# ---- datapath_sequencer_flat ----
==> datapath_sequencer_flat/wires.png <==
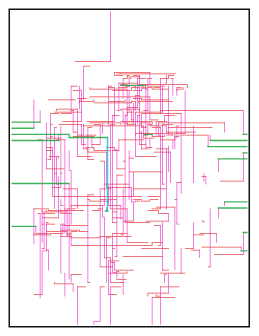

==> src/rtl/datapath_sequencer_if.sv <==
// Request/strobe bundle between a requester, datapath_sequencer and the accumulator datapath.
// Define SEQ_ABORT_EN to add the abort request line.
interface datapath_sequencer_if #(
    parameter int unsigned CNT_W = 4
);
    logic             start;
    logic [1:0]       op;
    logic [CNT_W-1:0] count;
`ifdef SEQ_ABORT_EN
    logic             abort;
`endif
    logic             busy;
    logic             done;
    logic             RAin;
    logic             RBin;
    logic             RZin;
    logic             RAout;
    logic             RBout;
    logic             RZout;
    logic [CNT_W-1:0] iter_left;

`ifdef SEQ_ABORT_EN
    modport master (
        output start, op, count, abort,
        input  busy, done, RAin, RBin, RZin, RAout, RBout, RZout, iter_left
    );
    modport slave (
        input  start, op, count, abort,
        output busy, done, RAin, RBin, RZin, RAout, RBout, RZout, iter_left
    );
`else
    modport master (
        output start, op, count,
        input  busy, done, RAin, RBin, RZin, RAout, RBout, RZout, iter_left
    );
    modport slave (
        input  start, op, count,
        output busy, done, RAin, RBin, RZin, RAout, RBout, RZout, iter_left
    );
`endif
endinterface

==> src/rtl/datapath_sequencer.sv <==
// Control-step FSM driving the RA/RB/RZ accumulator datapath strobes for LDA/MOVAB/ADDA/ADDB.
// Define SEQ_ABORT_EN to allow aborting an operation in T0/T1.
module datapath_sequencer #(
    parameter int unsigned CNT_W = 4
) (
    input  logic                 clock,
    input  logic                 clear,
    datapath_sequencer_if.slave  bus
);

    typedef enum logic [1:0] {StIdle, StT0, StT1, StDone} state_e;

    localparam logic [1:0] OpLda   = 2'd0;
    localparam logic [1:0] OpMovab = 2'd1;
    localparam logic [1:0] OpAdda  = 2'd2;
    localparam logic [1:0] OpAddb  = 2'd3;

    state_e           state_q, state_d;
    logic [1:0]       op_q, op_d;
    logic [CNT_W-1:0] cnt_q, cnt_d;

    logic             busy_q, done_q;
    logic [5:0]       strb_q;
    logic [CNT_W-1:0] iter_q;

    // Strobe vector order: {RAin, RBin, RZin, RAout, RBout, RZout}
    function automatic logic [5:0] decode(state_e s, logic [1:0] o);
        logic [5:0] v;
        v = '0;
        case (s)
            StT0: begin
                unique case (o)
                    OpLda:   v = 6'b100000;
                    OpMovab: v = 6'b010100;
                    OpAdda:  v = 6'b001100;
                    OpAddb:  v = 6'b001010;
                endcase
            end
            StT1:    v = 6'b010001;
            default: v = '0;
        endcase
        return v;
    endfunction

    always_comb begin
        state_d = state_q;
        op_d    = op_q;
        cnt_d   = cnt_q;
        unique case (state_q)
            StIdle: begin
                if (bus.start) begin
                    op_d    = bus.op;
                    cnt_d   = (bus.op != OpAddb) ? CNT_W'(1) :
                              (bus.count == '0)  ? CNT_W'(1) : bus.count;
                    state_d = StT0;
                end
            end
            StT0: state_d = op_q[1] ? StT1 : StDone;
            StT1: begin
                if (cnt_q == CNT_W'(1)) begin
                    state_d = StDone;
                end else begin
                    cnt_d   = cnt_q - CNT_W'(1);
                    state_d = StT0;
                end
            end
            StDone: state_d = StIdle;
        endcase
`ifdef SEQ_ABORT_EN
        // Abort beats a same-edge completion out of T1.
        if (bus.abort && (state_q == StT0 || state_q == StT1)) begin
            state_d = StIdle;
            cnt_d   = cnt_q;
        end
`endif
    end

    // Outputs are registered from the next state so they stay a pure Moore decode.
    always_ff @(posedge clock or negedge clear) begin
        if (!clear) begin
            state_q <= StIdle;
            op_q    <= OpLda;
            cnt_q   <= '0;
            busy_q  <= 1'b0;
            done_q  <= 1'b0;
            strb_q  <= '0;
            iter_q  <= '0;
        end else begin
            state_q <= state_d;
            op_q    <= op_d;
            cnt_q   <= cnt_d;
            busy_q  <= (state_d != StIdle);
            done_q  <= (state_d == StDone);
            strb_q  <= decode(state_d, op_d);
            iter_q  <= (state_d == StIdle) ? '0 : cnt_d;
        end
    end

    assign bus.busy      = busy_q;
    assign bus.done      = done_q;
    assign bus.RAin      = strb_q[5];
    assign bus.RBin      = strb_q[4];
    assign bus.RZin      = strb_q[3];
    assign bus.RAout     = strb_q[2];
    assign bus.RBout     = strb_q[1];
    assign bus.RZout     = strb_q[0];
    assign bus.iter_left = iter_q;

endmodule

==> src/flat_wrapper.sv <==
// flat-port wrapper written by rule: the top's interface ports become plain ports
module datapath_sequencer_flat 
#(
    parameter int unsigned CNT_W = 4
)
  (clock, clear, bus_start, bus_op, bus_count, bus_busy, bus_done, bus_RAin, bus_RBin, bus_RZin, bus_RAout, bus_RBout, bus_RZout, bus_iter_left);
  datapath_sequencer_if #(.CNT_W(CNT_W)) bus_i ();
  input  logic clock;
  input  logic clear;
  input wire logic [$bits(bus_i.start)-1:0] bus_start;
  input wire logic [$bits(bus_i.op)-1:0] bus_op;
  input wire logic [$bits(bus_i.count)-1:0] bus_count;
  output wire logic [$bits(bus_i.busy)-1:0] bus_busy;
  output wire logic [$bits(bus_i.done)-1:0] bus_done;
  output wire logic [$bits(bus_i.RAin)-1:0] bus_RAin;
  output wire logic [$bits(bus_i.RBin)-1:0] bus_RBin;
  output wire logic [$bits(bus_i.RZin)-1:0] bus_RZin;
  output wire logic [$bits(bus_i.RAout)-1:0] bus_RAout;
  output wire logic [$bits(bus_i.RBout)-1:0] bus_RBout;
  output wire logic [$bits(bus_i.RZout)-1:0] bus_RZout;
  output wire logic [$bits(bus_i.iter_left)-1:0] bus_iter_left;
  assign bus_i.start = bus_start;
  assign bus_i.op = bus_op;
  assign bus_i.count = bus_count;
  assign bus_busy = bus_i.busy;
  assign bus_done = bus_i.done;
  assign bus_RAin = bus_i.RAin;
  assign bus_RBin = bus_i.RBin;
  assign bus_RZin = bus_i.RZin;
  assign bus_RAout = bus_i.RAout;
  assign bus_RBout = bus_i.RBout;
  assign bus_RZout = bus_i.RZout;
  assign bus_iter_left = bus_i.iter_left;
  datapath_sequencer #(.CNT_W(CNT_W)) u_core (.clock(clock), .clear(clear), .bus(bus_i));
endmodule
==> config.mk <==
export PLATFORM = sky130hd
export DESIGN_NAME = datapath_sequencer_flat
export DESIGN_NICKNAME = d
export VERILOG_FILES = /design/src/rtl/datapath_sequencer_if.sv /design/src/rtl/datapath_sequencer.sv /design/src/flat_wrapper.sv
export SDC_FILE = /design/constraint.sdc
export NUM_CORES = 1
export LEC_CHECK = 0
export ABC_CLOCK_PERIOD_IN_PS = 2170
export CAP_MARGIN = 20
export CORE_ASPECT_RATIO = 1.4
export CORE_MARGIN = 5
export CORE_UTILIZATION = 37
export DETAILED_ROUTE_END_ITERATION = 6
export PLACE_DENSITY = 0.61
export SKIP_CTS_REPAIR_TIMING = 1
export SYNTH_ARGS = -nofsm -noshare
export SYNTH_HDL_FRONTEND = slang
export SYNTH_SLANG_ARGS = --single-unit
==> constraint.sdc <==
create_clock -name clock -period 2.17 [get_ports clock]
set_input_delay 0.434 -clock clock [delete_from_list [all_inputs] [get_ports clock]]
set_output_delay 0.434 -clock clock [all_outputs]
set_load 0.01 [all_outputs]
# ---- dds_wave_gen ----
<file path="config.mk">
export PLATFORM = sky130hd
export DESIGN_NAME = dds_wave_gen
export DESIGN_NICKNAME = d
export VERILOG_FILES = /design/src/rtl/dds_wave_gen.sv
export SDC_FILE = /design/constraint.sdc
export NUM_CORES = 1
export LEC_CHECK = 0
export CAP_MARGIN = 20
export CELL_PAD_IN_SITES_DETAIL_PLACEMENT = 1
export CELL_PAD_IN_SITES_GLOBAL_PLACEMENT = 1
export CORE_MARGIN = 1
export CORE_UTILIZATION = 50
export DETAILED_ROUTE_END_ITERATION = 10
export HOLD_SLACK_MARGIN = 0.08
export PLACE_DENSITY = 0.95
export SLEW_MARGIN = 20
export SYNTH_ARGS = -nofsm -noshare
export SYNTH_HDL_FRONTEND = slang
export SYNTH_SLANG_ARGS = --single-unit
</file>
<file path="constraint.sdc">
create_clock -name PLL_CLK -period 6.6 [get_ports PLL_CLK]
set_input_delay 1.32 -clock PLL_CLK [delete_from_list [all_inputs] [get_ports PLL_CLK]]
set_output_delay 1.32 -clock PLL_CLK [all_outputs]
set_load 0.005 [all_outputs]
</file>
<file path="src/rtl/dds_wave_gen.sv">
// Direct digital synthesis waveform generator: 32-bit phase accumulator with
// square/saw/triangle/DC shaping, one sample per two PLL_CLK cycles.
module dds_wave_gen #(
  parameter int unsigned PHASE_W = 32,
  parameter int unsigned DATA_W  = 10
) (
  input  logic               PLL_CLK,
  input  logic               RESETn,
  input  logic               enable,
  input  logic [1:0]         wave_sel,
  input  logic [PHASE_W-1:0] ftw_in,
  input  logic               ftw_valid,
  output logic               ftw_ready,
  output logic [DATA_W-1:0]  dac_data,
  output logic               sample_stb
);

  typedef enum logic [1:0] {
    STOP = 2'd0,
    RUN  = 2'd1,
    PEND = 2'd2
  } state_t;

  localparam logic [DATA_W-1:0] MIDSCALE = {1'b1, {(DATA_W-1){1'b0}}};

  state_t              state, state_next;
  logic                tick;
  logic [PHASE_W-1:0]  phase, phase_d, phase_sum;
  logic [PHASE_W-1:0]  ftw_active, ftw_active_d;
  logic [PHASE_W-1:0]  ftw_pend, ftw_pend_d;
  logic [DATA_W-1:0]   wave, dac_d;
  logic                stb_d;
  logic                wrap;
  logic                hs;

  // Shaping uses the pre-update phase, giving one sample of latency.
  always_comb begin
    wave = MIDSCALE;
    case (wave_sel)
      2'b00:   wave = phase[PHASE_W-1] ? '1 : '0;
      2'b01:   wave = phase[PHASE_W-1 -: DATA_W];
      2'b10:   wave = phase[PHASE_W-1] ? ~phase[PHASE_W-2 -: DATA_W]
                                       :  phase[PHASE_W-2 -: DATA_W];
      default: wave = MIDSCALE;
    endcase
  end

  always_comb begin
    ftw_ready          = (state != PEND);
    hs                 = ftw_valid & ftw_ready;
    {wrap, phase_sum}  = {1'b0, phase} + {1'b0, ftw_active};
    state_next         = state;
    phase_d            = phase;
    ftw_active_d       = ftw_active;
    ftw_pend_d         = ftw_pend;
    dac_d              = dac_data;
    stb_d              = 1'b0;

    case (state)
      STOP: begin
        if (hs)     ftw_active_d = ftw_in;
        if (enable) state_next   = RUN;
      end
      RUN, PEND: begin
        if (!enable) begin
          // A word accepted on the stopping edge is applied immediately, as if
          // it had been buffered and then flushed on STOP entry.
          state_next = STOP;
          phase_d    = '0;
          dac_d      = MIDSCALE;
          if (state == PEND) ftw_active_d = ftw_pend;
          else if (hs)       ftw_active_d = ftw_in;
        end else begin
          if (tick) begin
            phase_d = phase_sum;
            dac_d   = wave;
            stb_d   = 1'b1;
            if (state == PEND && wrap) begin
              ftw_active_d = ftw_pend;
              state_next   = RUN;
            end
          end
          if (state == RUN && hs) begin
            ftw_pend_d = ftw_in;
            state_next = PEND;
          end
        end
      end
      default: state_next = STOP;
    endcase
  end

  always_ff @(posedge PLL_CLK or negedge RESETn) begin
    if (!RESETn) begin
      state      <= STOP;
      tick       <= 1'b0;
      phase      <= '0;
      ftw_active <= '0;
      ftw_pend   <= '0;
      dac_data   <= MIDSCALE;
      sample_stb <= 1'b0;
    end else begin
      state      <= state_next;
      tick       <= ~tick;
      phase      <= phase_d;
      ftw_active <= ftw_active_d;
      ftw_pend   <= ftw_pend_d;
      dac_data   <= dac_d;
      sample_stb <= stb_d;
    end
  end

endmodule
</file>
# ---- sc_count_collect ----
`src/rtl/sc_count_collect_pkg.sv`:
```
// Shared constants and the result-buffer state type for stochastic-computing count collection.
package sc_count_collect_pkg;
  localparam int SC_CNT_WIDTH = 16;

  typedef enum logic {
    ST_EMPTY = 1'b0,
    ST_FULL  = 1'b1
  } out_state_e;
endpackage

```
`src/rtl/sc_count_collect_sat_ctr.sv`:
```
// Saturating up-counter; exposes the post-increment value so a frame can be
// captured including the bit arriving on its final cycle.
module sat_ctr #(
  parameter int W = 16
) (
  input  logic         clk,
  input  logic         rst,
  input  logic         clr,
  input  logic         en,
  output logic [W-1:0] cnt_nxt,
  output logic         sat_hit
);
  logic [W-1:0] cnt;
  logic         at_max;

  assign at_max  = &cnt;
  assign sat_hit = en && at_max;
  assign cnt_nxt = (en && !at_max) ? cnt + W'(1) : cnt;

  always_ff @(posedge clk) begin
    if (rst || clr) cnt <= '0;
    else            cnt <= cnt_nxt;
  end
endmodule

```
`src/rtl/sc_count_collect.sv`:
```
// Counts ones per SC stream over a frame and double-buffers the result so
// upstream never stalls; a late consumer gets overwritten and overrun latches.
module sc_count_collect
  import sc_count_collect_pkg::*;
#(
  parameter int NUM_INPUTS = 8,
  parameter int CNT_WIDTH  = SC_CNT_WIDTH
) (
  input  logic                  clk,
  input  logic                  rst,
  input  logic                  in_valid,
  input  logic [NUM_INPUTS-1:0] in_bits,
  input  logic                  in_last,
  input  logic                  abort,
  output logic                  out_valid,
  input  logic                  out_ready,
  output logic [CNT_WIDTH-1:0]  out_cnts [NUM_INPUTS],
  output logic [CNT_WIDTH-1:0]  out_len,
  output logic                  out_sat,
  output logic                  overrun
);
  logic                 take, done, acc_clr;
  logic                 acc_sat, acc_sat_nxt;
  logic [NUM_INPUTS:0]  hit;
  logic [CNT_WIDTH-1:0] cnt_nxt [NUM_INPUTS+1];
  out_state_e           state;

  assign take        = in_valid && !abort;
  assign done        = take && in_last;
  assign acc_clr     = abort || done;
  assign acc_sat_nxt = acc_sat || (|hit);

  // Slot NUM_INPUTS is the frame-length counter; it ticks on every taken cycle.
  for (genvar i = 0; i <= NUM_INPUTS; i++) begin : g_ctr
    logic en;
    if (i < NUM_INPUTS) begin : g_bit
      assign en = take && in_bits[i];
    end else begin : g_len
      assign en = take;
    end
    sat_ctr #(.W(CNT_WIDTH)) u_ctr (
      .clk     (clk),
      .rst     (rst),
      .clr     (acc_clr),
      .en      (en),
      .cnt_nxt (cnt_nxt[i]),
      .sat_hit (hit[i])
    );
  end

  always_ff @(posedge clk) begin
    if (rst || acc_clr) acc_sat <= 1'b0;
    else                acc_sat <= acc_sat_nxt;
  end

  always_ff @(posedge clk) begin
    if (rst) begin
      state     <= ST_EMPTY;
      out_valid <= 1'b0;
      overrun   <= 1'b0;
      out_len   <= '0;
      out_sat   <= 1'b0;
      for (int i = 0; i < NUM_INPUTS; i++) out_cnts[i] <= '0;
    end else if (done) begin
      for (int i = 0; i < NUM_INPUTS; i++) out_cnts[i] <= cnt_nxt[i];
      out_len   <= cnt_nxt[NUM_INPUTS];
      out_sat   <= acc_sat_nxt;
      state     <= ST_FULL;
      out_valid <= 1'b1;
      if (state == ST_FULL && !out_ready) overrun <= 1'b1;
    end else if (state == ST_FULL && out_ready) begin
      state     <= ST_EMPTY;
      out_valid <= 1'b0;
    end
  end
endmodule
```
`config.mk`:
```
export PLATFORM = sky130hd
export DESIGN_NAME = sc_count_collect
export DESIGN_NICKNAME = d
export VERILOG_FILES = /design/src/rtl/sc_count_collect_pkg.sv /design/src/rtl/sc_count_collect_sat_ctr.sv /design/src/rtl/sc_count_collect.sv
export SDC_FILE = /design/constraint.sdc
export NUM_CORES = 1
export LEC_CHECK = 0
export CAP_MARGIN = 0
export CORE_UTILIZATION = 50
export DETAILED_ROUTE_END_ITERATION = 8
export PLACE_DENSITY = 0.73
export SYNTH_ARGS = -nofsm -noshare
export SYNTH_HDL_FRONTEND = slang
export SYNTH_SLANG_ARGS = --single-unit
```
`constraint.sdc`:
```
create_clock -name clk -period 6.05 [get_ports clk]
set_clock_uncertainty 0.05 [all_clocks]
set_input_delay 1.21 -clock clk [delete_from_list [all_inputs] [get_ports clk]]
set_output_delay 1.21 -clock clk [all_outputs]
set_load 0.01 [all_outputs]
```
# ---- dm_arbiter ----
===== config.mk =====
export PLATFORM = sky130hd
export DESIGN_NAME = dm_arbiter
export DESIGN_NICKNAME = d
export VERILOG_FILES = /design/src/rtl/dm_arbiter.sv
export SDC_FILE = /design/constraint.sdc
export NUM_CORES = 1
export LEC_CHECK = 0
export CAP_MARGIN = 25
export CORE_AREA = 2 2 132 134
export CTS_CLUSTER_SIZE = 28
export DETAILED_ROUTE_END_ITERATION = 6
export DIE_AREA = 0 0 134 136
export PLACE_DENSITY_LB_ADDON = 0.08
export SYNTH_ARGS = -nofsm -noshare
export SYNTH_HDL_FRONTEND = slang
export SYNTH_SLANG_ARGS = --single-unit
export TNS_END_PERCENT = 20

===== constraint.sdc =====
create_clock -name clk -period 2.8 [get_ports clk]
set_input_delay 0.84 -clock clk [delete_from_list [all_inputs] [get_ports clk]]
set_output_delay 0.84 -clock clk [all_outputs]
set_load 0.02 [all_outputs]

===== src/rtl/dm_arbiter.sv =====
// Two-master arbiter in front of the single-port DM SRAM wrapper.
// Define SRAM_ARB_RR_EN for round-robin contention; default is fixed M0 priority.
module dm_arbiter #(
    parameter int ADDR_W = 14,
    parameter int DATA_W = 32
) (
    input  logic              clk,
    input  logic              rst,
    input  logic              m0_req,
    input  logic              m0_we,
    input  logic [DATA_W-1:0] m0_bweb,
    input  logic [ADDR_W-1:0] m0_addr,
    input  logic [DATA_W-1:0] m0_wdata,
    input  logic              m0_lock,
    output logic              m0_gnt,
    output logic              m0_rvalid,
    output logic [DATA_W-1:0] m0_rdata,
    input  logic              m1_req,
    input  logic              m1_we,
    input  logic [DATA_W-1:0] m1_bweb,
    input  logic [ADDR_W-1:0] m1_addr,
    input  logic [DATA_W-1:0] m1_wdata,
    input  logic              m1_lock,
    output logic              m1_gnt,
    output logic              m1_rvalid,
    output logic [DATA_W-1:0] m1_rdata,
    output logic              sram_ceb,
    output logic              sram_web,
    output logic [DATA_W-1:0] sram_bweb,
    output logic [ADDR_W-1:0] sram_a,
    output logic [DATA_W-1:0] sram_di,
    input  logic [DATA_W-1:0] sram_do
);

    typedef enum logic [1:0] {
        OWN_NONE = 2'd0,
        OWN_M0   = 2'd1,
        OWN_M1   = 2'd2
    } own_e;

    own_e r_owner;
    own_e w_owner_nxt;
    logic r_rd_pend;
    logic r_rd_id;
    logic w_rd_pend_nxt;
    logic w_rd_id_nxt;
    logic w_win1;
    logic w_g0;
    logic w_g1;
    logic w_gnt;
    logic w_we;
    logic w_lock;
    logic w_wr;
    logic [DATA_W-1:0] w_bweb;
    logic [DATA_W-1:0] w_wdata;
    logic [ADDR_W-1:0] w_addr;

`ifdef SRAM_ARB_RR_EN
    logic r_prio;
    logic w_prio_nxt;

    assign w_win1 = r_prio;

    always_comb begin
        w_prio_nxt = r_prio;
        if (w_g0) w_prio_nxt = 1'b1;
        if (w_g1) w_prio_nxt = 1'b0;
    end

    always_ff @(posedge clk or negedge rst) begin
        if (!rst) r_prio <= 1'b0;
        else      r_prio <= w_prio_nxt;
    end
`else
    assign w_win1 = 1'b0;
`endif

    // Grants are gated by reset so nothing reaches the SRAM while held.
    always_comb begin
        w_g0 = 1'b0;
        w_g1 = 1'b0;
        if (rst) begin
            unique case (r_owner)
                OWN_M0: w_g0 = m0_req;
                OWN_M1: w_g1 = m1_req;
                default: begin
                    w_g0 = m0_req & ~(m1_req & w_win1);
                    w_g1 = m1_req & ~(m0_req & ~w_win1);
                end
            endcase
        end
    end

    assign w_gnt  = w_g0 | w_g1;
    assign m0_gnt = w_g0;
    assign m1_gnt = w_g1;

    always_comb begin
        w_we    = 1'b0;
        w_lock  = 1'b0;
        w_bweb  = '1;
        w_wdata = '0;
        w_addr  = '0;
        unique case (1'b1)
            w_g0: begin
                w_we    = m0_we;
                w_lock  = m0_lock;
                w_bweb  = m0_bweb;
                w_wdata = m0_wdata;
                w_addr  = m0_addr;
            end
            w_g1: begin
                w_we    = m1_we;
                w_lock  = m1_lock;
                w_bweb  = m1_bweb;
                w_wdata = m1_wdata;
                w_addr  = m1_addr;
            end
            default: ;
        endcase
    end

    assign w_wr      = w_gnt & w_we;
    assign sram_ceb  = ~w_gnt;
    assign sram_web  = ~w_wr;
    assign sram_bweb = w_wr ? w_bweb : '1;
    assign sram_a    = w_addr;
    assign sram_di   = w_wr ? w_wdata : '0;

    always_comb begin
        w_owner_nxt   = r_owner;
        w_rd_pend_nxt = w_gnt & ~w_we;
        w_rd_id_nxt   = r_rd_id;
        if (w_gnt) begin
            w_rd_id_nxt = w_g1;
            if (!w_lock)   w_owner_nxt = OWN_NONE;
            else if (w_g1) w_owner_nxt = OWN_M1;
            else           w_owner_nxt = OWN_M0;
        end else begin
            // Idle owner drops the lock without issuing an access.
            unique case (r_owner)
                OWN_M0: begin
                    if (!m0_req && !m0_lock)
                        w_owner_nxt = OWN_NONE;
                end
                OWN_M1: begin
                    if (!m1_req && !m1_lock)
                        w_owner_nxt = OWN_NONE;
                end
                default: ;
            endcase
        end
    end

    always_ff @(posedge clk or negedge rst) begin
        if (!rst) begin
            r_owner   <= OWN_NONE;
            r_rd_pend <= 1'b0;
            r_rd_id   <= 1'b0;
        end else begin
            r_owner   <= w_owner_nxt;
            r_rd_pend <= w_rd_pend_nxt;
            r_rd_id   <= w_rd_id_nxt;
        end
    end

    assign m0_rvalid = r_rd_pend & ~r_rd_id;
    assign m1_rvalid = r_rd_pend & r_rd_id;
    assign m0_rdata  = m0_rvalid ? sram_do : '0;
    assign m1_rdata  = m1_rvalid ? sram_do : '0;

endmodule


==> gallery <==
Routed clock nets over the placement.
shot_01.png
Scale bar: 50 µm.
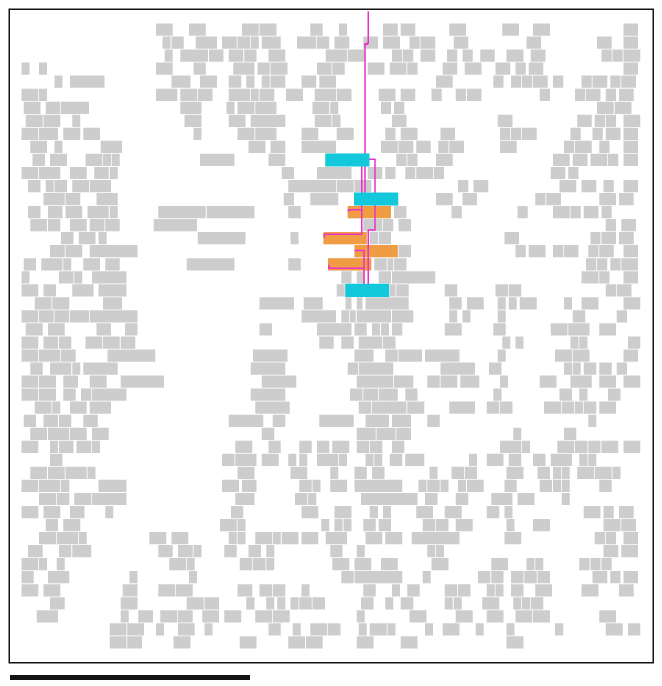
shot_02.png
Scale bar: 20 µm.
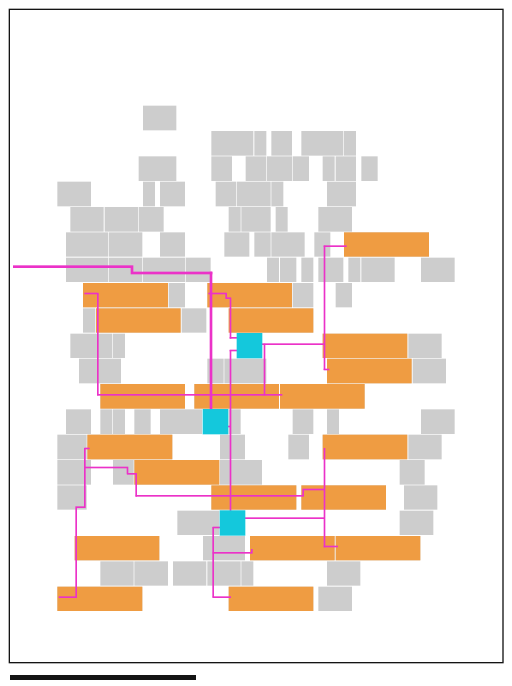
shot_03.png
Scale bar: 20 µm.
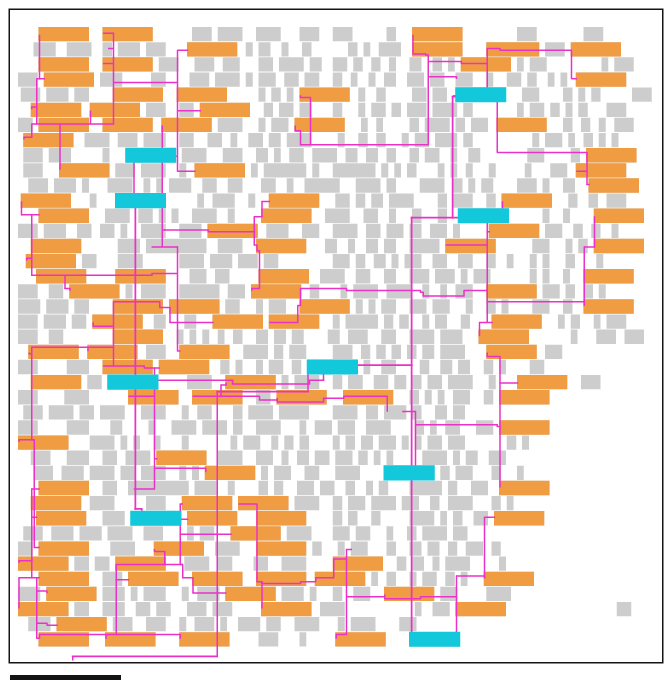
shot_04.png
Scale bar: 50 µm.
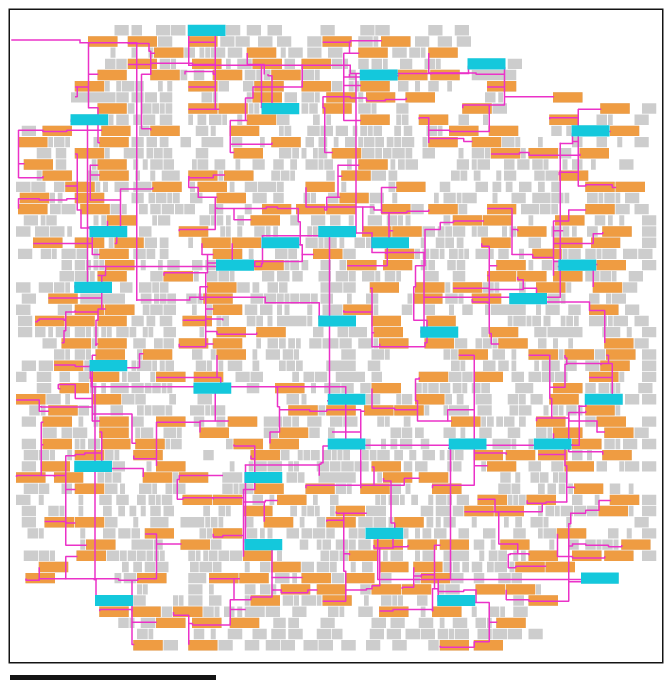
shot_02.png comes from datapath_sequencer_flat.
shot_04.png comes from sc_count_collect.
shot_01.png comes from dm_arbiter.
shot_03.png comes from dds_wave_gen.

==> datapath_sequencer_flat/placement.png <==
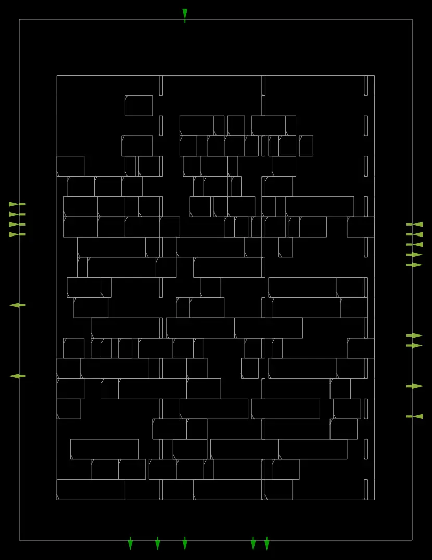
num rows: 21
flip-flops: 20
FILL cells: 225
post-layout util: 51.2%
fraction of area in registers: 40.0%

About datapath_sequencer_flat/wires.png:
Key: green = metal 3 [wire length 107 µm]; cyan = metal 4 [wire length 16.3 µm]; red = metal 1 [wire length 773 µm]; magenta = metal 2 [wire length 1020 µm]

==> out/results.txt, datapath_sequencer_flat <==
distinct lib cells = 25
PortBufs = 20
Met3 Wirelength = 106 µm
NumNets Final = 132
clock skew = 0.00560 ns
Largest cells by area = dfrtp_1 (52%), ha_1 (14%), inv_1 (2.8%)
Placed Cells incl. Taps = 141
total sequential power = 0.000620 W
DRT iter0 DRCs = 9
Seq pwr share = 38.5%
Crit-path slowest cell = dfrtp_1
Detailed Route WL = 1910 µm
AND/OR/NAND/NOR Cells, Area Fraction = 18.0%
CTS buffer count = 3
tool warnings = 34
mux frac, synth = 2.10%
H-tree lvl count = 1
worst slack, placed = 0.0151 ns
top layer in use = met4
non-filler cells, final = 144
run status = finished, final reports clean
kind of critical path = reg2reg
Pleak = 0.590 nW
insertion delay to the later sink of the worst-skew pair = 0.28 ns
CP Capture Type = flop
post-DP HPWL = 1540 µm
crit share post-route = 86.8%
yosys stat cell total = 83
aoi share = 10.4%
Adder Share, Synth = 14.4%
Met2 Wirelength = 1020 µm
Top Consumer = combinational cells
via count = 694
top cells by count = dfrtp_1 (20), ha_1 (11), inv_1 (7)
wire length per cell = 13.3 µm
initial antenna violation count = 0
xor/xnor share = 0%
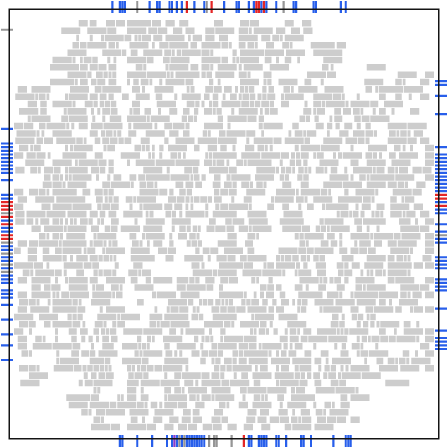
(sc_count_collect/io_placement.png)
Pins as bars across the die edge, other pins in gray.
Key: red = out_len [pins 16, direction output, edge 7 left, 5 top, 3 right, 1 bottom]; blue = out_cnts [pins 128, direction output, edge 37 right, 32 left, 32 bottom, 27 top]; purple = abort [pins 1, direction input, edge bottom]
All pins by edge: 45 left, 41 right, 40 bottom, 35 top.

==> out/results.txt, sc_count_collect <==
kind of critical path = in2reg
tool warnings = 28
die footprint = 0.0252 mm²
DR vias/cell = 5.53
drt pass-1 iters = 5
Gate Area = 0.00601 mm²
Post-Syn Instances = 1365
Cell Area, Synth = 0.0123 mm²
Area Overhead vs Synth = 22.2%
CP Max Fanout = 87
Seq share, synth = 47.7%
Worst Path Arrival = 3.93 ns
post-layout util = 63.1%
MaxCap Viol Count = 0
Top Consumer = registers
CTS tree = done
WP depth = 7
Hold Crit Start = out_cnts[62]
NumNets Final = 1503
yosys stat cell total = 1365
PortBufs = 160
run status = finished, final reports clean
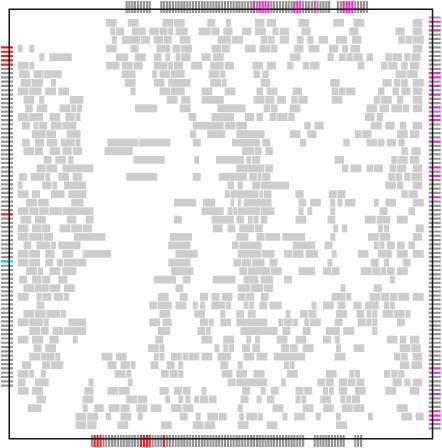
(dm_arbiter/io_placement.png)
Pins as bars across the die edge, other pins in gray.
Key: magenta = sram_do [pins 32, direction input, edge 19 right, 13 top]; cyan = sram_web [pins 1, direction output, edge left]; red = sram_a [pins 14, direction output, edge 8 bottom, 6 left]

==> out/results.txt, dm_arbiter <==
flip-flops = 4
Slew @ Worst Pin = 0.355 ns
wire length per cell = 18.8 µm
first-pass GRT wire length = 26400 µm
core area = 0.0169 mm²
Met3 Wirelength = 1150 µm
run status = complete, but fails checks
Worst Setup Start Kind = input pin
hold buffers post-CTS = 0
CP startpoint = m0_req
max_slew headroom = 76.1%
DRT iter0 DRCs = 136
syn_area_per_cell = 6.27 µm²
Clk pwr share = 8.5%
CTS tree = done
Mapped Nets = 584
HP Class = in2async
non-clock inverter count = 4
Ys Warns = 0
AND/OR/NAND/NOR Cells, Area Fraction = 27.2%
final setup fails = 75
Comb power frac = 87.8%
initial antenna violation count = 0
Async S/R FF share, synth = 100%
CP Capture Type = output port
most numerous cell in the Yosys netlist = a21oi_1
vias in the first global route = 4637
Top Usage Layer GRT = met2
Clock transition at path regs = 0.03 ns
Final Max Tran Viols = 0
Post-DRT Antenna Nets = 0
Worst Slack Setup Final = -0.178 ns
most frequent CP cell = buf_12
met1 Usage GRT = 19.3%
max FFs per register = 2
P_comb = 0.00231 W
violated checks = negative setup slack
Clk. pwr = 0.000224 W
Crit path max-delay family = buffers and inverters
Adder Share, Synth = 1.56%
H-tree lvl count = 1
FILL cells = 1724
mux frac, synth = 0%
Top class by area = buffers
reg2reg setup slack = 0.98 ns
RR Endpoint = r_rd_pend
Seq pwr share = 3.6%
NumNets Final = 945
PortBufs = 343
boundary pin count = 344
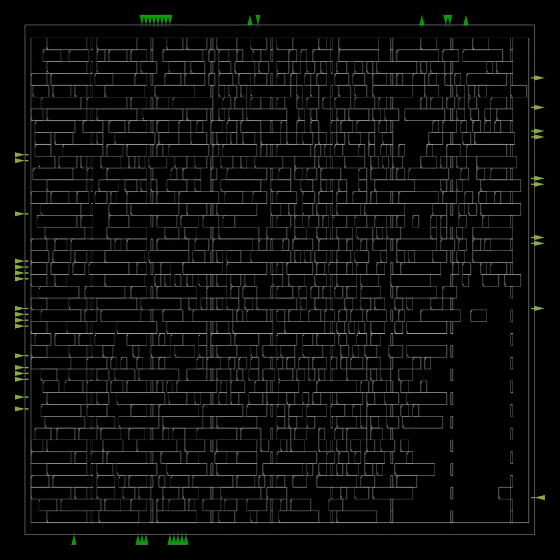
(dds_wave_gen/placement.png)
flip-flops: 110
tap cell count: 172
FILL cells: 1367
num rows: 41

==> out/results.txt, dds_wave_gen <==
run status = finished, final reports clean
Top logic family = AND-OR/OR-AND gates
Non-clock buffers = 56
area leader, netlist = dfrtp_1
top layer in use = met4
non-clock inverter count = 21
boundary pin count = 50
Largest regs = ftw_active: 32 flops, ftw_pend: 32 flops, phase: 32 flops
most numerous cell in the Yosys netlist = dfrtp_1
die width = 117 µm
drt pass-1 iters = 4
Clk pwr share = 16.2%
pin count of the biggest net entering global routing = 59
Post-DRT Antenna Nets = 0
via count = 5473
Worst Path Arrival = 3.67 ns
clk root buf = clkbuf_16
Placed Instance Area = 0.00723 mm²
RSZ-0062 raised after global routing = no
core area = 0.0128 mm²
Pint = 0.00210 W
Total GRT Usage = 29.9%

# ---- baud_gen_tx ----
==> baud_gen_tx/io_placement.png <==
Pins as bars across the die edge, other pins in gray.
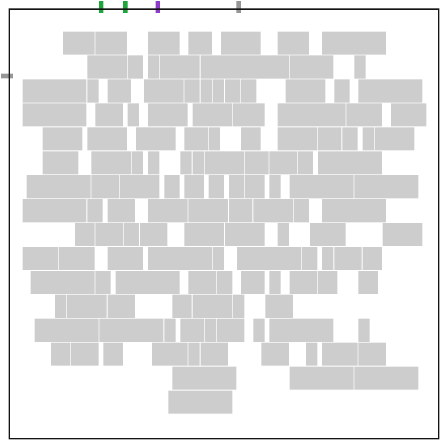

### src/rtl/baud_gen_tx.sv
// Transmit baud clock generator: divides clk to a 50%-duty square wave at one of four rates.
// Latency: select is registered; a rate change restarts the divider on the next edge, first rise HALF_new cycles later.
// Backpressure: none; free-running output with no handshake.
module baud_gen_tx #(
   parameter int CLK_FREQ = 50_000_000,
   parameter int BAUD0    = 2400,
   parameter int BAUD1    = 4800,
   parameter int BAUD2    = 9600,
   parameter int BAUD3    = 19200,
   parameter int CNT_W    = 16
) (
   input  logic       clk,
   input  logic       rst_n,
   input  logic [1:0] baud_rate,
   output logic       baud_clk
);

   // Half-period divisors, rounded to nearest at elaboration.
   localparam int HALF0 = (CLK_FREQ + BAUD0) / (2 * BAUD0);
   localparam int HALF1 = (CLK_FREQ + BAUD1) / (2 * BAUD1);
   localparam int HALF2 = (CLK_FREQ + BAUD2) / (2 * BAUD2);
   localparam int HALF3 = (CLK_FREQ + BAUD3) / (2 * BAUD3);
   localparam int CNT_MAX = (2 ** CNT_W) - 1;

   // A divisor of zero or one that overflows the counter cannot produce a valid wave.
   if (HALF0 < 1 || HALF0 > CNT_MAX) begin : g_bad_half0
      $error("baud_gen_tx: HALF0 out of range for CNT_W");
   end
   if (HALF1 < 1 || HALF1 > CNT_MAX) begin : g_bad_half1
      $error("baud_gen_tx: HALF1 out of range for CNT_W");
   end
   if (HALF2 < 1 || HALF2 > CNT_MAX) begin : g_bad_half2
      $error("baud_gen_tx: HALF2 out of range for CNT_W");
   end
   if (HALF3 < 1 || HALF3 > CNT_MAX) begin : g_bad_half3
      $error("baud_gen_tx: HALF3 out of range for CNT_W");
   end

   // Terminal counts (HALF-1) in counter width.
   localparam logic [CNT_W-1:0] TERM0 = CNT_W'(HALF0 - 1);
   localparam logic [CNT_W-1:0] TERM1 = CNT_W'(HALF1 - 1);
   localparam logic [CNT_W-1:0] TERM2 = CNT_W'(HALF2 - 1);
   localparam logic [CNT_W-1:0] TERM3 = CNT_W'(HALF3 - 1);

   logic [1:0]       baud_rate_q;
   logic [CNT_W-1:0] counter;
   logic [CNT_W-1:0] term_sel;

   // Terminal count follows the registered select so a changing input never shortens a half period.
   always_comb begin
      term_sel = TERM0;
      case (baud_rate_q)
         2'b00:   term_sel = TERM0;
         2'b01:   term_sel = TERM1;
         2'b10:   term_sel = TERM2;
         2'b11:   term_sel = TERM3;
         default: term_sel = TERM0;
      endcase
   end

   // Divider: reset beats rate change, rate change restarts from a clean low phase, else count and toggle.
   always_ff @(posedge clk) begin
      baud_rate_q <= baud_rate;
      if (!rst_n) begin
         counter  <= '0;
         baud_clk <= 1'b0;
      end else if (baud_rate != baud_rate_q) begin
         counter  <= '0;
         baud_clk <= 1'b0;
      end else if (counter >= term_sel) begin
         // >= rather than == so a corrupted count above terminal wraps instead of running away.
         counter  <= '0;
         baud_clk <= ~baud_clk;
      end else begin
         counter  <= counter + 1'b1;
      end
   end

endmodule

### config.mk
export PLATFORM = sky130hd
export DESIGN_NAME = baud_gen_tx
export DESIGN_NICKNAME = d
export VERILOG_FILES = /design/src/rtl/baud_gen_tx.sv
export SDC_FILE = /design/constraint.sdc
export NUM_CORES = 1
export LEC_CHECK = 0
export CORE_UTILIZATION = 59
export DETAILED_ROUTE_END_ITERATION = 8
export GPL_ROUTABILITY_DRIVEN = 0
export PLACE_DENSITY = 0.78
export SYNTH_ARGS = -nofsm -noshare
export SYNTH_HDL_FRONTEND = slang
export SYNTH_SLANG_ARGS = --single-unit
### constraint.sdc
create_clock -name clk -period 2.55 [get_ports clk]
set_input_delay 0.255 -clock clk [delete_from_list [all_inputs] [get_ports clk]]
set_output_delay 0.255 -clock clk [all_outputs]
set_load 0.01 [all_outputs]
# ---- fb_vga_scanout ----
===== config.mk =====
export PLATFORM = sky130hd
export DESIGN_NAME = fb_vga_scanout
export DESIGN_NICKNAME = d
export VERILOG_FILES = /design/src/rtl/fb_vga_scanout.sv
export SDC_FILE = /design/constraint.sdc
export NUM_CORES = 1
export LEC_CHECK = 0
export ABC_AREA = 1
export CAP_MARGIN = 40
export CORE_MARGIN = 3
export CORE_UTILIZATION = 60
export CTS_CLUSTER_SIZE = 14
export DETAILED_ROUTE_END_ITERATION = 8
export DONT_BUFFER_PORTS = 1
export HOLD_SLACK_MARGIN = 0.02
export PLACE_DENSITY = 0.76
export SETUP_SLACK_MARGIN = 0.1
export SLEW_MARGIN = 0
export SYNTH_ARGS = -nofsm -noshare
export SYNTH_HDL_FRONTEND = slang
export SYNTH_SLANG_ARGS = --single-unit

===== constraint.sdc =====
create_clock -name clk -period 1.7 [get_ports clk]
set_input_delay 0.34 -clock clk [delete_from_list [all_inputs] [get_ports clk]]
set_output_delay 0.34 -clock clk [all_outputs]
set_load 0.1 [all_outputs]

===== src/rtl/fb_vga_scanout.sv =====
// fb_vga_scanout
//   Display-side consumer of a 400x300 RGB444 frame buffer. Generates 640x480
//   VGA raster timing, issues one buffer read per image pixel in raster order,
//   and drives the returned colour inside a centred 400x300 window. Active
//   pixels outside the window are black, or BORDER_RGB when the
//   FB_SCANOUT_BORDER_EN macro is defined. Blanking always outputs black.
//   The raster advances one pixel per pix_ce tick.
//
// Ports
//   clk          system clock
//   reset        synchronous, active-high
//   pix_ce       pixel-rate enable; raster, pipeline and pins hold while low
//   fb_rd_en     combinational read strobe to the frame buffer
//   fb_R/G/B     buffer read data, valid the clk after fb_rd_en
//   vga_r/g/b    registered colour
//   vga_hs/vs    registered syncs, active-low
//   frame_start  registered one-clk pulse when the pins present pixel (0,0)
//
// Configuration macro: FB_SCANOUT_BORDER_EN
module fb_vga_scanout #(
    parameter int          H_ACTIVE   = 640,
    parameter int          H_FP       = 16,
    parameter int          H_SYNC     = 96,
    parameter int          H_BP       = 48,
    parameter int          V_ACTIVE   = 480,
    parameter int          V_FP       = 10,
    parameter int          V_SYNC     = 2,
    parameter int          V_BP       = 33,
    parameter int          IMG_W      = 400,
    parameter int          IMG_H      = 300,
    parameter int          IMG_X0     = 120,
    parameter int          IMG_Y0     = 90,
    parameter logic [11:0] BORDER_RGB = 12'h222
) (
    input  logic       clk,
    input  logic       reset,
    input  logic       pix_ce,
    output logic       fb_rd_en,
    input  logic [3:0] fb_R,
    input  logic [3:0] fb_G,
    input  logic [3:0] fb_B,
    output logic [3:0] vga_r,
    output logic [3:0] vga_g,
    output logic [3:0] vga_b,
    output logic       vga_hs,
    output logic       vga_vs,
    output logic       frame_start
);

    localparam int CNT_W = 10;

    // Region boundaries, pre-cast to counter width so every compare is
    // same-width. Ranges are half-open [begin, end).
    localparam logic [CNT_W-1:0] H_LAST   = CNT_W'(H_ACTIVE + H_FP + H_SYNC + H_BP - 1);
    localparam logic [CNT_W-1:0] V_LAST   = CNT_W'(V_ACTIVE + V_FP + V_SYNC + V_BP - 1);
    localparam logic [CNT_W-1:0] H_ACT    = CNT_W'(H_ACTIVE);
    localparam logic [CNT_W-1:0] V_ACT    = CNT_W'(V_ACTIVE);
    localparam logic [CNT_W-1:0] HS_BEG   = CNT_W'(H_ACTIVE + H_FP);
    localparam logic [CNT_W-1:0] HS_END   = CNT_W'(H_ACTIVE + H_FP + H_SYNC);
    localparam logic [CNT_W-1:0] VS_BEG   = CNT_W'(V_ACTIVE + V_FP);
    localparam logic [CNT_W-1:0] VS_END   = CNT_W'(V_ACTIVE + V_FP + V_SYNC);
    localparam logic [CNT_W-1:0] WIN_X0   = CNT_W'(IMG_X0);
    localparam logic [CNT_W-1:0] WIN_X1   = CNT_W'(IMG_X0 + IMG_W);
    localparam logic [CNT_W-1:0] WIN_Y0   = CNT_W'(IMG_Y0);
    localparam logic [CNT_W-1:0] WIN_Y1   = CNT_W'(IMG_Y0 + IMG_H);

`ifdef FB_SCANOUT_BORDER_EN
    localparam logic [11:0] FILL_RGB = BORDER_RGB;
`else
    // Border disabled: the fill colour is black and BORDER_RGB has no effect.
    localparam logic [11:0] FILL_RGB = BORDER_RGB & 12'h000;
`endif

    logic [CNT_W-1:0] h_cnt;
    logic [CNT_W-1:0] v_cnt;

    // Raster counters: active region first, then front porch, sync, back
    // porch. Line and frame wrap happen on the tick of the last pixel.
    // NOTE: sequential state uses non-blocking assignments so every register
    // samples pre-edge values regardless of block ordering.
    always_ff @(posedge clk) begin
        if (reset) begin
            h_cnt <= '0;
            v_cnt <= '0;
        end else if (pix_ce) begin
            if (h_cnt == H_LAST) begin
                h_cnt <= '0;
                v_cnt <= (v_cnt == V_LAST) ? '0 : v_cnt + 1'b1;
            end else begin
                h_cnt <= h_cnt + 1'b1;
            end
        end
    end

    // Flags for the position currently being counted.
    logic win, act, hs_n, vs_n, origin;

    assign win    = (h_cnt >= WIN_X0) && (h_cnt < WIN_X1) &&
                    (v_cnt >= WIN_Y0) && (v_cnt < WIN_Y1);
    assign act    = (h_cnt < H_ACT) && (v_cnt < V_ACT);
    assign hs_n   = !((h_cnt >= HS_BEG) && (h_cnt < HS_END));
    assign vs_n   = !((v_cnt >= VS_BEG) && (v_cnt < VS_END));
    assign origin = (h_cnt == '0) && (v_cnt == '0);

    // Gated with reset so no read escapes on the edge that resets the raster;
    // the buffer is reset on that same edge and its pointer stays aligned.
    assign fb_rd_en = pix_ce & win & ~reset;

    // One-stage delay: the buffer answers one clk after the read, and the
    // pins update on the following tick, so flags are delayed to match.
    logic win_d, act_d, hs_d, vs_d, origin_d;

    always_ff @(posedge clk) begin
        if (reset) begin
            win_d    <= 1'b0;
            act_d    <= 1'b0;
            hs_d     <= 1'b1;
            vs_d     <= 1'b1;
            origin_d <= 1'b0;
        end else if (pix_ce) begin
            win_d    <= win;
            act_d    <= act;
            hs_d     <= hs_n;
            vs_d     <= vs_n;
            origin_d <= origin;
        end
    end

    // Colour selection for the delayed position.
    // NOTE: the default assignment ahead of the if-chain keeps this block
    // purely combinational; without it an unassigned path infers a latch.
    logic [11:0] pix_rgb;

    always_comb begin
        pix_rgb = 12'h000;
        if (win_d) begin
            pix_rgb = {fb_R, fb_G, fb_B};
        end else if (act_d) begin
            pix_rgb = FILL_RGB;
        end
    end

    // Pin registers. frame_start is cleared on every non-tick clk so it is a
    // single-clk pulse even when pix_ce is sparse.
    always_ff @(posedge clk) begin
        if (reset) begin
            vga_r       <= 4'h0;
            vga_g       <= 4'h0;
            vga_b       <= 4'h0;
            vga_hs      <= 1'b1;
            vga_vs      <= 1'b1;
            frame_start <= 1'b0;
        end else begin
            frame_start <= pix_ce & origin_d;
            if (pix_ce) begin
                {vga_r, vga_g, vga_b} <= pix_rgb;
                vga_hs                <= hs_d;
                vga_vs                <= vs_d;
            end
        end
    end

endmodule


# ---- linear_driver_flat ----
**config.mk**
```make
export PLATFORM = sky130hd
export DESIGN_NAME = linear_driver_flat
export DESIGN_NICKNAME = d
export VERILOG_FILES = /design/src/rtl/linear_driver_if.sv /design/src/rtl/linear_driver.sv /design/src/flat_wrapper.sv
export SDC_FILE = /design/constraint.sdc
export NUM_CORES = 1
export LEC_CHECK = 0
export ABC_AREA = 1
export CAP_MARGIN = 25
export CORE_UTILIZATION = 43
export DETAILED_ROUTE_END_ITERATION = 12
export PLACE_DENSITY = 0.84
export RECOVER_POWER = 50
export REMOVE_ABC_BUFFERS = 1
export SYNTH_ARGS = -nofsm -noshare
export SYNTH_HDL_FRONTEND = slang
export SYNTH_SLANG_ARGS = --single-unit
```
**constraint.sdc**
```tcl
create_clock -name clk -period 1.6 [get_ports clk]
set_clock_uncertainty 0.2 [all_clocks]
set_input_delay 0.16 -clock clk [delete_from_list [all_inputs] [get_ports clk]]
set_output_delay 0.16 -clock clk [all_outputs]
set_load 0.005 [all_outputs]
```
**src/rtl/linear_driver_if.sv**
```systemverilog
// Bundle of the load stream, linear-unit operand/result ports and result stream
// seen by linear_driver; the driver uses the master view, its environment the slave view.
interface linear_driver_if #(
    parameter int D_IN  = 4,
    parameter int D_OUT = 2,
    parameter int DW    = 4,
    parameter int ACC_W = 2*DW + $clog2(D_IN)
);
    logic                    ld_valid;
    logic                    ld_ready;
    logic [ACC_W-1:0]        ld_data;

    logic                    lu_start;
    logic                    lu_in_valid;
    logic signed [DW-1:0]    lu_in_vec [0:D_IN-1];
    logic signed [DW-1:0]    lu_w_mat  [0:D_OUT*D_IN-1];
    logic signed [ACC_W-1:0] lu_b_vec  [0:D_OUT-1];
    logic                    lu_out_valid;
    logic signed [ACC_W-1:0] lu_out_vec [0:D_OUT-1];

    logic                    res_valid;
    logic                    res_ready;
    logic [ACC_W-1:0]        res_data;
    logic                    res_last;

    logic                    busy;
    logic                    timeout_err;

    modport master (
        input  ld_valid, ld_data, lu_out_valid, lu_out_vec, res_ready,
        output ld_ready, lu_start, lu_in_valid, lu_in_vec, lu_w_mat, lu_b_vec,
               res_valid, res_data, res_last, busy, timeout_err
    );

    modport slave (
        output ld_valid, ld_data, lu_out_valid, lu_out_vec, res_ready,
        input  ld_ready, lu_start, lu_in_valid, lu_in_vec, lu_w_mat, lu_b_vec,
               res_valid, res_data, res_last, busy, timeout_err
    );
endinterface

```
**src/rtl/linear_driver.sv**
```systemverilog
// Sequencer for the linear unit: collects an operand frame word by word, launches the
// unit, waits (with timeout) for its result vector and streams the result out word by word.
module linear_driver #(
    parameter int D_IN    = 4,
    parameter int D_OUT   = 2,
    parameter int DW      = 4,
    parameter int ACC_W   = 2*DW + $clog2(D_IN),
    parameter int TIMEOUT = 64
) (
    input  logic            clk,
    input  logic            rst_n,
    linear_driver_if.master bus
);
    localparam int N_WORDS = D_IN + D_OUT*D_IN + D_OUT;
    localparam int W_BASE  = D_IN;
    localparam int B_BASE  = D_IN + D_OUT*D_IN;
    localparam int WCW     = $clog2(N_WORDS);
    localparam int RCW     = (D_OUT > 1) ? $clog2(D_OUT) : 1;
    localparam int TCW     = (TIMEOUT > 1) ? $clog2(TIMEOUT) : 1;

    typedef enum logic [1:0] {LOAD, START, WAIT, DRAIN} state_t;

    state_t                  state_reg;
    logic [WCW-1:0]          wcnt_reg;
    logic [RCW-1:0]          rcnt_reg;
    logic [TCW-1:0]          tcnt_reg;

    logic                    ld_ready_reg;
    logic                    lu_start_reg;
    logic                    lu_in_valid_reg;
    logic                    res_valid_reg;
    logic                    res_last_reg;
    logic                    busy_reg;
    logic                    timeout_err_reg;

    logic signed [DW-1:0]    x_reg [0:D_IN-1];
    logic signed [DW-1:0]    w_reg [0:D_OUT*D_IN-1];
    logic signed [ACC_W-1:0] b_reg [0:D_OUT-1];
    logic signed [ACC_W-1:0] y_reg [0:D_OUT-1];

    logic ld_fire;
    logic capture;

    // ld_ready_reg is high exactly in LOAD, so a handshake implies the LOAD state.
    assign ld_fire = bus.ld_valid & ld_ready_reg;
    assign capture = (state_reg == WAIT) & bus.lu_out_valid;

    genvar gi;

    generate
        for (gi = 0; gi < D_IN; gi++) begin : g_x
            always_ff @(posedge clk or negedge rst_n) begin
                if (!rst_n) begin
                    x_reg[gi] <= '0;
                end else if (ld_fire && wcnt_reg == WCW'(gi)) begin
                    x_reg[gi] <= $signed(bus.ld_data[DW-1:0]);
                end
            end
            assign bus.lu_in_vec[gi] = x_reg[gi];
        end

        for (gi = 0; gi < D_OUT*D_IN; gi++) begin : g_w
            always_ff @(posedge clk or negedge rst_n) begin
                if (!rst_n) begin
                    w_reg[gi] <= '0;
                end else if (ld_fire && wcnt_reg == WCW'(W_BASE + gi)) begin
                    w_reg[gi] <= $signed(bus.ld_data[DW-1:0]);
                end
            end
            assign bus.lu_w_mat[gi] = w_reg[gi];
        end

        for (gi = 0; gi < D_OUT; gi++) begin : g_b
            always_ff @(posedge clk or negedge rst_n) begin
                if (!rst_n) begin
                    b_reg[gi] <= '0;
                end else if (ld_fire && wcnt_reg == WCW'(B_BASE + gi)) begin
                    b_reg[gi] <= $signed(bus.ld_data);
                end
            end
            assign bus.lu_b_vec[gi] = b_reg[gi];
        end

        for (gi = 0; gi < D_OUT; gi++) begin : g_y
            always_ff @(posedge clk or negedge rst_n) begin
                if (!rst_n) begin
                    y_reg[gi] <= '0;
                end else if (capture) begin
                    y_reg[gi] <= bus.lu_out_vec[gi];
                end
            end
        end
    endgenerate

    always_ff @(posedge clk or negedge rst_n) begin
        if (!rst_n) begin
            state_reg       <= LOAD;
            wcnt_reg        <= '0;
            rcnt_reg        <= '0;
            tcnt_reg        <= '0;
            ld_ready_reg    <= 1'b1;
            lu_start_reg    <= 1'b0;
            lu_in_valid_reg <= 1'b0;
            res_valid_reg   <= 1'b0;
            res_last_reg    <= 1'b0;
            busy_reg        <= 1'b0;
            timeout_err_reg <= 1'b0;
        end else begin
            lu_start_reg <= 1'b0;
            case (state_reg)
                LOAD: begin
                    if (ld_fire) begin
                        if (wcnt_reg == WCW'(N_WORDS-1)) begin
                            wcnt_reg        <= '0;
                            state_reg       <= START;
                            ld_ready_reg    <= 1'b0;
                            lu_start_reg    <= 1'b1;
                            lu_in_valid_reg <= 1'b1;
                            busy_reg        <= 1'b1;
                        end else begin
                            wcnt_reg <= wcnt_reg + WCW'(1);
                        end
                    end
                end
                START: begin
                    tcnt_reg  <= '0;
                    state_reg <= WAIT;
                end
                WAIT: begin
                    // A result arriving on the timeout cycle is still accepted.
                    if (bus.lu_out_valid) begin
                        state_reg       <= DRAIN;
                        lu_in_valid_reg <= 1'b0;
                        res_valid_reg   <= 1'b1;
                        res_last_reg    <= (D_OUT == 1);
                    end else if (tcnt_reg == TCW'(TIMEOUT-1)) begin
                        state_reg       <= LOAD;
                        timeout_err_reg <= 1'b1;
                        lu_in_valid_reg <= 1'b0;
                        ld_ready_reg    <= 1'b1;
                        busy_reg        <= 1'b0;
                    end else begin
                        tcnt_reg <= tcnt_reg + TCW'(1);
                    end
                end
                DRAIN: begin
                    if (bus.res_ready) begin
                        if (rcnt_reg == RCW'(D_OUT-1)) begin
                            rcnt_reg      <= '0;
                            state_reg     <= LOAD;
                            res_valid_reg <= 1'b0;
                            res_last_reg  <= 1'b0;
                            ld_ready_reg  <= 1'b1;
                            busy_reg      <= 1'b0;
                        end else begin
                            rcnt_reg     <= rcnt_reg + RCW'(1);
                            res_last_reg <= ((rcnt_reg + RCW'(1)) == RCW'(D_OUT-1));
                        end
                    end
                end
                default: state_reg <= LOAD;
            endcase
        end
    end

    assign bus.ld_ready    = ld_ready_reg;
    assign bus.lu_start    = lu_start_reg;
    assign bus.lu_in_valid = lu_in_valid_reg;
    assign bus.res_valid   = res_valid_reg;
    assign bus.res_data    = y_reg[rcnt_reg];
    assign bus.res_last    = res_last_reg;
    assign bus.busy        = busy_reg;
    assign bus.timeout_err = timeout_err_reg;

endmodule

```
**src/flat_wrapper.sv**
```systemverilog
// flat-port wrapper written by rule: the top's interface ports become plain ports
module linear_driver_flat 
#(
    parameter int D_IN    = 4,
    parameter int D_OUT   = 2,
    parameter int DW      = 4,
    parameter int ACC_W   = 2*DW + $clog2(D_IN),
    parameter int TIMEOUT = 64
)
  (clk, rst_n, bus_ld_valid, bus_ld_data, bus_lu_out_valid, bus_lu_out_vec, bus_res_ready, bus_ld_ready, bus_lu_start, bus_lu_in_valid, bus_lu_in_vec, bus_lu_w_mat, bus_lu_b_vec, bus_res_valid, bus_res_data, bus_res_last, bus_busy, bus_timeout_err);
  linear_driver_if #(.D_IN(D_IN), .D_OUT(D_OUT), .DW(DW), .ACC_W(ACC_W)) bus_i ();
  input  logic clk;
  input  logic rst_n;
  input wire logic [$bits(bus_i.ld_valid)-1:0] bus_ld_valid;
  input wire logic [$bits(bus_i.ld_data)-1:0] bus_ld_data;
  input wire logic [$bits(bus_i.lu_out_valid)-1:0] bus_lu_out_valid;
  input wire logic [$bits(bus_i.lu_out_vec)-1:0] bus_lu_out_vec;
  input wire logic [$bits(bus_i.res_ready)-1:0] bus_res_ready;
  output wire logic [$bits(bus_i.ld_ready)-1:0] bus_ld_ready;
  output wire logic [$bits(bus_i.lu_start)-1:0] bus_lu_start;
  output wire logic [$bits(bus_i.lu_in_valid)-1:0] bus_lu_in_valid;
  output wire logic [$bits(bus_i.lu_in_vec)-1:0] bus_lu_in_vec;
  output wire logic [$bits(bus_i.lu_w_mat)-1:0] bus_lu_w_mat;
  output wire logic [$bits(bus_i.lu_b_vec)-1:0] bus_lu_b_vec;
  output wire logic [$bits(bus_i.res_valid)-1:0] bus_res_valid;
  output wire logic [$bits(bus_i.res_data)-1:0] bus_res_data;
  output wire logic [$bits(bus_i.res_last)-1:0] bus_res_last;
  output wire logic [$bits(bus_i.busy)-1:0] bus_busy;
  output wire logic [$bits(bus_i.timeout_err)-1:0] bus_timeout_err;
  assign bus_i.ld_valid = bus_ld_valid;
  assign bus_i.ld_data = bus_ld_data;
  assign bus_i.lu_out_valid = bus_lu_out_valid;
  assign bus_i.lu_out_vec = {>>{bus_lu_out_vec}};
  assign bus_i.res_ready = bus_res_ready;
  assign bus_ld_ready = bus_i.ld_ready;
  assign bus_lu_start = bus_i.lu_start;
  assign bus_lu_in_valid = bus_i.lu_in_valid;
  assign bus_lu_in_vec = {>>{bus_i.lu_in_vec}};
  assign bus_lu_w_mat = {>>{bus_i.lu_w_mat}};
  assign bus_lu_b_vec = {>>{bus_i.lu_b_vec}};
  assign bus_res_valid = bus_i.res_valid;
  assign bus_res_data = bus_i.res_data;
  assign bus_res_last = bus_i.res_last;
  assign bus_busy = bus_i.busy;
  assign bus_timeout_err = bus_i.timeout_err;
  linear_driver #(.D_IN(D_IN), .D_OUT(D_OUT), .DW(DW), .ACC_W(ACC_W), .TIMEOUT(TIMEOUT)) u_core (.clk(clk), .rst_n(rst_n), .bus(bus_i));
endmodule
```
==> baud_gen_tx/placement.png <==
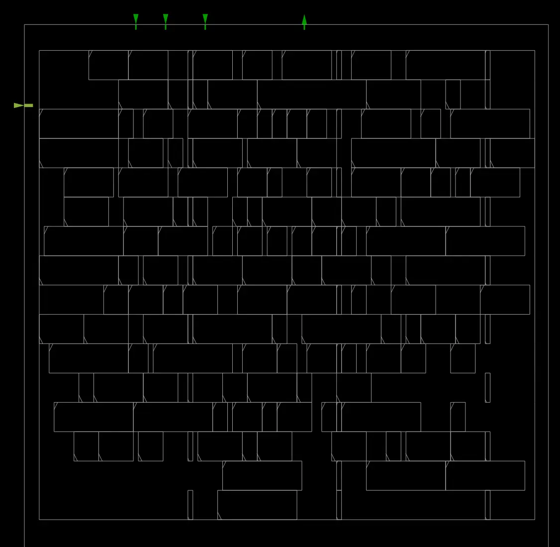
fraction of area in registers: 27.3%
num rows: 16

About baud_gen_tx/io_placement.png:
Key: purple = rst_n [pins 1, direction input, edge top]; green = baud_rate [pins 2, direction input, edge top]
All pins by edge: 4 top, 1 left.

==> out/results.txt, baud_gen_tx <==
run status = finished, final reports clean
Comb power frac = 13.5%
non-clock inverter count = 9
Crit-path slowest cell = dfxtp_1
reg2reg setup slack = 0.21 ns
total grt overflow = 0
Top Usage Layer GRT = met2
Worst Slack Setup Final = 0.208 ns
grt met2 use = 34.7%
CP startpoint = baud_rate_q[1]
Top logic family = simple AND/OR/NAND/NOR gates
DR vias/cell = 5.23
WP depth = 11
area leader, netlist = dfxtp_1
Non-clock buffers = 6
via count = 853
met1 Usage GRT = 24.2%
yosys stat chip area = 0.00128 mm²
r2r worst-path depth = 11
Seq share, synth = 29.6%
fp util = 64.1%
Setup Fix Bufs, Post-CTS = 0
Crit path max-delay family = AND-OR/OR-AND gates
Final Max Tran Viols = 0
# DRC = 0
pin count of the biggest net entering global routing = 16
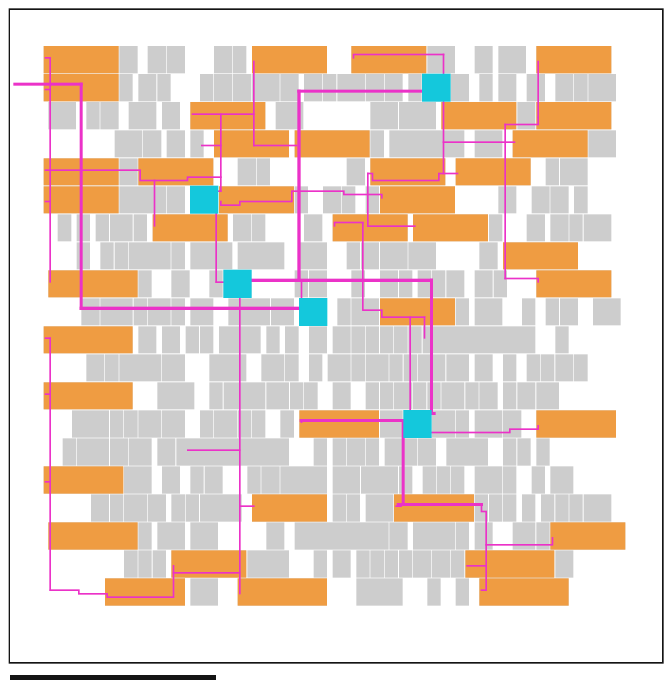
(fb_vga_scanout/clk_routes.png)
Scale bar: 20 µm.
Key: orange = flip-flops [count 39]; cyan = clock drivers [count 5]; magenta = clock wires [length 478 µm]
Position of the flops: all over the die. There are 6 routed clock nets.

==> out/results.txt, fb_vga_scanout <==
H-tree lvl count = 2
share of layout cells above drive strength 1 = 25.9%
mux frac, synth = 0%
power consumption = 0.00179 W
worst hold slack = 0.0320 ns
Max Freq = 524 MHz
met1 Usage GRT = 29.1%
ys flops = 39
final setup fails = 1
Final Max Tran Viols = 0
grt met2 use = 41.2%
Crit-path slowest cell = dfxtp_2
gp weighted congestion = 0.889
Largest regs = h_cnt: 10 flops, v_cnt: 10 flops
Clk. pwr = 0.000769 W
FILL cells = 241
flip-flops = 39
tap cell count = 44
Endpoint, Worst Hold = v_cnt[5]
Pleak = 1.02 nW
insertion delay to the later sink of the worst-skew pair = 0.35 ns
Met3 Wirelength = 286 µm
non-filler cells, final = 357
Critical Path Sink = fb_rd_en
Clock transition at path regs = 0.13 ns
Post-DRT Antenna Nets = 0
Pint = 0.00140 W
run status = complete, but fails checks
violated checks = negative setup slack
Register Area = 813 µm²
total grt overflow = 0
Placed Cells incl. Taps = 339
Async S/R FF share, synth = 0%
Top FF cell, synth = dfxtp_1
fp util = 63.5%
Top class by area = combinational gates
r2r worst-path depth = 11
via count = 1946
total sequential power = 0.000922 W
Clk pwr share = 43.1%
NumNets Final = 332
Non-clock buffers = 29
Worst Slack Setup Final = -0.208 ns
Setup Fix Bufs, Post-CTS = 5
P_comb = 0.0000956 W
CP Max Fanout = 2
first-pass GRT wire length = 7750 µm
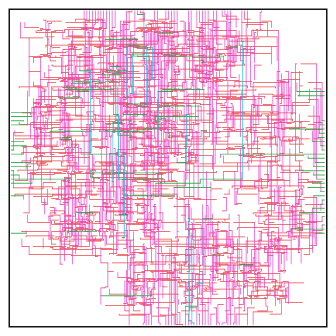
(linear_driver_flat/wires.png)
Key: cyan = metal 4 [wire length 445 µm]; magenta = metal 2 [wire length 7000 µm]; green = metal 3 [wire length 661 µm]; red = metal 1 [wire length 5460 µm]

==> out/results.txt, linear_driver_flat <==
clkbuf count = 10
distinct lib cells = 30
run status = complete, but fails checks
Seq share, synth = 61.5%
Worst Slack Setup Final = -0.210 ns
Critical Path Sink = u_core.bus.lu_w_mat[30]
PwrDens = 1430 mW/mm²
Comb power frac = 41.9%
drt pass-1 iters = 9
Seq pwr share = 41.9%
# DRC = 2
max_slew headroom = 53.0%
violated checks = design-rule violations, negative setup slack
max incr delay on CP = 0.57 ns
final setup fails = 68

## Gallery

Placed cells, one color a class.
Fill, decap, tap and diode cells in gray.
(a)
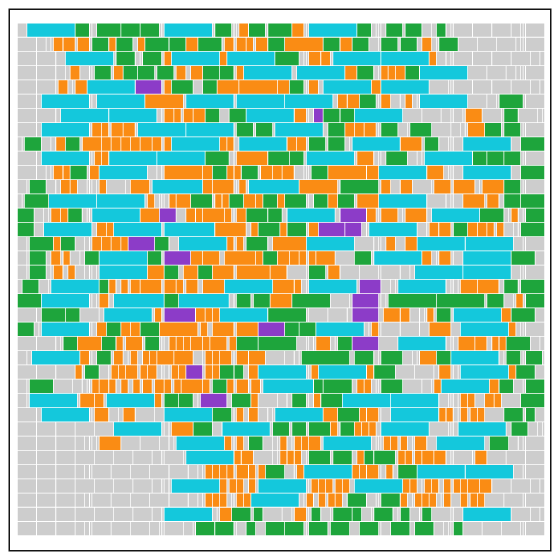
(b)
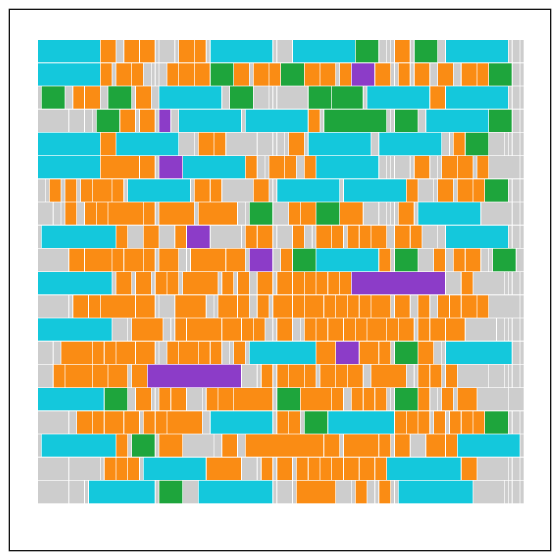
(c)
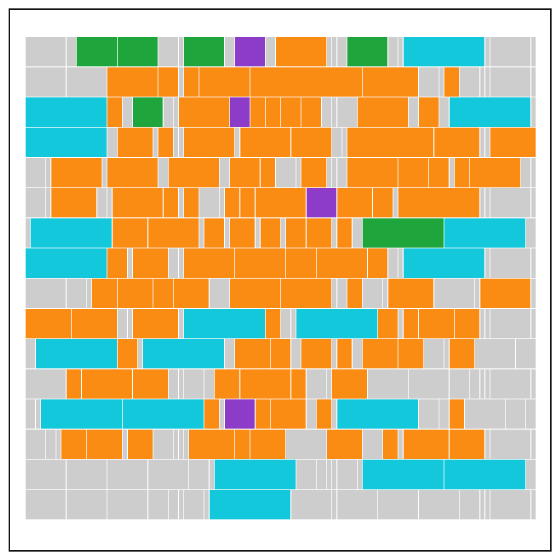
- most cells: (a)
- most sequential cells: (a)
linear_driver_flat is (a).
baud_gen_tx is (c).
fb_vga_scanout is (b).

Key to (a):
Key: purple = clock drivers and dummy loads [cells 16, share of their area 2.9%]; green = remaining buffers and delay cells [cells 199, share of their area 28%]; orange = combinational and other logic [cells 359, share of their area 30%]; cyan = sequential cells [cells 108, share of their area 39%]


# ---- julia_frame_sched ----
==> julia_frame_sched/placement.png <==
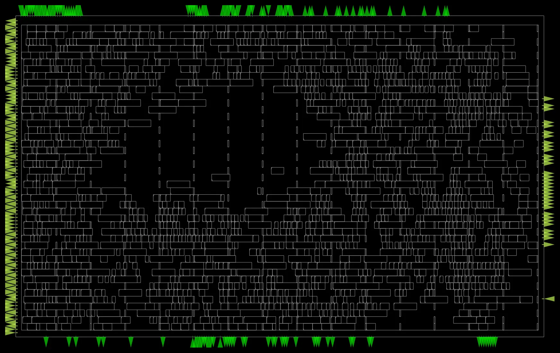

### config.mk
export PLATFORM = sky130hd
export DESIGN_NAME = julia_frame_sched
export DESIGN_NICKNAME = d
export VERILOG_FILES = /design/src/rtl/julia_frame_sched.sv
export SDC_FILE = /design/constraint.sdc
export NUM_CORES = 1
export LEC_CHECK = 0
export ABC_AREA = 1
export CAP_MARGIN = 5
export CORE_ASPECT_RATIO = 0.6
export CORE_MARGIN = 2
export CORE_UTILIZATION = 40
export CTS_BUF_LIST = sky130_fd_sc_hd__clkbuf_8
export DETAILED_ROUTE_END_ITERATION = 8
export HOLD_SLACK_MARGIN = 0.12
export PLACE_DENSITY = 0.71
export SYNTH_ARGS = -nofsm -noshare
export SYNTH_HDL_FRONTEND = slang
export SYNTH_SLANG_ARGS = --single-unit
### constraint.sdc
create_clock -name clk -period 2.97 [get_ports clk]
set_input_delay 0.891 -clock clk [delete_from_list [all_inputs] [get_ports clk]]
set_output_delay 0.891 -clock clk [all_outputs]
set_load 0.05 [all_outputs]
### src/rtl/julia_frame_sched.sv
// ============================================================================
//  Module      : julia_frame_sched
//  Description : Frame scheduler for the Julia-set pixel engine. Walks every
//                pixel of an H_RES x V_RES frame in raster order, hands the
//                fixed-point coordinate to the engine, captures the RGB565
//                result (or a watchdog colour) and writes it to the frame
//                buffer through a valid/ready port.
//  Revision    : 1.0 - initial release
// ============================================================================
`default_nettype none

module julia_frame_sched #(
  parameter int                 H_RES         = 320,
  parameter int                 V_RES         = 240,
  parameter int                 ADDR_W        = 17,
  parameter logic signed [31:0] X_START       = -32'sd1500,
  parameter logic signed [31:0] Y_START       = 32'sd1000,
  parameter logic signed [31:0] STEP_X        = 32'sd10,
  parameter logic signed [31:0] STEP_Y        = 32'sd10,
  parameter logic [15:0]        TIMEOUT       = 16'd4096,
  parameter logic [15:0]        TIMEOUT_COLOR = 16'h0000
) (
  input  logic                     clk,
  input  logic                     rst_n,
  input  logic                     start,
  input  logic                     abort,
  input  logic signed [31:0]       cr,
  input  logic signed [31:0]       ci,
  output logic                     calc_enable,
  output logic signed [31:0]       calc_x,
  output logic signed [31:0]       calc_y,
  output logic signed [31:0]       calc_cr,
  output logic signed [31:0]       calc_ci,
  input  logic                     calc_end,
  input  logic [15:0]              calc_color,
  output logic                     pix_we,
  output logic [ADDR_W-1:0]        pix_addr,
  output logic [15:0]              pix_data,
  input  logic                     pix_ready,
  output logic                     busy,
  output logic                     done
);

  // Counter widths; a one-pixel dimension still gets a 1-bit counter.
  localparam int COL_W = (H_RES > 1) ? $clog2(H_RES) : 1;
  localparam int ROW_W = (V_RES > 1) ? $clog2(V_RES) : 1;

  localparam logic [COL_W-1:0]  LAST_COL  = COL_W'(H_RES - 1);
  localparam logic [ROW_W-1:0]  LAST_ROW  = ROW_W'(V_RES - 1);
  localparam logic [15:0]       WDOG_LAST = TIMEOUT - 16'd1;
  localparam logic [ADDR_W-1:0] ADDR_ONE  = ADDR_W'(1);

  localparam logic [2:0] S_IDLE  = 3'd0;
  localparam logic [2:0] S_LOAD  = 3'd1;
  localparam logic [2:0] S_RUN   = 3'd2;
  localparam logic [2:0] S_WRITE = 3'd3;
  localparam logic [2:0] S_DONE  = 3'd4;

  logic [2:0]       state;
  logic [2:0]       state_next;
  logic [COL_W-1:0] col;
  logic [ROW_W-1:0] row;
  logic [15:0]      wdog;

  // Qualified events that drive every register update below.
  logic start_take;
  logic abort_take;
  logic run_active;
  logic wdog_expired;
  logic accept;
  logic last_col;
  logic last_pix;

  assign start_take   = (state == S_IDLE) && start;
  assign abort_take   = (state != S_IDLE) && abort;
  assign run_active   = (state == S_RUN) && !abort_take;
  assign wdog_expired = (wdog == WDOG_LAST);
  assign accept       = (state == S_WRITE) && pix_ready && !abort_take;
  assign last_col     = (col == LAST_COL);
  assign last_pix     = last_col && (row == LAST_ROW);

  // Status and handshake outputs are pure state decodes, so an asynchronous
  // reset clears them in the same instant as the state register.
  assign calc_enable = (state == S_RUN);
  assign pix_we      = (state == S_WRITE);
  assign busy        = (state != S_IDLE);
  assign done        = (state == S_DONE);

  // Next-state selection; abort overrides every other transition.
  always_comb begin
    state_next = state;
    if (abort_take) begin
      state_next = S_IDLE;
    end else begin
      case (state)
        S_IDLE: begin
          if (start) begin
            state_next = S_LOAD;
          end
        end
        S_LOAD: begin
          state_next = S_RUN;
        end
        S_RUN: begin
          if (calc_end || wdog_expired) begin
            state_next = S_WRITE;
          end
        end
        S_WRITE: begin
          if (pix_ready) begin
            state_next = last_pix ? S_DONE : S_LOAD;
          end
        end
        S_DONE: begin
          state_next = S_IDLE;
        end
        default: begin
          state_next = S_IDLE;
        end
      endcase
    end
  end

  // State register.
  always_ff @(posedge clk or negedge rst_n) begin
    if (!rst_n) begin
      state <= S_IDLE;
    end else begin
      state <= state_next;
    end
  end

  // Julia constant is captured once per frame so mid-frame changes are ignored.
  always_ff @(posedge clk or negedge rst_n) begin
    if (!rst_n) begin
      calc_cr <= '0;
      calc_ci <= '0;
    end else if (start_take) begin
      calc_cr <= cr;
      calc_ci <= ci;
    end
  end

  // Raster position and fixed-point coordinate advance on each accepted write.
  always_ff @(posedge clk or negedge rst_n) begin
    if (!rst_n) begin
      col    <= '0;
      row    <= '0;
      calc_x <= '0;
      calc_y <= '0;
    end else if (start_take) begin
      col    <= '0;
      row    <= '0;
      calc_x <= X_START;
      calc_y <= Y_START;
    end else if (accept && !last_pix) begin
      if (!last_col) begin
        col    <= col + COL_W'(1);
        calc_x <= calc_x + STEP_X;
      end else begin
        col    <= '0;
        row    <= row + ROW_W'(1);
        calc_x <= X_START;
        calc_y <= calc_y - STEP_Y;
      end
    end
  end

  // Write address is a running counter that parks at zero whenever idle.
  always_ff @(posedge clk or negedge rst_n) begin
    if (!rst_n) begin
      pix_addr <= '0;
    end else if (abort_take || start_take || (state == S_DONE)) begin
      pix_addr <= '0;
    end else if (accept && !last_pix) begin
      pix_addr <= pix_addr + ADDR_ONE;
    end
  end

  // Per-pixel watchdog: cleared while loading, counts every RUN cycle.
  always_ff @(posedge clk or negedge rst_n) begin
    if (!rst_n) begin
      wdog <= '0;
    end else if (state == S_LOAD) begin
      wdog <= '0;
    end else if (run_active) begin
      wdog <= wdog + 16'd1;
    end
  end

  // Pixel colour capture; an engine result wins over a same-cycle timeout.
  always_ff @(posedge clk or negedge rst_n) begin
    if (!rst_n) begin
      pix_data <= '0;
    end else if (run_active) begin
      if (calc_end) begin
        pix_data <= calc_color;
      end else if (wdog_expired) begin
        pix_data <= TIMEOUT_COLOR;
      end
    end
  end

endmodule

`default_nettype wire
# ---- bpm2per ----
`src/rtl/bpm2per.sv`:
```
// Tempo (BPM) to beat period converter: serial restoring divide of the timepulse-tick
// count per minute by the tempo, driving a beat generator clocked by the timepulse.
module bpm2per #(
   parameter int CLK_PER_NS = 40,
   parameter int TP_CYCLE   = 5120,
   parameter int BPM_MAX    = 250,
   localparam longint unsigned DIVIDEND = 64'd60_000_000_000 / longint'(TP_CYCLE),
   localparam int PER_SIZE = $clog2(DIVIDEND + 1),
   localparam int BPM_SIZE = $clog2(BPM_MAX + 1)
) (
   input  logic                clk_i,
   input  logic                rst_i,
   input  logic                tp_i,
   input  logic [BPM_SIZE-1:0] bpm_i,
   input  logic                bpm_valid,
   output logic [PER_SIZE-1:0] per_o,
   output logic                per_valid,
   output logic                busy_o,
   output logic                beat_o
);
   localparam int W      = PER_SIZE + BPM_SIZE;
   localparam int ITER_W = $clog2(PER_SIZE);

   if (CLK_PER_NS <= 0 || (TP_CYCLE % CLK_PER_NS) != 0) begin : g_bad_clk
      $error("TP_CYCLE must be a whole number of clock periods");
   end

   // state    | meaning
   // s_idle   | waiting for a tempo request
   // s_calc   | one quotient bit per cycle, MSB first
   // s_done   | publish quotient (or 0 for a zero tempo)
   typedef enum logic [1:0] {
      s_idle = 2'h0,
      s_calc = 2'h1,
      s_done = 2'h2
   } state_t;

   state_t              state_q, state_d;
   logic [ITER_W-1:0]   iter_q, iter_d;
   logic [W-1:0]        rem_q, rem_d;
   logic [W-1:0]        div_q, div_d;
   logic [W-1:0]        div_shift;
   logic [PER_SIZE-1:0] quo_q, quo_d;
   logic                zero_q, zero_d;
   logic [PER_SIZE-1:0] per_q, per_d;
   logic                pv_q, pv_d;
   logic                busy_q, busy_d;
   logic [PER_SIZE-1:0] cnt_q, cnt_d;
   logic                beat_q, beat_d;
   logic [BPM_SIZE-1:0] op_c;

   assign op_c = (bpm_i > BPM_SIZE'(BPM_MAX)) ? BPM_SIZE'(BPM_MAX) : bpm_i;

   always_comb begin
      state_d   = state_q;
      iter_d    = iter_q;
      rem_d     = rem_q;
      div_d     = div_q;
      quo_d     = quo_q;
      zero_d    = zero_q;
      per_d     = per_q;
      pv_d      = 1'b0;
      cnt_d     = cnt_q;
      beat_d    = 1'b0;
      // Shifting before the compare makes the PER_SIZE steps produce quotient bits PER_SIZE-1..0.
      div_shift = div_q >> 1;

      case (state_q)
         s_idle: begin
            if (bpm_valid) begin
               state_d = s_calc;
               iter_d  = ITER_W'(PER_SIZE - 1);
               rem_d   = W'(DIVIDEND);
               div_d   = {op_c, {PER_SIZE{1'b0}}};
               quo_d   = '0;
               zero_d  = (bpm_i == '0);
            end
         end
         s_calc: begin
            if (div_shift <= rem_q) begin
               rem_d = rem_q - div_shift;
               quo_d = {quo_q[PER_SIZE-2:0], 1'b1};
            end else begin
               quo_d = {quo_q[PER_SIZE-2:0], 1'b0};
            end
            div_d  = div_shift;
            iter_d = iter_q - 1'b1;
            if (iter_q == '0) state_d = s_done;
         end
         s_done: begin
            state_d = s_idle;
            per_d   = zero_q ? '0 : quo_q;
            pv_d    = 1'b1;
         end
         default: state_d = s_idle;
      endcase

      busy_d = (state_d != s_idle);

      // A fresh period restarts the beat phase; a strobe in that same cycle is dropped.
      if (pv_q) begin
         cnt_d = '0;
      end else if (tp_i && per_q != '0) begin
         if (cnt_q == per_q - 1'b1) begin
            cnt_d  = '0;
            beat_d = 1'b1;
         end else begin
            cnt_d = cnt_q + 1'b1;
         end
      end
   end

   always_ff @(posedge clk_i or posedge rst_i) begin
      if (rst_i) begin
         state_q <= s_idle;
         iter_q  <= '0;
         rem_q   <= '0;
         div_q   <= '0;
         quo_q   <= '0;
         zero_q  <= 1'b0;
         per_q   <= '0;
         pv_q    <= 1'b0;
         busy_q  <= 1'b0;
         cnt_q   <= '0;
         beat_q  <= 1'b0;
      end else begin
         state_q <= state_d;
         iter_q  <= iter_d;
         rem_q   <= rem_d;
         div_q   <= div_d;
         quo_q   <= quo_d;
         zero_q  <= zero_d;
         per_q   <= per_d;
         pv_q    <= pv_d;
         busy_q  <= busy_d;
         cnt_q   <= cnt_d;
         beat_q  <= beat_d;
      end
   end

   assign per_o     = per_q;
   assign per_valid = pv_q;
   assign busy_o    = busy_q;
   assign beat_o    = beat_q;
endmodule

```
`config.mk`:
```
export PLATFORM = sky130hd
export DESIGN_NAME = bpm2per
export DESIGN_NICKNAME = d
export VERILOG_FILES = /design/src/rtl/bpm2per.sv
export SDC_FILE = /design/constraint.sdc
export NUM_CORES = 1
export LEC_CHECK = 0
export CORE_MARGIN = 2
export CORE_UTILIZATION = 25
export DETAILED_ROUTE_END_ITERATION = 10
export RECOVER_POWER = 25
export SETUP_SLACK_MARGIN = 0.3
export SKIP_CTS_REPAIR_TIMING = 1
export SYNTH_ARGS = -nofsm -noshare
export SYNTH_HDL_FRONTEND = slang
export SYNTH_SLANG_ARGS = --single-unit
```
`constraint.sdc`:
```
create_clock -name clk_i -period 4.8 [get_ports clk_i]
set_clock_uncertainty 0.2 [all_clocks]
set_input_delay 0.96 -clock clk_i [delete_from_list [all_inputs] [get_ports clk_i]]
set_output_delay 0.96 -clock clk_i [all_outputs]
set_load 0.02 [all_outputs]
```

==> layout pictures side by side <==
Wiring by layer.
picture 1
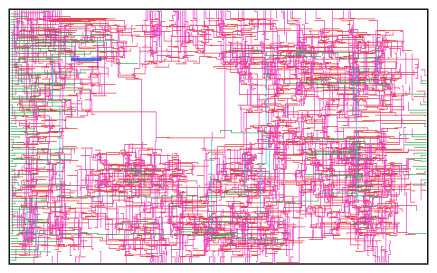
picture 2
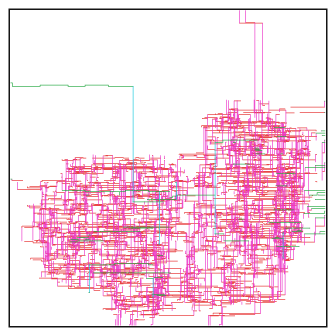
picture 1: julia_frame_sched
picture 2: bpm2per
- most wire: picture 1

Key to picture 2:
Key: magenta = metal 2 [wire length 8990 µm]; red = metal 1 [wire length 10100 µm]; green = metal 3 [wire length 722 µm]; cyan = metal 4 [wire length 207 µm]

==> julia_frame_sched/clk_routes.png <==
Scale bar: 50 µm.
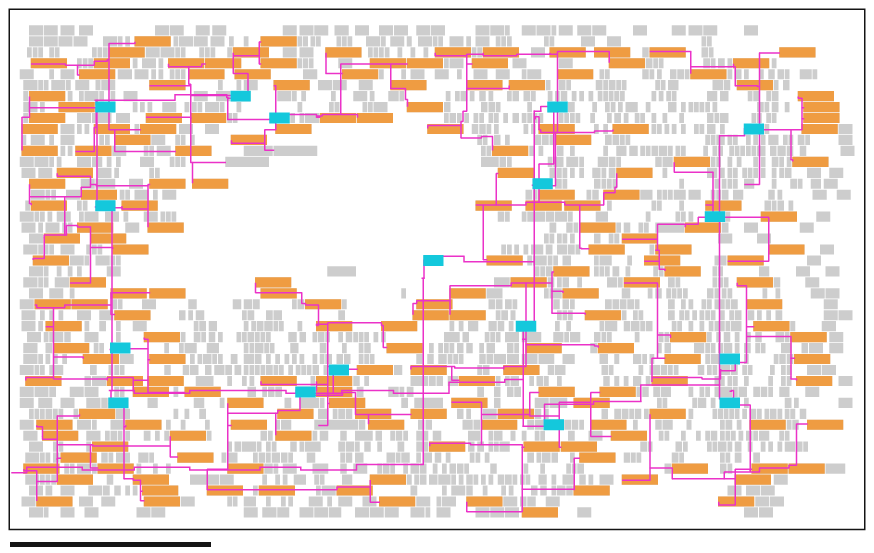
Key: orange = flip-flops [count 195]; cyan = clock drivers [count 17]; magenta = clock wires [length 2670 µm]
There are 18 routed clock nets. Position of the flops: all over the die.

## Picture notes: julia_frame_sched/placement.png
non-filler cells, final: 2014
flip-flops: 195
num rows: 45

==> out/results.txt, julia_frame_sched <==
run status = finished, final reports clean
pin count of the biggest net entering global routing = 66
kind of critical path = reg2out
max incr delay on CP = 0.87 ns
Top logic family = simple AND/OR/NAND/NOR gates
total grt overflow = 0
clk buf depth = 2
boundary pin count = 251
drt pass-1 iters = 5
Setup Fix Bufs, Post-CTS = 0
clk root buf = clkbuf_8
initial antenna violation count = 1
Top cell excl fill/tap = nand2_1
r2r worst-path depth = 11
Total GRT Usage = 22.3%
xor/xnor share = 1.43%
Crit-path slowest cell = clkdlybuf4s50_1
die width = 212 µm
Top Usage Layer GRT = met2
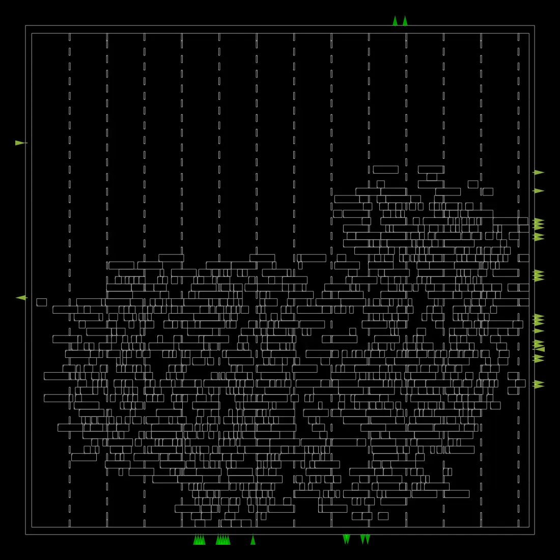
(bpm2per/placement.png)
non-filler cells, final: 1404
FILL cells: 3490
fraction of area in registers: 36.7%

==> out/results.txt, bpm2per <==
MaxCap Viol Count = 3
run status = complete, but fails checks
Buf/Inv on CP = 3
CP Max Fanout = 34
DR vias/cell = 4.78
violated checks = max-capacitance violations, max-slew violations
syn_area_per_cell = 9.16 µm²
clkbuf count = 19
Critical Path Sink = div_q[23]
r2r worst-path depth = 10
minimum clock period = 3.89 ns
post-route cell area = 0.00994 mm²
Final Max Tran Viols = 112
Data buffer area share = 4.62%
yosys stat cell total = 922
Largest regs = rem_q: 32 flops, div_q: 31 flops

# ---- seg_scan_driver ----
==> seg_scan_driver/wires.png <==
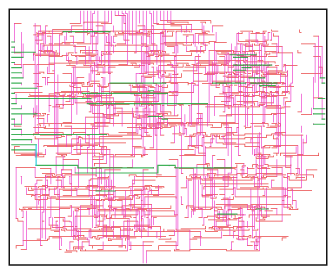

**src/rtl/seg_scan_driver.sv**
```systemverilog
// Four-digit multiplexed seven-segment driver for the reaction timer display.
// Scans one digit per REFRESH_DIV clocks and blinks the "FAIL" text in fail mode.
module seg_scan_driver #(
    parameter int REFRESH_DIV = 2,
    parameter int BLINK_DIV   = 500
) (
    input  logic       clk,
    input  logic       reset,
    input  logic [2:0] fstate,
    input  logic [4:0] cur0,
    input  logic [4:0] cur1,
    input  logic [4:0] cur2,
    input  logic [4:0] cur3,
    input  logic [4:0] bst0,
    input  logic [4:0] bst1,
    input  logic [4:0] bst2,
    input  logic [4:0] bst3,
    output logic [3:0] an,
    output logic [6:0] seg,
    output logic       dp
);

    typedef enum logic [2:0] {
        ST_IDLE   = 3'b000,
        ST_PREP   = 3'b001,
        ST_RESULT = 3'b010,
        ST_TEST   = 3'b011,
        ST_FAIL   = 3'b100,
        ST_BEST   = 3'b101,
        ST_NULL   = 3'b110,
        ST_UNUSED = 3'b111
    } fstate_t;

    localparam logic [15:0] REFRESH_LAST = 16'(REFRESH_DIV - 1);
    localparam logic [15:0] BLINK_LAST   = 16'(BLINK_DIV - 1);
    localparam logic [4:0]  CODE_BLANK   = 5'd31;

    logic [15:0] refresh_cnt, refresh_nxt;
    logic [15:0] blink_cnt, blink_nxt;
    logic [1:0]  index, index_nxt;
    logic        blink_on, blink_on_nxt;
    logic [2:0]  fstate_q;
    logic [4:0]  cur_sel, bst_sel, fail_sel, code;
    logic [3:0]  an_nxt;
    logic [6:0]  seg_nxt;
    logic        dp_nxt;

    function automatic logic [6:0] decode(input logic [4:0] c);
        case (c)
            5'd0:    decode = 7'b1000000;
            5'd1:    decode = 7'b1111001;
            5'd2:    decode = 7'b0100100;
            5'd3:    decode = 7'b0110000;
            5'd4:    decode = 7'b0011001;
            5'd5:    decode = 7'b0010010;
            5'd6:    decode = 7'b0000010;
            5'd7:    decode = 7'b1111000;
            5'd8:    decode = 7'b0000000;
            5'd9:    decode = 7'b0010000;
            5'd20:   decode = 7'b0001110;
            5'd21:   decode = 7'b0001000;
            5'd22:   decode = 7'b1111001;
            5'd23:   decode = 7'b0111111;
            5'd24:   decode = 7'b1000111;
            5'd25:   decode = 7'b0101011;
            5'd26:   decode = 7'b1100011;
            default: decode = 7'b1111111;
        endcase
    endfunction

    always_comb begin
        refresh_nxt  = refresh_cnt + 16'd1;
        index_nxt    = index;
        blink_nxt    = '0;
        blink_on_nxt = 1'b1;
        if (refresh_cnt == REFRESH_LAST) begin
            refresh_nxt = '0;
            index_nxt   = index + 2'd1;
        end

        // Entering fail mode (or any state change) restarts blinking in the on phase.
        if (fstate == ST_FAIL && fstate == fstate_q) begin
            if (blink_cnt == BLINK_LAST) begin
                blink_nxt    = '0;
                blink_on_nxt = ~blink_on;
            end else begin
                blink_nxt    = blink_cnt + 16'd1;
                blink_on_nxt = blink_on;
            end
        end

        case (index)
            2'd0:    begin cur_sel = cur0; bst_sel = bst0; fail_sel = 5'd24; end
            2'd1:    begin cur_sel = cur1; bst_sel = bst1; fail_sel = 5'd22; end
            2'd2:    begin cur_sel = cur2; bst_sel = bst2; fail_sel = 5'd21; end
            default: begin cur_sel = cur3; bst_sel = bst3; fail_sel = 5'd20; end
        endcase

        case (fstate)
            ST_TEST, ST_RESULT: code = cur_sel;
            ST_BEST, ST_NULL:   code = bst_sel;
            ST_IDLE:            code = 5'd23;
            ST_FAIL:            code = fail_sel;
            default:            code = CODE_BLANK;
        endcase

        an_nxt  = ~(4'b0001 << index);
        seg_nxt = decode(code);
        dp_nxt  = ~(index == 2'd3 &&
                    (fstate == ST_TEST || fstate == ST_RESULT || fstate == ST_BEST));
        // Blanking uses the upcoming phase so the off phase starts on the toggle edge.
        if (!blink_on_nxt) begin
            seg_nxt = 7'b1111111;
            dp_nxt  = 1'b1;
        end
    end

    always_ff @(posedge clk) begin
        if (reset) begin
            refresh_cnt <= '0;
            index       <= '0;
            blink_cnt   <= '0;
            blink_on    <= 1'b1;
            fstate_q    <= ST_IDLE;
            an          <= 4'b1111;
            seg         <= 7'b1111111;
            dp          <= 1'b1;
        end else begin
            refresh_cnt <= refresh_nxt;
            index       <= index_nxt;
            blink_cnt   <= blink_nxt;
            blink_on    <= blink_on_nxt;
            fstate_q    <= fstate;
            an          <= an_nxt;
            seg         <= seg_nxt;
            dp          <= dp_nxt;
        end
    end

endmodule

```
**config.mk**
```make
export PLATFORM = sky130hd
export DESIGN_NAME = seg_scan_driver
export DESIGN_NICKNAME = d
export VERILOG_FILES = /design/src/rtl/seg_scan_driver.sv
export SDC_FILE = /design/constraint.sdc
export NUM_CORES = 1
export LEC_CHECK = 0
export ABC_AREA = 1
export ABC_CLOCK_PERIOD_IN_PS = 4700
export CORE_ASPECT_RATIO = 0.8
export CORE_UTILIZATION = 57
export DETAILED_ROUTE_END_ITERATION = 10
export PLACE_DENSITY = 0.85
export SLEW_MARGIN = 0
export SYNTH_ARGS = -nofsm -noshare
export SYNTH_HDL_FRONTEND = slang
export SYNTH_SLANG_ARGS = --single-unit
```
**constraint.sdc**
```tcl
create_clock -name clk -period 4.7 [get_ports clk]
set_input_delay 0.94 -clock clk [delete_from_list [all_inputs] [get_ports clk]]
set_output_delay 0.94 -clock clk [all_outputs]
set_load 0.05 [all_outputs]
```
# ---- spi_slave_ctrl ----
--- src/rtl/spi_slave_ctrl.sv ---
// spi_slave_ctrl: SPI mode-0 (CPOL=0, CPHA=0) responder running in the
// i_clk domain. SCLK, SS_n and MOSI are oversampled through two-flop
// synchronisers (plus an edge-detect flop on SCLK and SS_n). MOSI frames of
// WIDTH bits are deserialised into o_rx_data. A one-deep TX buffer, filled
// through a valid/ready handshake, supplies the word shifted out on MISO.
//
// Ports:
//   i_clk, i_rst          system clock (>= 8x SCLK), synchronous active-high reset
//   i_sclk, i_ss_n, i_mosi asynchronous SPI pins from the master
//   o_miso                serial data to the master, 0 while deselected
//   i_tx_data, i_tx_valid, o_tx_ready  TX buffer write handshake
//   o_rx_data, o_rx_valid last complete frame and its one-cycle strobe
//   o_tx_underrun         one-cycle pulse when a frame loads from an empty buffer
//   o_busy                high while selected
//
// state  | meaning
// IDLE   | deselected, MISO held low, SCLK edges ignored
// ACTIVE | selected, shifting RX on SCLK rise and TX on SCLK fall
module spi_slave_ctrl #(
  parameter int WIDTH     = 8,
  parameter bit LSB_FIRST = 1'b0
) (
  input  logic             i_clk,
  input  logic             i_rst,
  input  logic             i_sclk,
  input  logic             i_ss_n,
  input  logic             i_mosi,
  output logic             o_miso,
  input  logic [WIDTH-1:0] i_tx_data,
  input  logic             i_tx_valid,
  output logic             o_tx_ready,
  output logic [WIDTH-1:0] o_rx_data,
  output logic             o_rx_valid,
  output logic             o_tx_underrun,
  output logic             o_busy
);

  localparam int CNT_W = $clog2(WIDTH);

  typedef enum logic {
    ST_IDLE   = 1'b0,
    ST_ACTIVE = 1'b1
  } state_t;

  state_t             state_q, state_d;
  logic               sclk_s1_q, sclk_s2_q, sclk_s3_q;
  logic               ss_s1_q, ss_s2_q, ss_s3_q;
  logic               mosi_s1_q, mosi_s2_q;
  logic [WIDTH-1:0]   shift_tx_q, shift_tx_d;
  logic [WIDTH-1:0]   shift_rx_q, shift_rx_d;
  logic [CNT_W-1:0]   bit_cnt_q, bit_cnt_d;
  logic               reload_q, reload_d;
  logic [WIDTH-1:0]   rx_data_q, rx_data_d;
  logic               rx_valid_q, rx_valid_d;
  logic               underrun_q, underrun_d;
  logic [WIDTH-1:0]   tx_buf_q, tx_buf_d;
  logic               tx_full_q, tx_full_d;
  logic               miso_q, miso_d;
  logic               busy_q, busy_d;

  logic               sclk_rise, sclk_fall, ss_fall, ss_rise;
  logic               load_req;
  logic [WIDTH-1:0]   rx_next;

  assign sclk_rise = sclk_s2_q & ~sclk_s3_q;
  assign sclk_fall = ~sclk_s2_q & sclk_s3_q;
  assign ss_fall   = ~ss_s2_q & ss_s3_q;
  assign ss_rise   = ss_s2_q & ~ss_s3_q;

  always_comb begin
    state_d    = state_q;
    shift_tx_d = shift_tx_q;
    shift_rx_d = shift_rx_q;
    bit_cnt_d  = bit_cnt_q;
    reload_d   = reload_q;
    rx_data_d  = rx_data_q;
    rx_valid_d = 1'b0;
    underrun_d = 1'b0;
    tx_buf_d   = tx_buf_q;
    tx_full_d  = tx_full_q;
    load_req   = 1'b0;
    rx_next    = LSB_FIRST ? {mosi_s2_q, shift_rx_q[WIDTH-1:1]}
                           : {shift_rx_q[WIDTH-2:0], mosi_s2_q};

    case (state_q)
      ST_IDLE: begin
        bit_cnt_d = '0;
        reload_d  = 1'b0;
        if (ss_fall) begin
          state_d    = ST_ACTIVE;
          shift_rx_d = '0;
          load_req   = 1'b1;
        end
      end
      ST_ACTIVE: begin
        // Deselect wins over a coincident SCLK edge, so a master that drops
        // SCLK and raises SS_n together does not trigger a trailing reload.
        if (ss_rise) begin
          state_d   = ST_IDLE;
          bit_cnt_d = '0;
          reload_d  = 1'b0;
        end else begin
          if (sclk_rise) begin
            shift_rx_d = rx_next;
            if (bit_cnt_q == CNT_W'(WIDTH - 1)) begin
              rx_data_d  = rx_next;
              rx_valid_d = 1'b1;
              bit_cnt_d  = '0;
              reload_d   = 1'b1;
            end else begin
              bit_cnt_d = bit_cnt_q + CNT_W'(1);
            end
          end
          // The fall after the last bit of a frame loads the next word
          // instead of shifting, so back-to-back frames start aligned.
          if (sclk_fall) begin
            if (reload_q) begin
              load_req = 1'b1;
              reload_d = 1'b0;
            end else begin
              shift_tx_d = LSB_FIRST ? (shift_tx_q >> 1) : (shift_tx_q << 1);
            end
          end
        end
      end
      default: state_d = ST_IDLE;
    endcase

    if (load_req) begin
      if (tx_full_q) begin
        shift_tx_d = tx_buf_q;
        tx_full_d  = 1'b0;
      end else begin
        shift_tx_d = '0;
        underrun_d = 1'b1;
      end
    end

    // A write is only accepted into an empty buffer; if it lands in the same
    // cycle as an underrun load it is kept for the following frame.
    if (i_tx_valid && !tx_full_q) begin
      tx_buf_d  = i_tx_data;
      tx_full_d = 1'b1;
    end

    busy_d = (state_d == ST_ACTIVE);
    miso_d = (state_d == ST_ACTIVE) ?
             (LSB_FIRST ? shift_tx_d[0] : shift_tx_d[WIDTH-1]) : 1'b0;
  end

  always_ff @(posedge i_clk) begin
    if (i_rst) begin
      state_q    <= ST_IDLE;
      sclk_s1_q  <= 1'b0;
      sclk_s2_q  <= 1'b0;
      sclk_s3_q  <= 1'b0;
      ss_s1_q    <= 1'b0;
      ss_s2_q    <= 1'b0;
      ss_s3_q    <= 1'b0;
      mosi_s1_q  <= 1'b0;
      mosi_s2_q  <= 1'b0;
      shift_tx_q <= '0;
      shift_rx_q <= '0;
      bit_cnt_q  <= '0;
      reload_q   <= 1'b0;
      rx_data_q  <= '0;
      rx_valid_q <= 1'b0;
      underrun_q <= 1'b0;
      tx_buf_q   <= '0;
      tx_full_q  <= 1'b0;
      miso_q     <= 1'b0;
      busy_q     <= 1'b0;
    end else begin
      state_q    <= state_d;
      sclk_s1_q  <= i_sclk;
      sclk_s2_q  <= sclk_s1_q;
      sclk_s3_q  <= sclk_s2_q;
      ss_s1_q    <= i_ss_n;
      ss_s2_q    <= ss_s1_q;
      ss_s3_q    <= ss_s2_q;
      mosi_s1_q  <= i_mosi;
      mosi_s2_q  <= mosi_s1_q;
      shift_tx_q <= shift_tx_d;
      shift_rx_q <= shift_rx_d;
      bit_cnt_q  <= bit_cnt_d;
      reload_q   <= reload_d;
      rx_data_q  <= rx_data_d;
      rx_valid_q <= rx_valid_d;
      underrun_q <= underrun_d;
      tx_buf_q   <= tx_buf_d;
      tx_full_q  <= tx_full_d;
      miso_q     <= miso_d;
      busy_q     <= busy_d;
    end
  end

  assign o_miso        = miso_q;
  assign o_tx_ready    = ~tx_full_q;
  assign o_rx_data     = rx_data_q;
  assign o_rx_valid    = rx_valid_q;
  assign o_tx_underrun = underrun_q;
  assign o_busy        = busy_q;

endmodule

--- config.mk ---
export PLATFORM = sky130hd
export DESIGN_NAME = spi_slave_ctrl
export DESIGN_NICKNAME = d
export VERILOG_FILES = /design/src/rtl/spi_slave_ctrl.sv
export SDC_FILE = /design/constraint.sdc
export NUM_CORES = 1
export LEC_CHECK = 0
export ABC_AREA = 1
export CAP_MARGIN = 20
export CORE_MARGIN = 5
export CORE_UTILIZATION = 41
export CTS_CLUSTER_SIZE = 25
export DETAILED_ROUTE_END_ITERATION = 7
export SLEW_MARGIN = 20
export SYNTH_ARGS = -nofsm -noshare
export SYNTH_HDL_FRONTEND = slang
export SYNTH_SLANG_ARGS = --single-unit
--- constraint.sdc ---
create_clock -name i_clk -period 1.84 [get_ports i_clk]
set_input_delay 0.368 -clock i_clk [delete_from_list [all_inputs] [get_ports i_clk]]
set_output_delay 0.368 -clock i_clk [all_outputs]
set_load 0.1 [all_outputs]
==> seg_scan_driver/placement.png <==
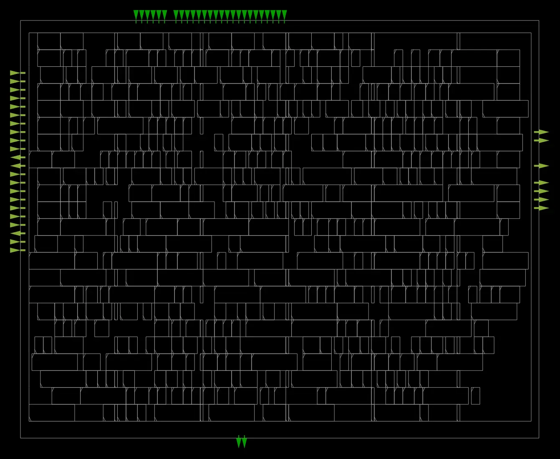
flip-flops: 50
post-layout util: 73.7%
non-filler cells, final: 565
num rows: 23

Notes on seg_scan_driver/wires.png above:
Key: red = metal 1 [wire length 3250 µm]; cyan = metal 4 [wire length 5.40 µm]; magenta = metal 2 [wire length 2850 µm]; green = metal 3 [wire length 350 µm]

==> out/results.txt, seg_scan_driver <==
kind of critical path = in2reg
power consumption = 0.00113 W
# DRC = 0
vias in the first global route = 2424
Final Max Tran Viols = 0
Pleak = 1.59 nW
drt pass-1 iters = 4
tap cell count = 62
VDD IR max = 0.341 mV
CP startpoint = fstate[1]
Post-Syn Instances = 446
Clk pwr share = 27.2%
fraction of area in registers = 26.8%
Crit-path slowest cell = clkdlybuf4s50_1
PwrDens = 302 mW/mm²
Met3 Wirelength = 349 µm
Top FF cell, synth = dfxtp_1
Net Sw Frac = 34.2%
clk sinks = 50
Largest regs = blink_cnt: 16 flops, refresh_cnt: 16 flops, seg: 7 flops
worst path required time = 4.90 ns
Met2 Wirelength = 2850 µm
most common logic cells in the final layout = nand2_1 (127), nor2_1 (64), clkdlybuf4s50_1 (56)
clk buf depth = 2
logic share of the area = 48.2%
NumNets Final = 563
total grt overflow = 0
Crit path max-delay family = simple AND/OR/NAND/NOR gates
aoi share = 7.13%
Top Usage Layer GRT = met2
PortBufs = 56
CTS resizes = 0
run status = finished, final reports clean
reg2reg setup slack = 2.11 ns
DRT iter0 DRCs = 145
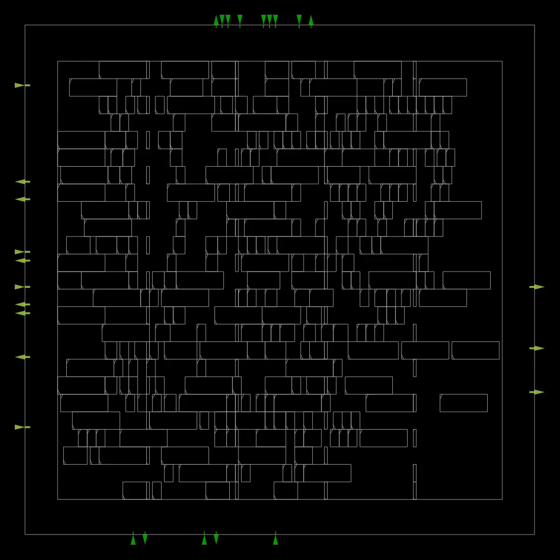
(spi_slave_ctrl/placement.png)
non-filler cells, final: 354
FILL cells: 455
core area: 0.00469 mm²

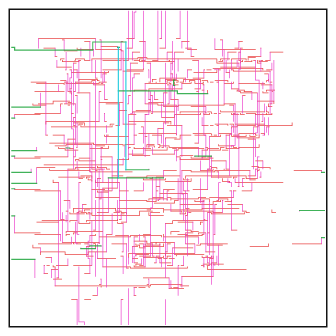
(spi_slave_ctrl/wires.png)
Key: magenta = metal 2 [wire length 1560 µm]; red = metal 1 [wire length 1780 µm]; green = metal 3 [wire length 128 µm]; cyan = metal 4 [wire length 64.6 µm]

==> out/results.txt, spi_slave_ctrl <==
PwrDens = 772 mW/mm²
flip-flops = 48
num rows = 25
clk buf depth = 2
AND/OR/NAND/NOR Cells, Area Fraction = 28.1%
Post-DRT Antenna Nets = 0
Data buffer area share = 17.0%
crit-path cells = ha_1 -> ha_1 -> nand2_1 -> nor2_4 -> inv_1 -> nor2_1 -> nor2_1
WHS Path Cells = 2
clock skew = 0.00377 ns
Placed Instance Area = 0.00238 mm²
PortBufs = 26
worst hold slack = 0.405 ns
Ant. Diodes = 0
fp util = 41.7%
Dominant cell area share = 49.1%
Register Area = 962 µm²
met1 Usage GRT = 15.8%
Routed met1 length = 1780 µm
Seq pwr share = 57.3%
Top logic family = simple AND/OR/NAND/NOR gates
Crit path max-delay family = simple AND/OR/NAND/NOR gates
Top Usage Layer GRT = met2
via count = 1588
insertion delay to the later sink of the worst-skew pair = 0.30 ns
mux frac, synth = 0%
met3 GRT Util = 4.20%
Comb power frac = 9.4%
tap cell count = 54
top layer in use = met4
share of layout cells above drive strength 1 = 12.7%
ys flops = 48
DRT iter0 DRCs = 65
CTS buffer count = 5
Top FF cell, synth = dfxtp_1
Area Overhead vs Synth = 26.5%
yosys stat cell total = 270
tool warnings = 26
run status = finished, final reports clean
Pleak = 1.13 nW
max incr delay on CP = 0.36 ns
first-pass GRT wire length = 6240 µm
boundary pin count = 27
NumNets Final = 315
Top class by area = flip-flops and latches
# DRC = 0
worst path required time = 2.04 ns
fraction of area in registers = 38.9%
CP startpoint = bit_cnt_q[0]
kind of critical path = reg2reg
RSZ-0062 raised after global routing = no
distinct lib cells = 25
non-clock inverter count = 38
Top Consumer = registers
Gate Area = 788 µm²
Met2 Wirelength = 1560 µm
VDD IR max = 0.396 mV
CP Capture Type = flop
drt pass-1 iters = 4
Max Freq = 662 MHz
max_slew headroom = 77.1%
wire length per cell = 9.97 µm
top cells by count = nand2_1 (63), nor2_1 (61), dfxtp_1 (48)
Clk pwr share = 33.3%
CP Max Fanout = 14
Ys Warns = 0

# ---- uart_fifo_param ----
==> uart_fifo_param/io_placement.png <==
Pins as bars across the die edge, other pins in gray.
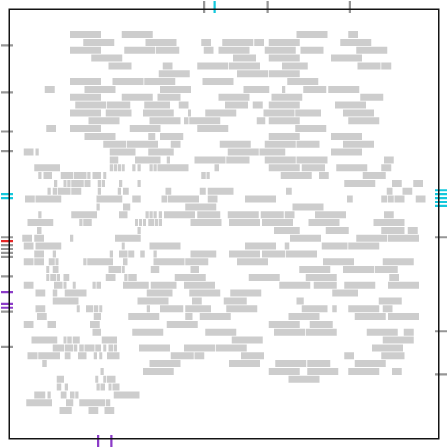

[src/rtl/uart_fifo_param.sv]
// Parametrised first-word-fall-through FIFO for the UART TX/RX data paths.
// Provides occupancy flags, programmable thresholds, sticky error flags and a synchronous flush.
module uart_fifo_param #(
    parameter int DATA_WIDTH = 8,
    parameter int DEPTH      = 16,
    parameter int AF_LEVEL   = 12,
    parameter int AE_LEVEL   = 2
) (
    input  logic                    clk,
    input  logic                    rst,
    input  logic                    clr,
    input  logic                    push,
    input  logic                    pop,
    input  logic [DATA_WIDTH-1:0]   data_in,
    output logic [DATA_WIDTH-1:0]   data_out,
    output logic                    fifo_empty,
    output logic                    fifo_full,
    output logic                    almost_empty,
    output logic                    almost_full,
    output logic [$clog2(DEPTH):0]  count,
    output logic                    overflow,
    output logic                    underflow
);

    localparam int AW = $clog2(DEPTH);
    localparam int CW = AW + 1;

    logic [DATA_WIDTH-1:0] mem_q [DEPTH];

    logic [AW-1:0] wr_ptr_q, wr_ptr_d;
    logic [AW-1:0] rd_ptr_q, rd_ptr_d;
    logic [CW-1:0] count_q, count_d;
    logic          overflow_q, overflow_d;
    logic          underflow_q, underflow_d;

    logic is_full;
    logic is_empty;
    logic eff_push;
    logic eff_pop;

    assign is_full  = (count_q == CW'(DEPTH));
    assign is_empty = (count_q == '0);

    // A pop on a full FIFO frees the slot the simultaneous push lands in.
    assign eff_push = push & (~is_full | pop);
    assign eff_pop  = pop & ~is_empty;

    always_comb begin
        wr_ptr_d    = wr_ptr_q;
        rd_ptr_d    = rd_ptr_q;
        count_d     = count_q;
        overflow_d  = overflow_q;
        underflow_d = underflow_q;
        if (clr) begin
            wr_ptr_d    = '0;
            rd_ptr_d    = '0;
            count_d     = '0;
            overflow_d  = 1'b0;
            underflow_d = 1'b0;
        end else begin
            if (eff_push) begin
                wr_ptr_d = wr_ptr_q + AW'(1);
            end
            if (eff_pop) begin
                rd_ptr_d = rd_ptr_q + AW'(1);
            end
            case ({eff_push, eff_pop})
                2'b10:   count_d = count_q + CW'(1);
                2'b01:   count_d = count_q - CW'(1);
                default: count_d = count_q;
            endcase
            if (push && !eff_push) begin
                overflow_d = 1'b1;
            end
            if (pop && is_empty) begin
                underflow_d = 1'b1;
            end
        end
    end

    always_ff @(posedge clk or posedge rst) begin
        if (rst) begin
            wr_ptr_q    <= '0;
            rd_ptr_q    <= '0;
            count_q     <= '0;
            overflow_q  <= 1'b0;
            underflow_q <= 1'b0;
        end else begin
            wr_ptr_q    <= wr_ptr_d;
            rd_ptr_q    <= rd_ptr_d;
            count_q     <= count_d;
            overflow_q  <= overflow_d;
            underflow_q <= underflow_d;
        end
    end

    // Storage is deliberately left out of reset; occupancy alone defines validity.
    always_ff @(posedge clk) begin
        if (eff_push && !clr) begin
            mem_q[wr_ptr_q] <= data_in;
        end
    end

    assign data_out     = is_empty ? '0 : mem_q[rd_ptr_q];
    assign fifo_empty   = is_empty;
    assign fifo_full    = is_full;
    assign almost_empty = (count_q <= CW'(AE_LEVEL));
    assign almost_full  = (count_q >= CW'(AF_LEVEL));
    assign count        = count_q;
    assign overflow     = overflow_q;
    assign underflow    = underflow_q;

endmodule

[config.mk]
export PLATFORM = sky130hd
export DESIGN_NAME = uart_fifo_param
export DESIGN_NICKNAME = d
export VERILOG_FILES = /design/src/rtl/uart_fifo_param.sv
export SDC_FILE = /design/constraint.sdc
export NUM_CORES = 1
export LEC_CHECK = 0
export CAP_MARGIN = 15
export CORE_MARGIN = 4
export CORE_UTILIZATION = 30
export CTS_CLUSTER_DIAMETER = 60
export DETAILED_ROUTE_END_ITERATION = 8
export GPL_TIMING_DRIVEN = 0
export PLACE_DENSITY_LB_ADDON = 0.05
export SLEW_MARGIN = 20
export SYNTH_ARGS = -nofsm -noshare
export SYNTH_HDL_FRONTEND = slang
export SYNTH_SLANG_ARGS = --single-unit
[constraint.sdc]
create_clock -name clk -period 3.8 [get_ports clk]
set_input_delay 0.38 -clock clk [delete_from_list [all_inputs] [get_ports clk]]
set_output_delay 0.38 -clock clk [all_outputs]
set_load 0.01 [all_outputs]
# ---- nou_issue ----
**src/rtl/nou_issue.sv**
```systemverilog
// -----------------------------------------------------------------------------
// nou_issue
//   Issue stage fed by the head of the XoCC Request Queue (XRQ). Each cycle
//   the head entry is either popped (decode_issue_ack) or left waiting. A
//   popped entry with vld set is dispatched one cycle later to exactly one
//   execution unit (BRR, PWRR, SPIDR, SPRR, IRR). Dispatch is gated by a
//   per-unit credit counter. An SPIDR must be followed by an SPRR with the
//   same sid; an SPRR that breaks the pair is redirected to IRR.
//
// Ports
//   clk, rst            clock, synchronous active-high reset
//   xrq_entry_in        {unit_mask, cmd, sid, vld} head entry
//   xrq_entry_in_valid  head entry present
//   decode_issue_ack    combinational pop of the XRQ head
//   unit_vld_o          one-hot dispatch strobe (registered)
//   unit_sid_o          dispatched sid (holds when idle)
//   unit_cmd_o          dispatched command (holds when idle)
//   unit_credit_ret_i   per-unit credit return pulses
//   err_o               [0] pair violation, [1] bad mask / credit overflow
//   busy_o              FSM in PAIR or any credit outstanding
// -----------------------------------------------------------------------------
module nou_issue #(
    parameter int CMD_W   = 64,
    parameter int SID_W   = 8,
    parameter int UOV     = 5,
    parameter int CREDITS = 4,
    parameter int ENTRY_W = 1 + SID_W + CMD_W + UOV
) (
    input  logic               clk,
    input  logic               rst,
    input  logic [ENTRY_W-1:0] xrq_entry_in,
    input  logic               xrq_entry_in_valid,
    output logic               decode_issue_ack,
    output logic [UOV-1:0]     unit_vld_o,
    output logic [SID_W-1:0]   unit_sid_o,
    output logic [CMD_W-1:0]   unit_cmd_o,
    input  logic [UOV-1:0]     unit_credit_ret_i,
    output logic [1:0]         err_o,
    output logic               busy_o
);

    localparam logic [UOV-1:0] SPIDR_M  = UOV'(4);
    localparam logic [UOV-1:0] SPRR_M   = UOV'(8);
    localparam logic [UOV-1:0] IRR_M    = UOV'(16);
    localparam logic [2:0]     CRED_MAX = 3'(CREDITS);

    typedef enum logic {IDLE, PAIR} state_t;

    state_t                 state_q, state_d;
    logic [SID_W-1:0]       pair_sid_q, pair_sid_d;
    logic [UOV-1:0][2:0]    cred_q, cred_d;
    logic [UOV-1:0]         unit_vld_q, unit_vld_d;
    logic [SID_W-1:0]       unit_sid_q, unit_sid_d;
    logic [CMD_W-1:0]       unit_cmd_q, unit_cmd_d;
    logic [1:0]             err_q, err_d;
    logic                   busy_q, busy_d;

    // Entry fields
    logic                   e_vld;
    logic [SID_W-1:0]       e_sid;
    logic [CMD_W-1:0]       e_cmd;
    logic [UOV-1:0]         e_mask;

    assign e_vld  = xrq_entry_in[0];
    assign e_sid  = xrq_entry_in[SID_W:1];
    assign e_cmd  = xrq_entry_in[SID_W+CMD_W:SID_W+1];
    assign e_mask = xrq_entry_in[ENTRY_W-1:ENTRY_W-UOV];

    logic                   mask_onehot;
    logic                   is_sprr;
    logic                   pair_break;
    logic [UOV-1:0]         tgt;
    logic [UOV-1:0]         cred_avail;
    logic                   ack;
    logic                   accept;
    logic [UOV-1:0]         dec;
    logic [UOV-1:0]         ovf;
    logic                   all_full;

    // Target selection and acknowledge
    always_comb begin
        mask_onehot = (e_mask != '0) && ((e_mask & (e_mask - UOV'(1))) == '0);
        is_sprr     = (e_mask == SPRR_M);
        pair_break  = (state_q == PAIR) && is_sprr && (e_sid != pair_sid_q);
        tgt         = mask_onehot ? e_mask : IRR_M;
        if (pair_break) tgt = IRR_M;
        // A return arriving this cycle already counts as an available credit,
        // so a stalled head is popped in the same cycle its credit comes back.
        for (int i = 0; i < UOV; i++)
            cred_avail[i] = (cred_q[i] != 3'd0) || unit_credit_ret_i[i];
        ack    = xrq_entry_in_valid && (!e_vld || ((tgt & cred_avail) != '0));
        accept = ack && e_vld;
        dec    = accept ? tgt : '0;
    end

    assign decode_issue_ack = ack;

    // Credit counters: return with no dispatch at full saturates and flags
    always_comb begin
        all_full = 1'b1;
        for (int i = 0; i < UOV; i++) begin
            cred_d[i] = cred_q[i];
            ovf[i]    = 1'b0;
            if (dec[i] && !unit_credit_ret_i[i]) begin
                cred_d[i] = cred_q[i] - 3'd1;
            end else if (!dec[i] && unit_credit_ret_i[i]) begin
                if (cred_q[i] == CRED_MAX) ovf[i] = 1'b1;
                else                       cred_d[i] = cred_q[i] + 3'd1;
            end
            if (cred_d[i] != CRED_MAX) all_full = 1'b0;
        end
    end

    // Pairing FSM and registered outputs
    always_comb begin
        state_d    = state_q;
        pair_sid_d = pair_sid_q;
        err_d      = 2'b00;
        if (accept) begin
            if (state_q == PAIR)
                err_d[0] = !(is_sprr && (e_sid == pair_sid_q));
            if (e_mask == SPIDR_M) begin
                state_d    = PAIR;
                pair_sid_d = e_sid;
            end else begin
                state_d    = IDLE;
            end
        end
        err_d[1]   = (accept && !mask_onehot) || (ovf != '0);
        unit_vld_d = dec;
        unit_sid_d = accept ? e_sid : unit_sid_q;
        unit_cmd_d = accept ? e_cmd : unit_cmd_q;
        busy_d     = (state_d == PAIR) || !all_full;
    end

    always_ff @(posedge clk) begin
        if (rst) begin
            state_q    <= IDLE;
            pair_sid_q <= '0;
            cred_q     <= {UOV{CRED_MAX}};
            unit_vld_q <= '0;
            unit_sid_q <= '0;
            unit_cmd_q <= '0;
            err_q      <= 2'b00;
            busy_q     <= 1'b0;
        end else begin
            state_q    <= state_d;
            pair_sid_q <= pair_sid_d;
            cred_q     <= cred_d;
            unit_vld_q <= unit_vld_d;
            unit_sid_q <= unit_sid_d;
            unit_cmd_q <= unit_cmd_d;
            err_q      <= err_d;
            busy_q     <= busy_d;
        end
    end

    assign unit_vld_o = unit_vld_q;
    assign unit_sid_o = unit_sid_q;
    assign unit_cmd_o = unit_cmd_q;
    assign err_o      = err_q;
    assign busy_o     = busy_q;

endmodule

```
**config.mk**
```make
export PLATFORM = sky130hd
export DESIGN_NAME = nou_issue
export DESIGN_NICKNAME = d
export VERILOG_FILES = /design/src/rtl/nou_issue.sv
export SDC_FILE = /design/constraint.sdc
export NUM_CORES = 1
export LEC_CHECK = 0
export CAP_MARGIN = 40
export CORE_ASPECT_RATIO = 0.8
export CORE_MARGIN = 1
export CORE_UTILIZATION = 40
export DETAILED_ROUTE_END_ITERATION = 10
export GPL_ROUTABILITY_DRIVEN = 0
export PLACE_DENSITY = 0.79
export SLEW_MARGIN = 30
export SYNTH_ARGS = -nofsm -noshare
export SYNTH_HDL_FRONTEND = slang
export SYNTH_SLANG_ARGS = --single-unit
```
**constraint.sdc**
```tcl
create_clock -name clk -period 4.7 [get_ports clk]
set_clock_uncertainty 0.15 [all_clocks]
set_input_delay 1.41 -clock clk [delete_from_list [all_inputs] [get_ports clk]]
set_output_delay 1.41 -clock clk [all_outputs]
set_load 0.01 [all_outputs]
```
==> uart_fifo_param/clk_routes.png <==
Scale bar: 50 µm.
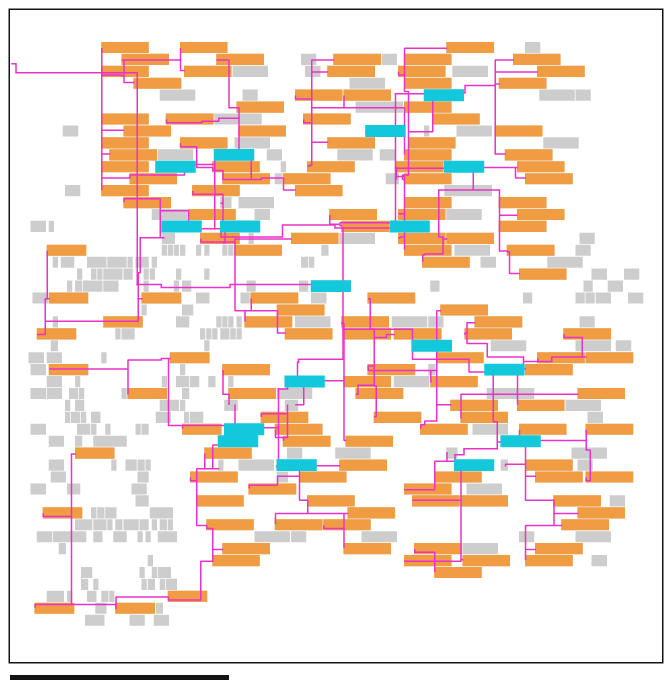
Key: orange = flip-flops [count 143]; magenta = clock wires [length 1830 µm]; cyan = clock drivers [count 17]
Position of the flops: all over the die.

About uart_fifo_param/io_placement.png:
Key: red = underflow [pins 1, direction output, edge left]; cyan = data_out [pins 8, direction output, edge 5 right, 2 left, 1 top]; purple = count [pins 5, direction output, edge 3 left, 2 bottom]
All pins by edge: 18 left, 8 right, 4 top, 2 bottom.

==> out/results.txt, uart_fifo_param <==
run status = finished, final reports clean
WP depth = 6
Seq share, synth = 71.1%
insertion delay to the later sink of the worst-skew pair = 0.42 ns
fp util = 30.5%
vias in the first global route = 3151
Adder Share, Synth = 1.48%
final hold violations = 0
Worst Setup Start Kind = flop
aoi share = 2.83%
post-layout util = 37.0%
flip-flops with a built-in enable = 128
syn_area_per_cell = 17.9 µm²
DRT iter0 DRCs = 180
grt met2 use = 20.0%
hold buffers post-CTS = 0
r2r worst-path depth = 5
post-DP HPWL = 8710 µm
crit share post-route = 92.1%
Final clock-cell share = 8.63%
non-clock inverter count = 7
worst hold slack = 0.366 ns
Largest cells by area = edfxtp_1 (65%), mux4_2 (12%), dfrtp_1 (6.3%)
Clock transition at path regs = 0.07 ns
Async S/R FF share, synth = 10.5%
#MultiIn Comb = 165
wire length per cell = 19.7 µm
CP Capture Type = output port
top layer in use = met4
post-route cell area = 0.00719 mm²
yosys stat chip area = 0.00593 mm²
Setup TNS = 0 ns
logic share of the area = 22.3%
Top cell excl fill/tap = edfxtp_1
max FFs per register = 128
PwrDens = 669 mW/mm²
met1 Usage GRT = 17.1%
Slew @ Worst Pin = 0.983 ns
Net Sw Frac = 27.4%
Worst Path Arrival = 3.12 ns
DR vias/cell = 4.58
power consumption = 0.00482 W
NetSw = 0.00132 W
Max Freq = 286 MHz
H-tree lvl count = 4
CTS tree = done
MaxCap Viol Count = 0
most numerous cell in the Yosys netlist = edfxtp_1
VDD IR max = 0.325 mV
die footprint = 0.0221 mm²
clk root buf = clkbuf_16
FILL cells = 1809
xor/xnor share = 1.18%
CTS resizes = 0
Total GRT Usage = 12.5%
flip-flops = 143
Ys Warns = 0
core area = 0.0195 mm²
distinct lib cells = 37
Buf/Inv on CP = 3
boundary pin count = 32
Placed Instance Area = 0.00657 mm²
Post-Syn Instances = 332
Clk. pwr = 0.00174 W
total grt overflow = 0
Met2 Wirelength = 6430 µm
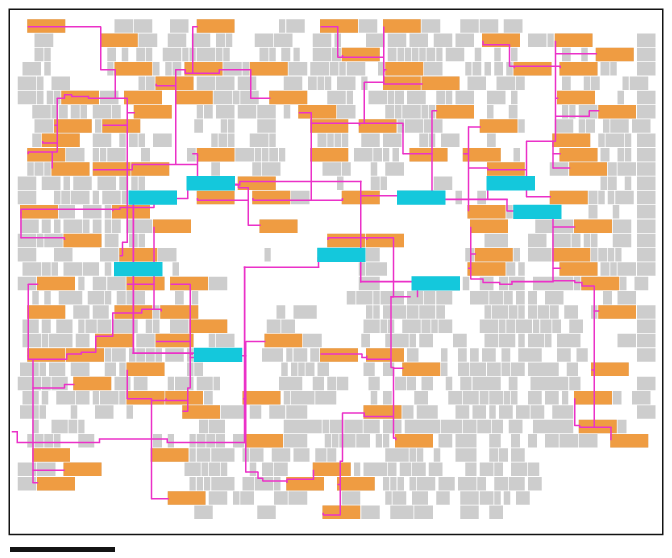
(nou_issue/clk_routes.png)
Scale bar: 20 µm.
Key: magenta = clock wires [length 1220 µm]; cyan = clock drivers [count 9]; orange = flip-flops [count 104]
There are 10 routed clock nets. Position of the flops: all over the die.

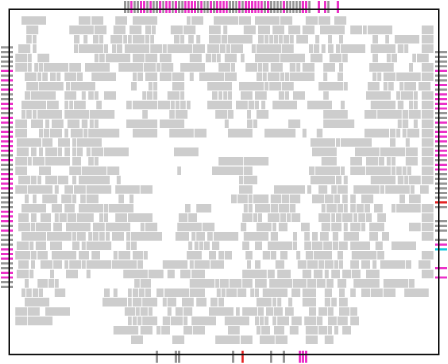
(nou_issue/io_placement.png)
Pins as bars across the die edge, other pins in gray.
Key: red = err_o [pins 2, direction output, edge 1 right, 1 bottom]; magenta = xrq_entry_in [pins 78, direction input, edge 32 top, 26 left, 17 right, 3 bottom]; cyan = decode_issue_ack [pins 1, direction output, edge right]

==> out/results.txt, nou_issue <==
worst slack, placed = -0.440 ns
final setup fails = 0
Met3 Wirelength = 1130 µm
run status = finished, final reports clean
fraction of area in registers = 29.4%
final hold violations = 0
Ys Warns = 0
aoi share = 16.8%
HP Class = reg2reg
Clk. pwr = 0.000680 W
NetSw = 0.000612 W
post-DP HPWL = 9720 µm
CTS buffer count = 9
Top class by area = combinational gates
Data buffer area share = 28.1%
mux frac, synth = 3.23%
NumNets Final = 876
CTS resizes = 12
most common logic cells in the final layout = nand2_1 (169), clkdlybuf4s50_1 (156), dfxtp_1 (104)
Crit-path slowest cell = clkdlybuf4s50_1
Mapped Nets = 692
AND/OR/NAND/NOR Cells, Area Fraction = 24.9%
Hold Crit Start = unit_cmd_o[59]
Area Overhead vs Synth = 48.7%
total grt overflow = 0
Ant. Diodes = 0
CP Capture Type = output port
CTS tree = done
Net Sw Frac = 27.9%
Post-DRT Antenna Nets = 0
Final clock-cell share = 3.75%
Top Consumer = registers
Top cell excl fill/tap = nand2_1
insertion delay to the later sink of the worst-skew pair = 0.33 ns
CP startpoint = xrq_entry_in[75]
boundary pin count = 167
via count = 4863
grt met2 use = 39.0%
Seq share, synth = 43.7%
Worst Slack Setup Final = 0.141 ns
minimum clock period = 4.56 ns
Cell Area, Synth = 0.00476 mm²
Total GRT Usage = 22.6%
max_slew headroom = 48.9%
logic share of the area = 35.2%
MaxCap Viol Count = 0
VDD IR max = 0.204 mV
Met2 Wirelength = 6550 µm
WP depth = 8
area leader, netlist = dfxtp_1
crit share post-route = 97.0%
clkbuf count = 12
Critical Path Sink = decode_issue_ack
Comb power frac = 24.7%
flip-flops with a built-in enable = 0
Clk pwr share = 31.1%
Detailed Route WL = 13800 µm
Adder Share, Synth = 4.15%
Final Max Tran Viols = 0
power consumption = 0.00219 W
total sequential power = 0.000969 W
Pint = 0.00158 W
max FFs per register = 64
Buf/Inv on CP = 3
xor/xnor share = 2.76%
FILL cells = 968
RSZ-0062 raised after global routing = no
ys flops = 104
post-layout util = 61.3%

==> layout pictures side by side <==
Placement view.
image #1
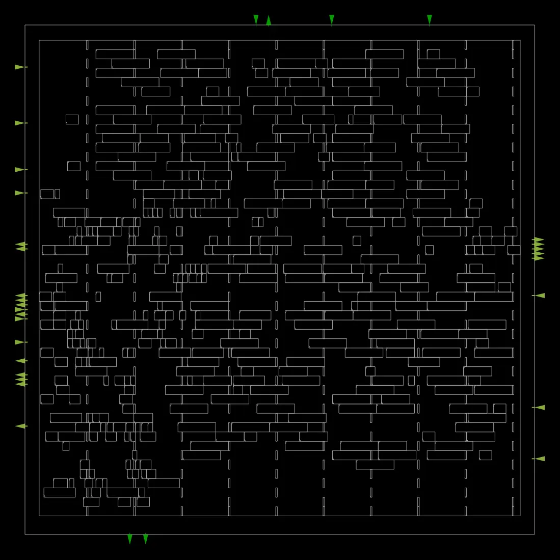
image #2
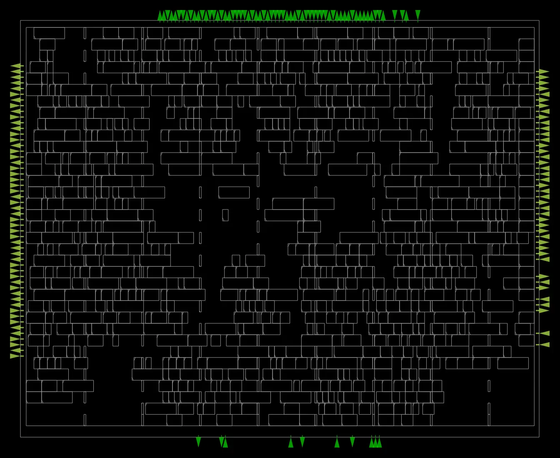
| from | picture |
|---|---|
| nou_issue | image #2 |
| uart_fifo_param | image #1 |
- highest utilization: image #2
- most sequential cells: image #1



## Gallery

Ports around the boundary.
Pins as bars across the die edge, other pins in gray.
Plate I
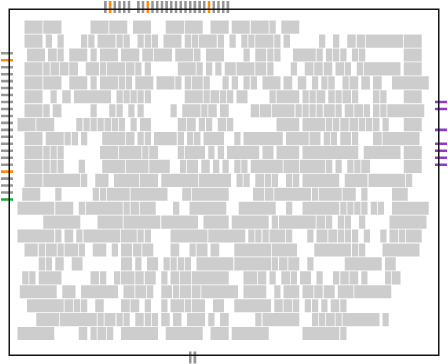
Plate II
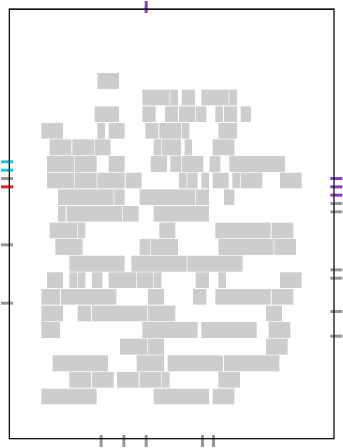
Plate III
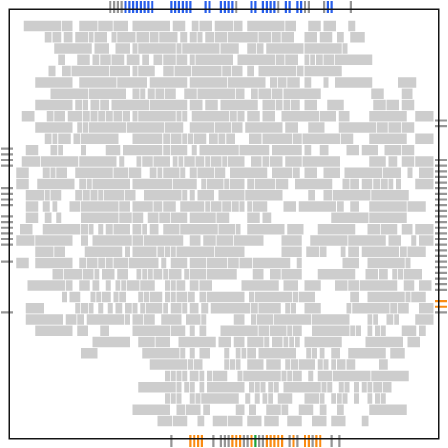
Plate IV
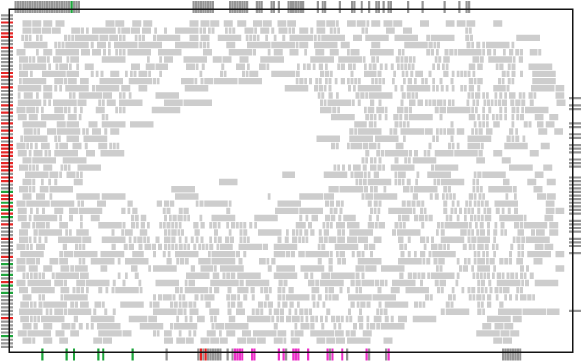
Plate V
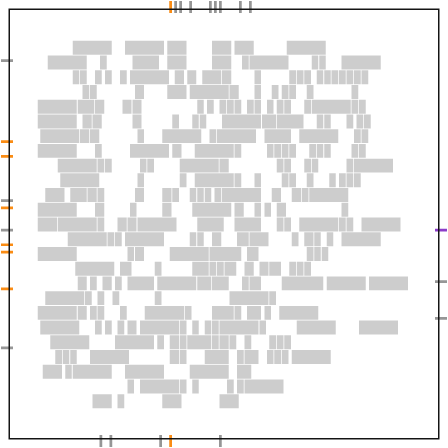
Plate VI
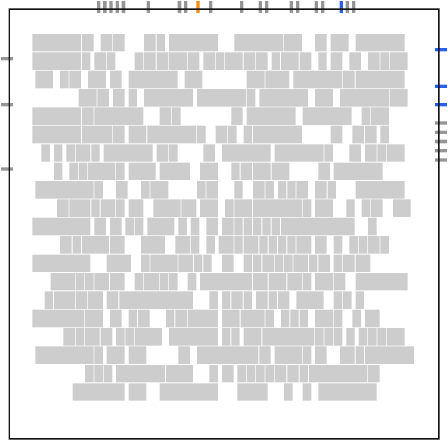
Plate IV comes from julia_frame_sched.
Plate I comes from seg_scan_driver.
Plate VI comes from fb_vga_scanout.
Plate V comes from spi_slave_ctrl.
Plate II comes from datapath_sequencer_flat.
Plate III comes from linear_driver_flat.


==> layout pictures side by side <==
Routed clock nets over the placement.
panel A
Scale bar: 50 µm.
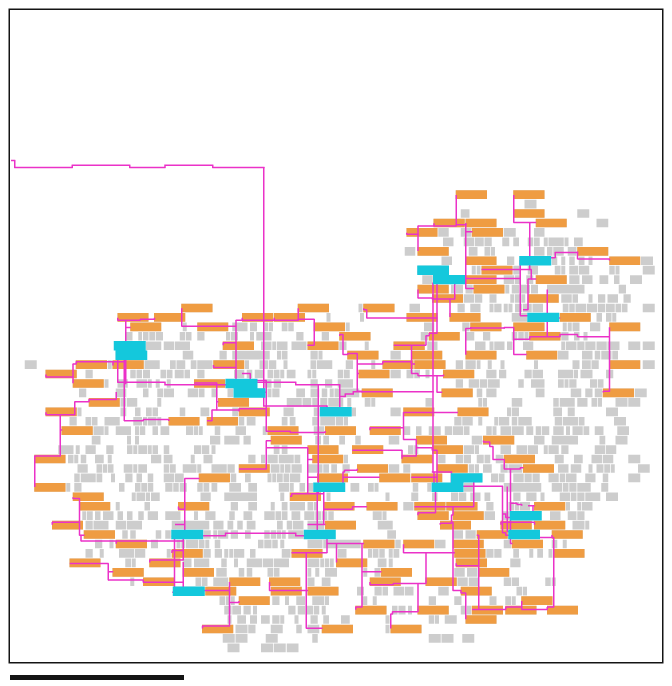
panel B
Scale bar: 20 µm.
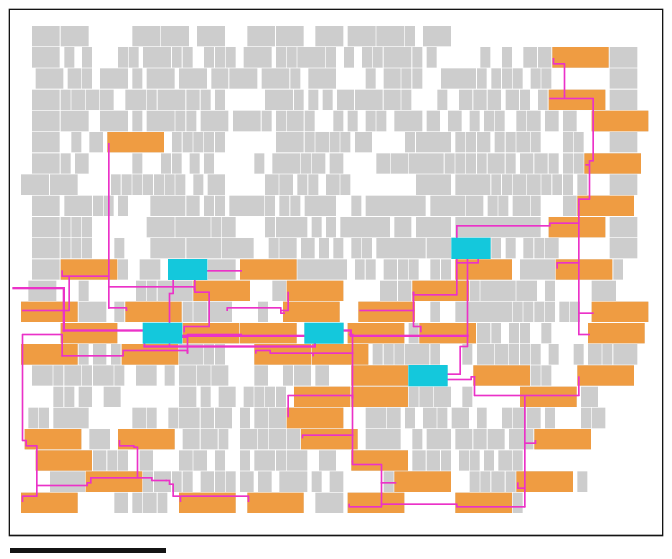
panel C
Scale bar: 20 µm.
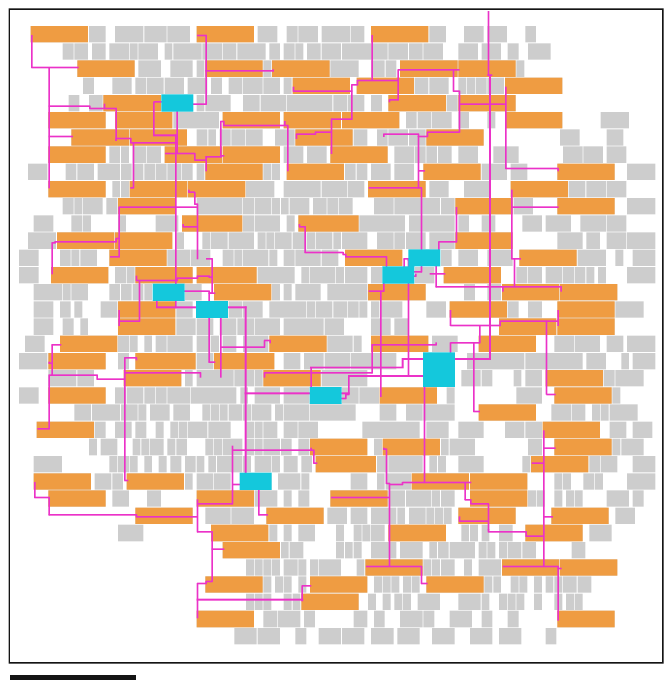
panel D
Scale bar: 20 µm.
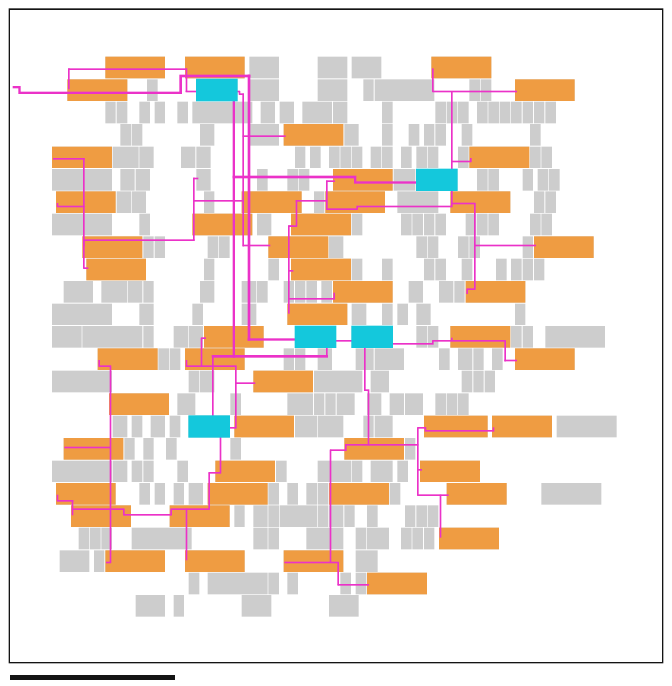
- panel C = linear_driver_flat
- panel A = bpm2per
- panel B = seg_scan_driver
- panel D = spi_slave_ctrl
Of these, most sequential cells: panel A

Key to panel D:
Key: orange = flip-flops [count 48]; magenta = clock wires [length 552 µm]; cyan = clock drivers [count 5]
There are 6 routed clock nets. Position of the flops: all over the die.

No activity file was given, so power comes from the tool's default toggle rates.
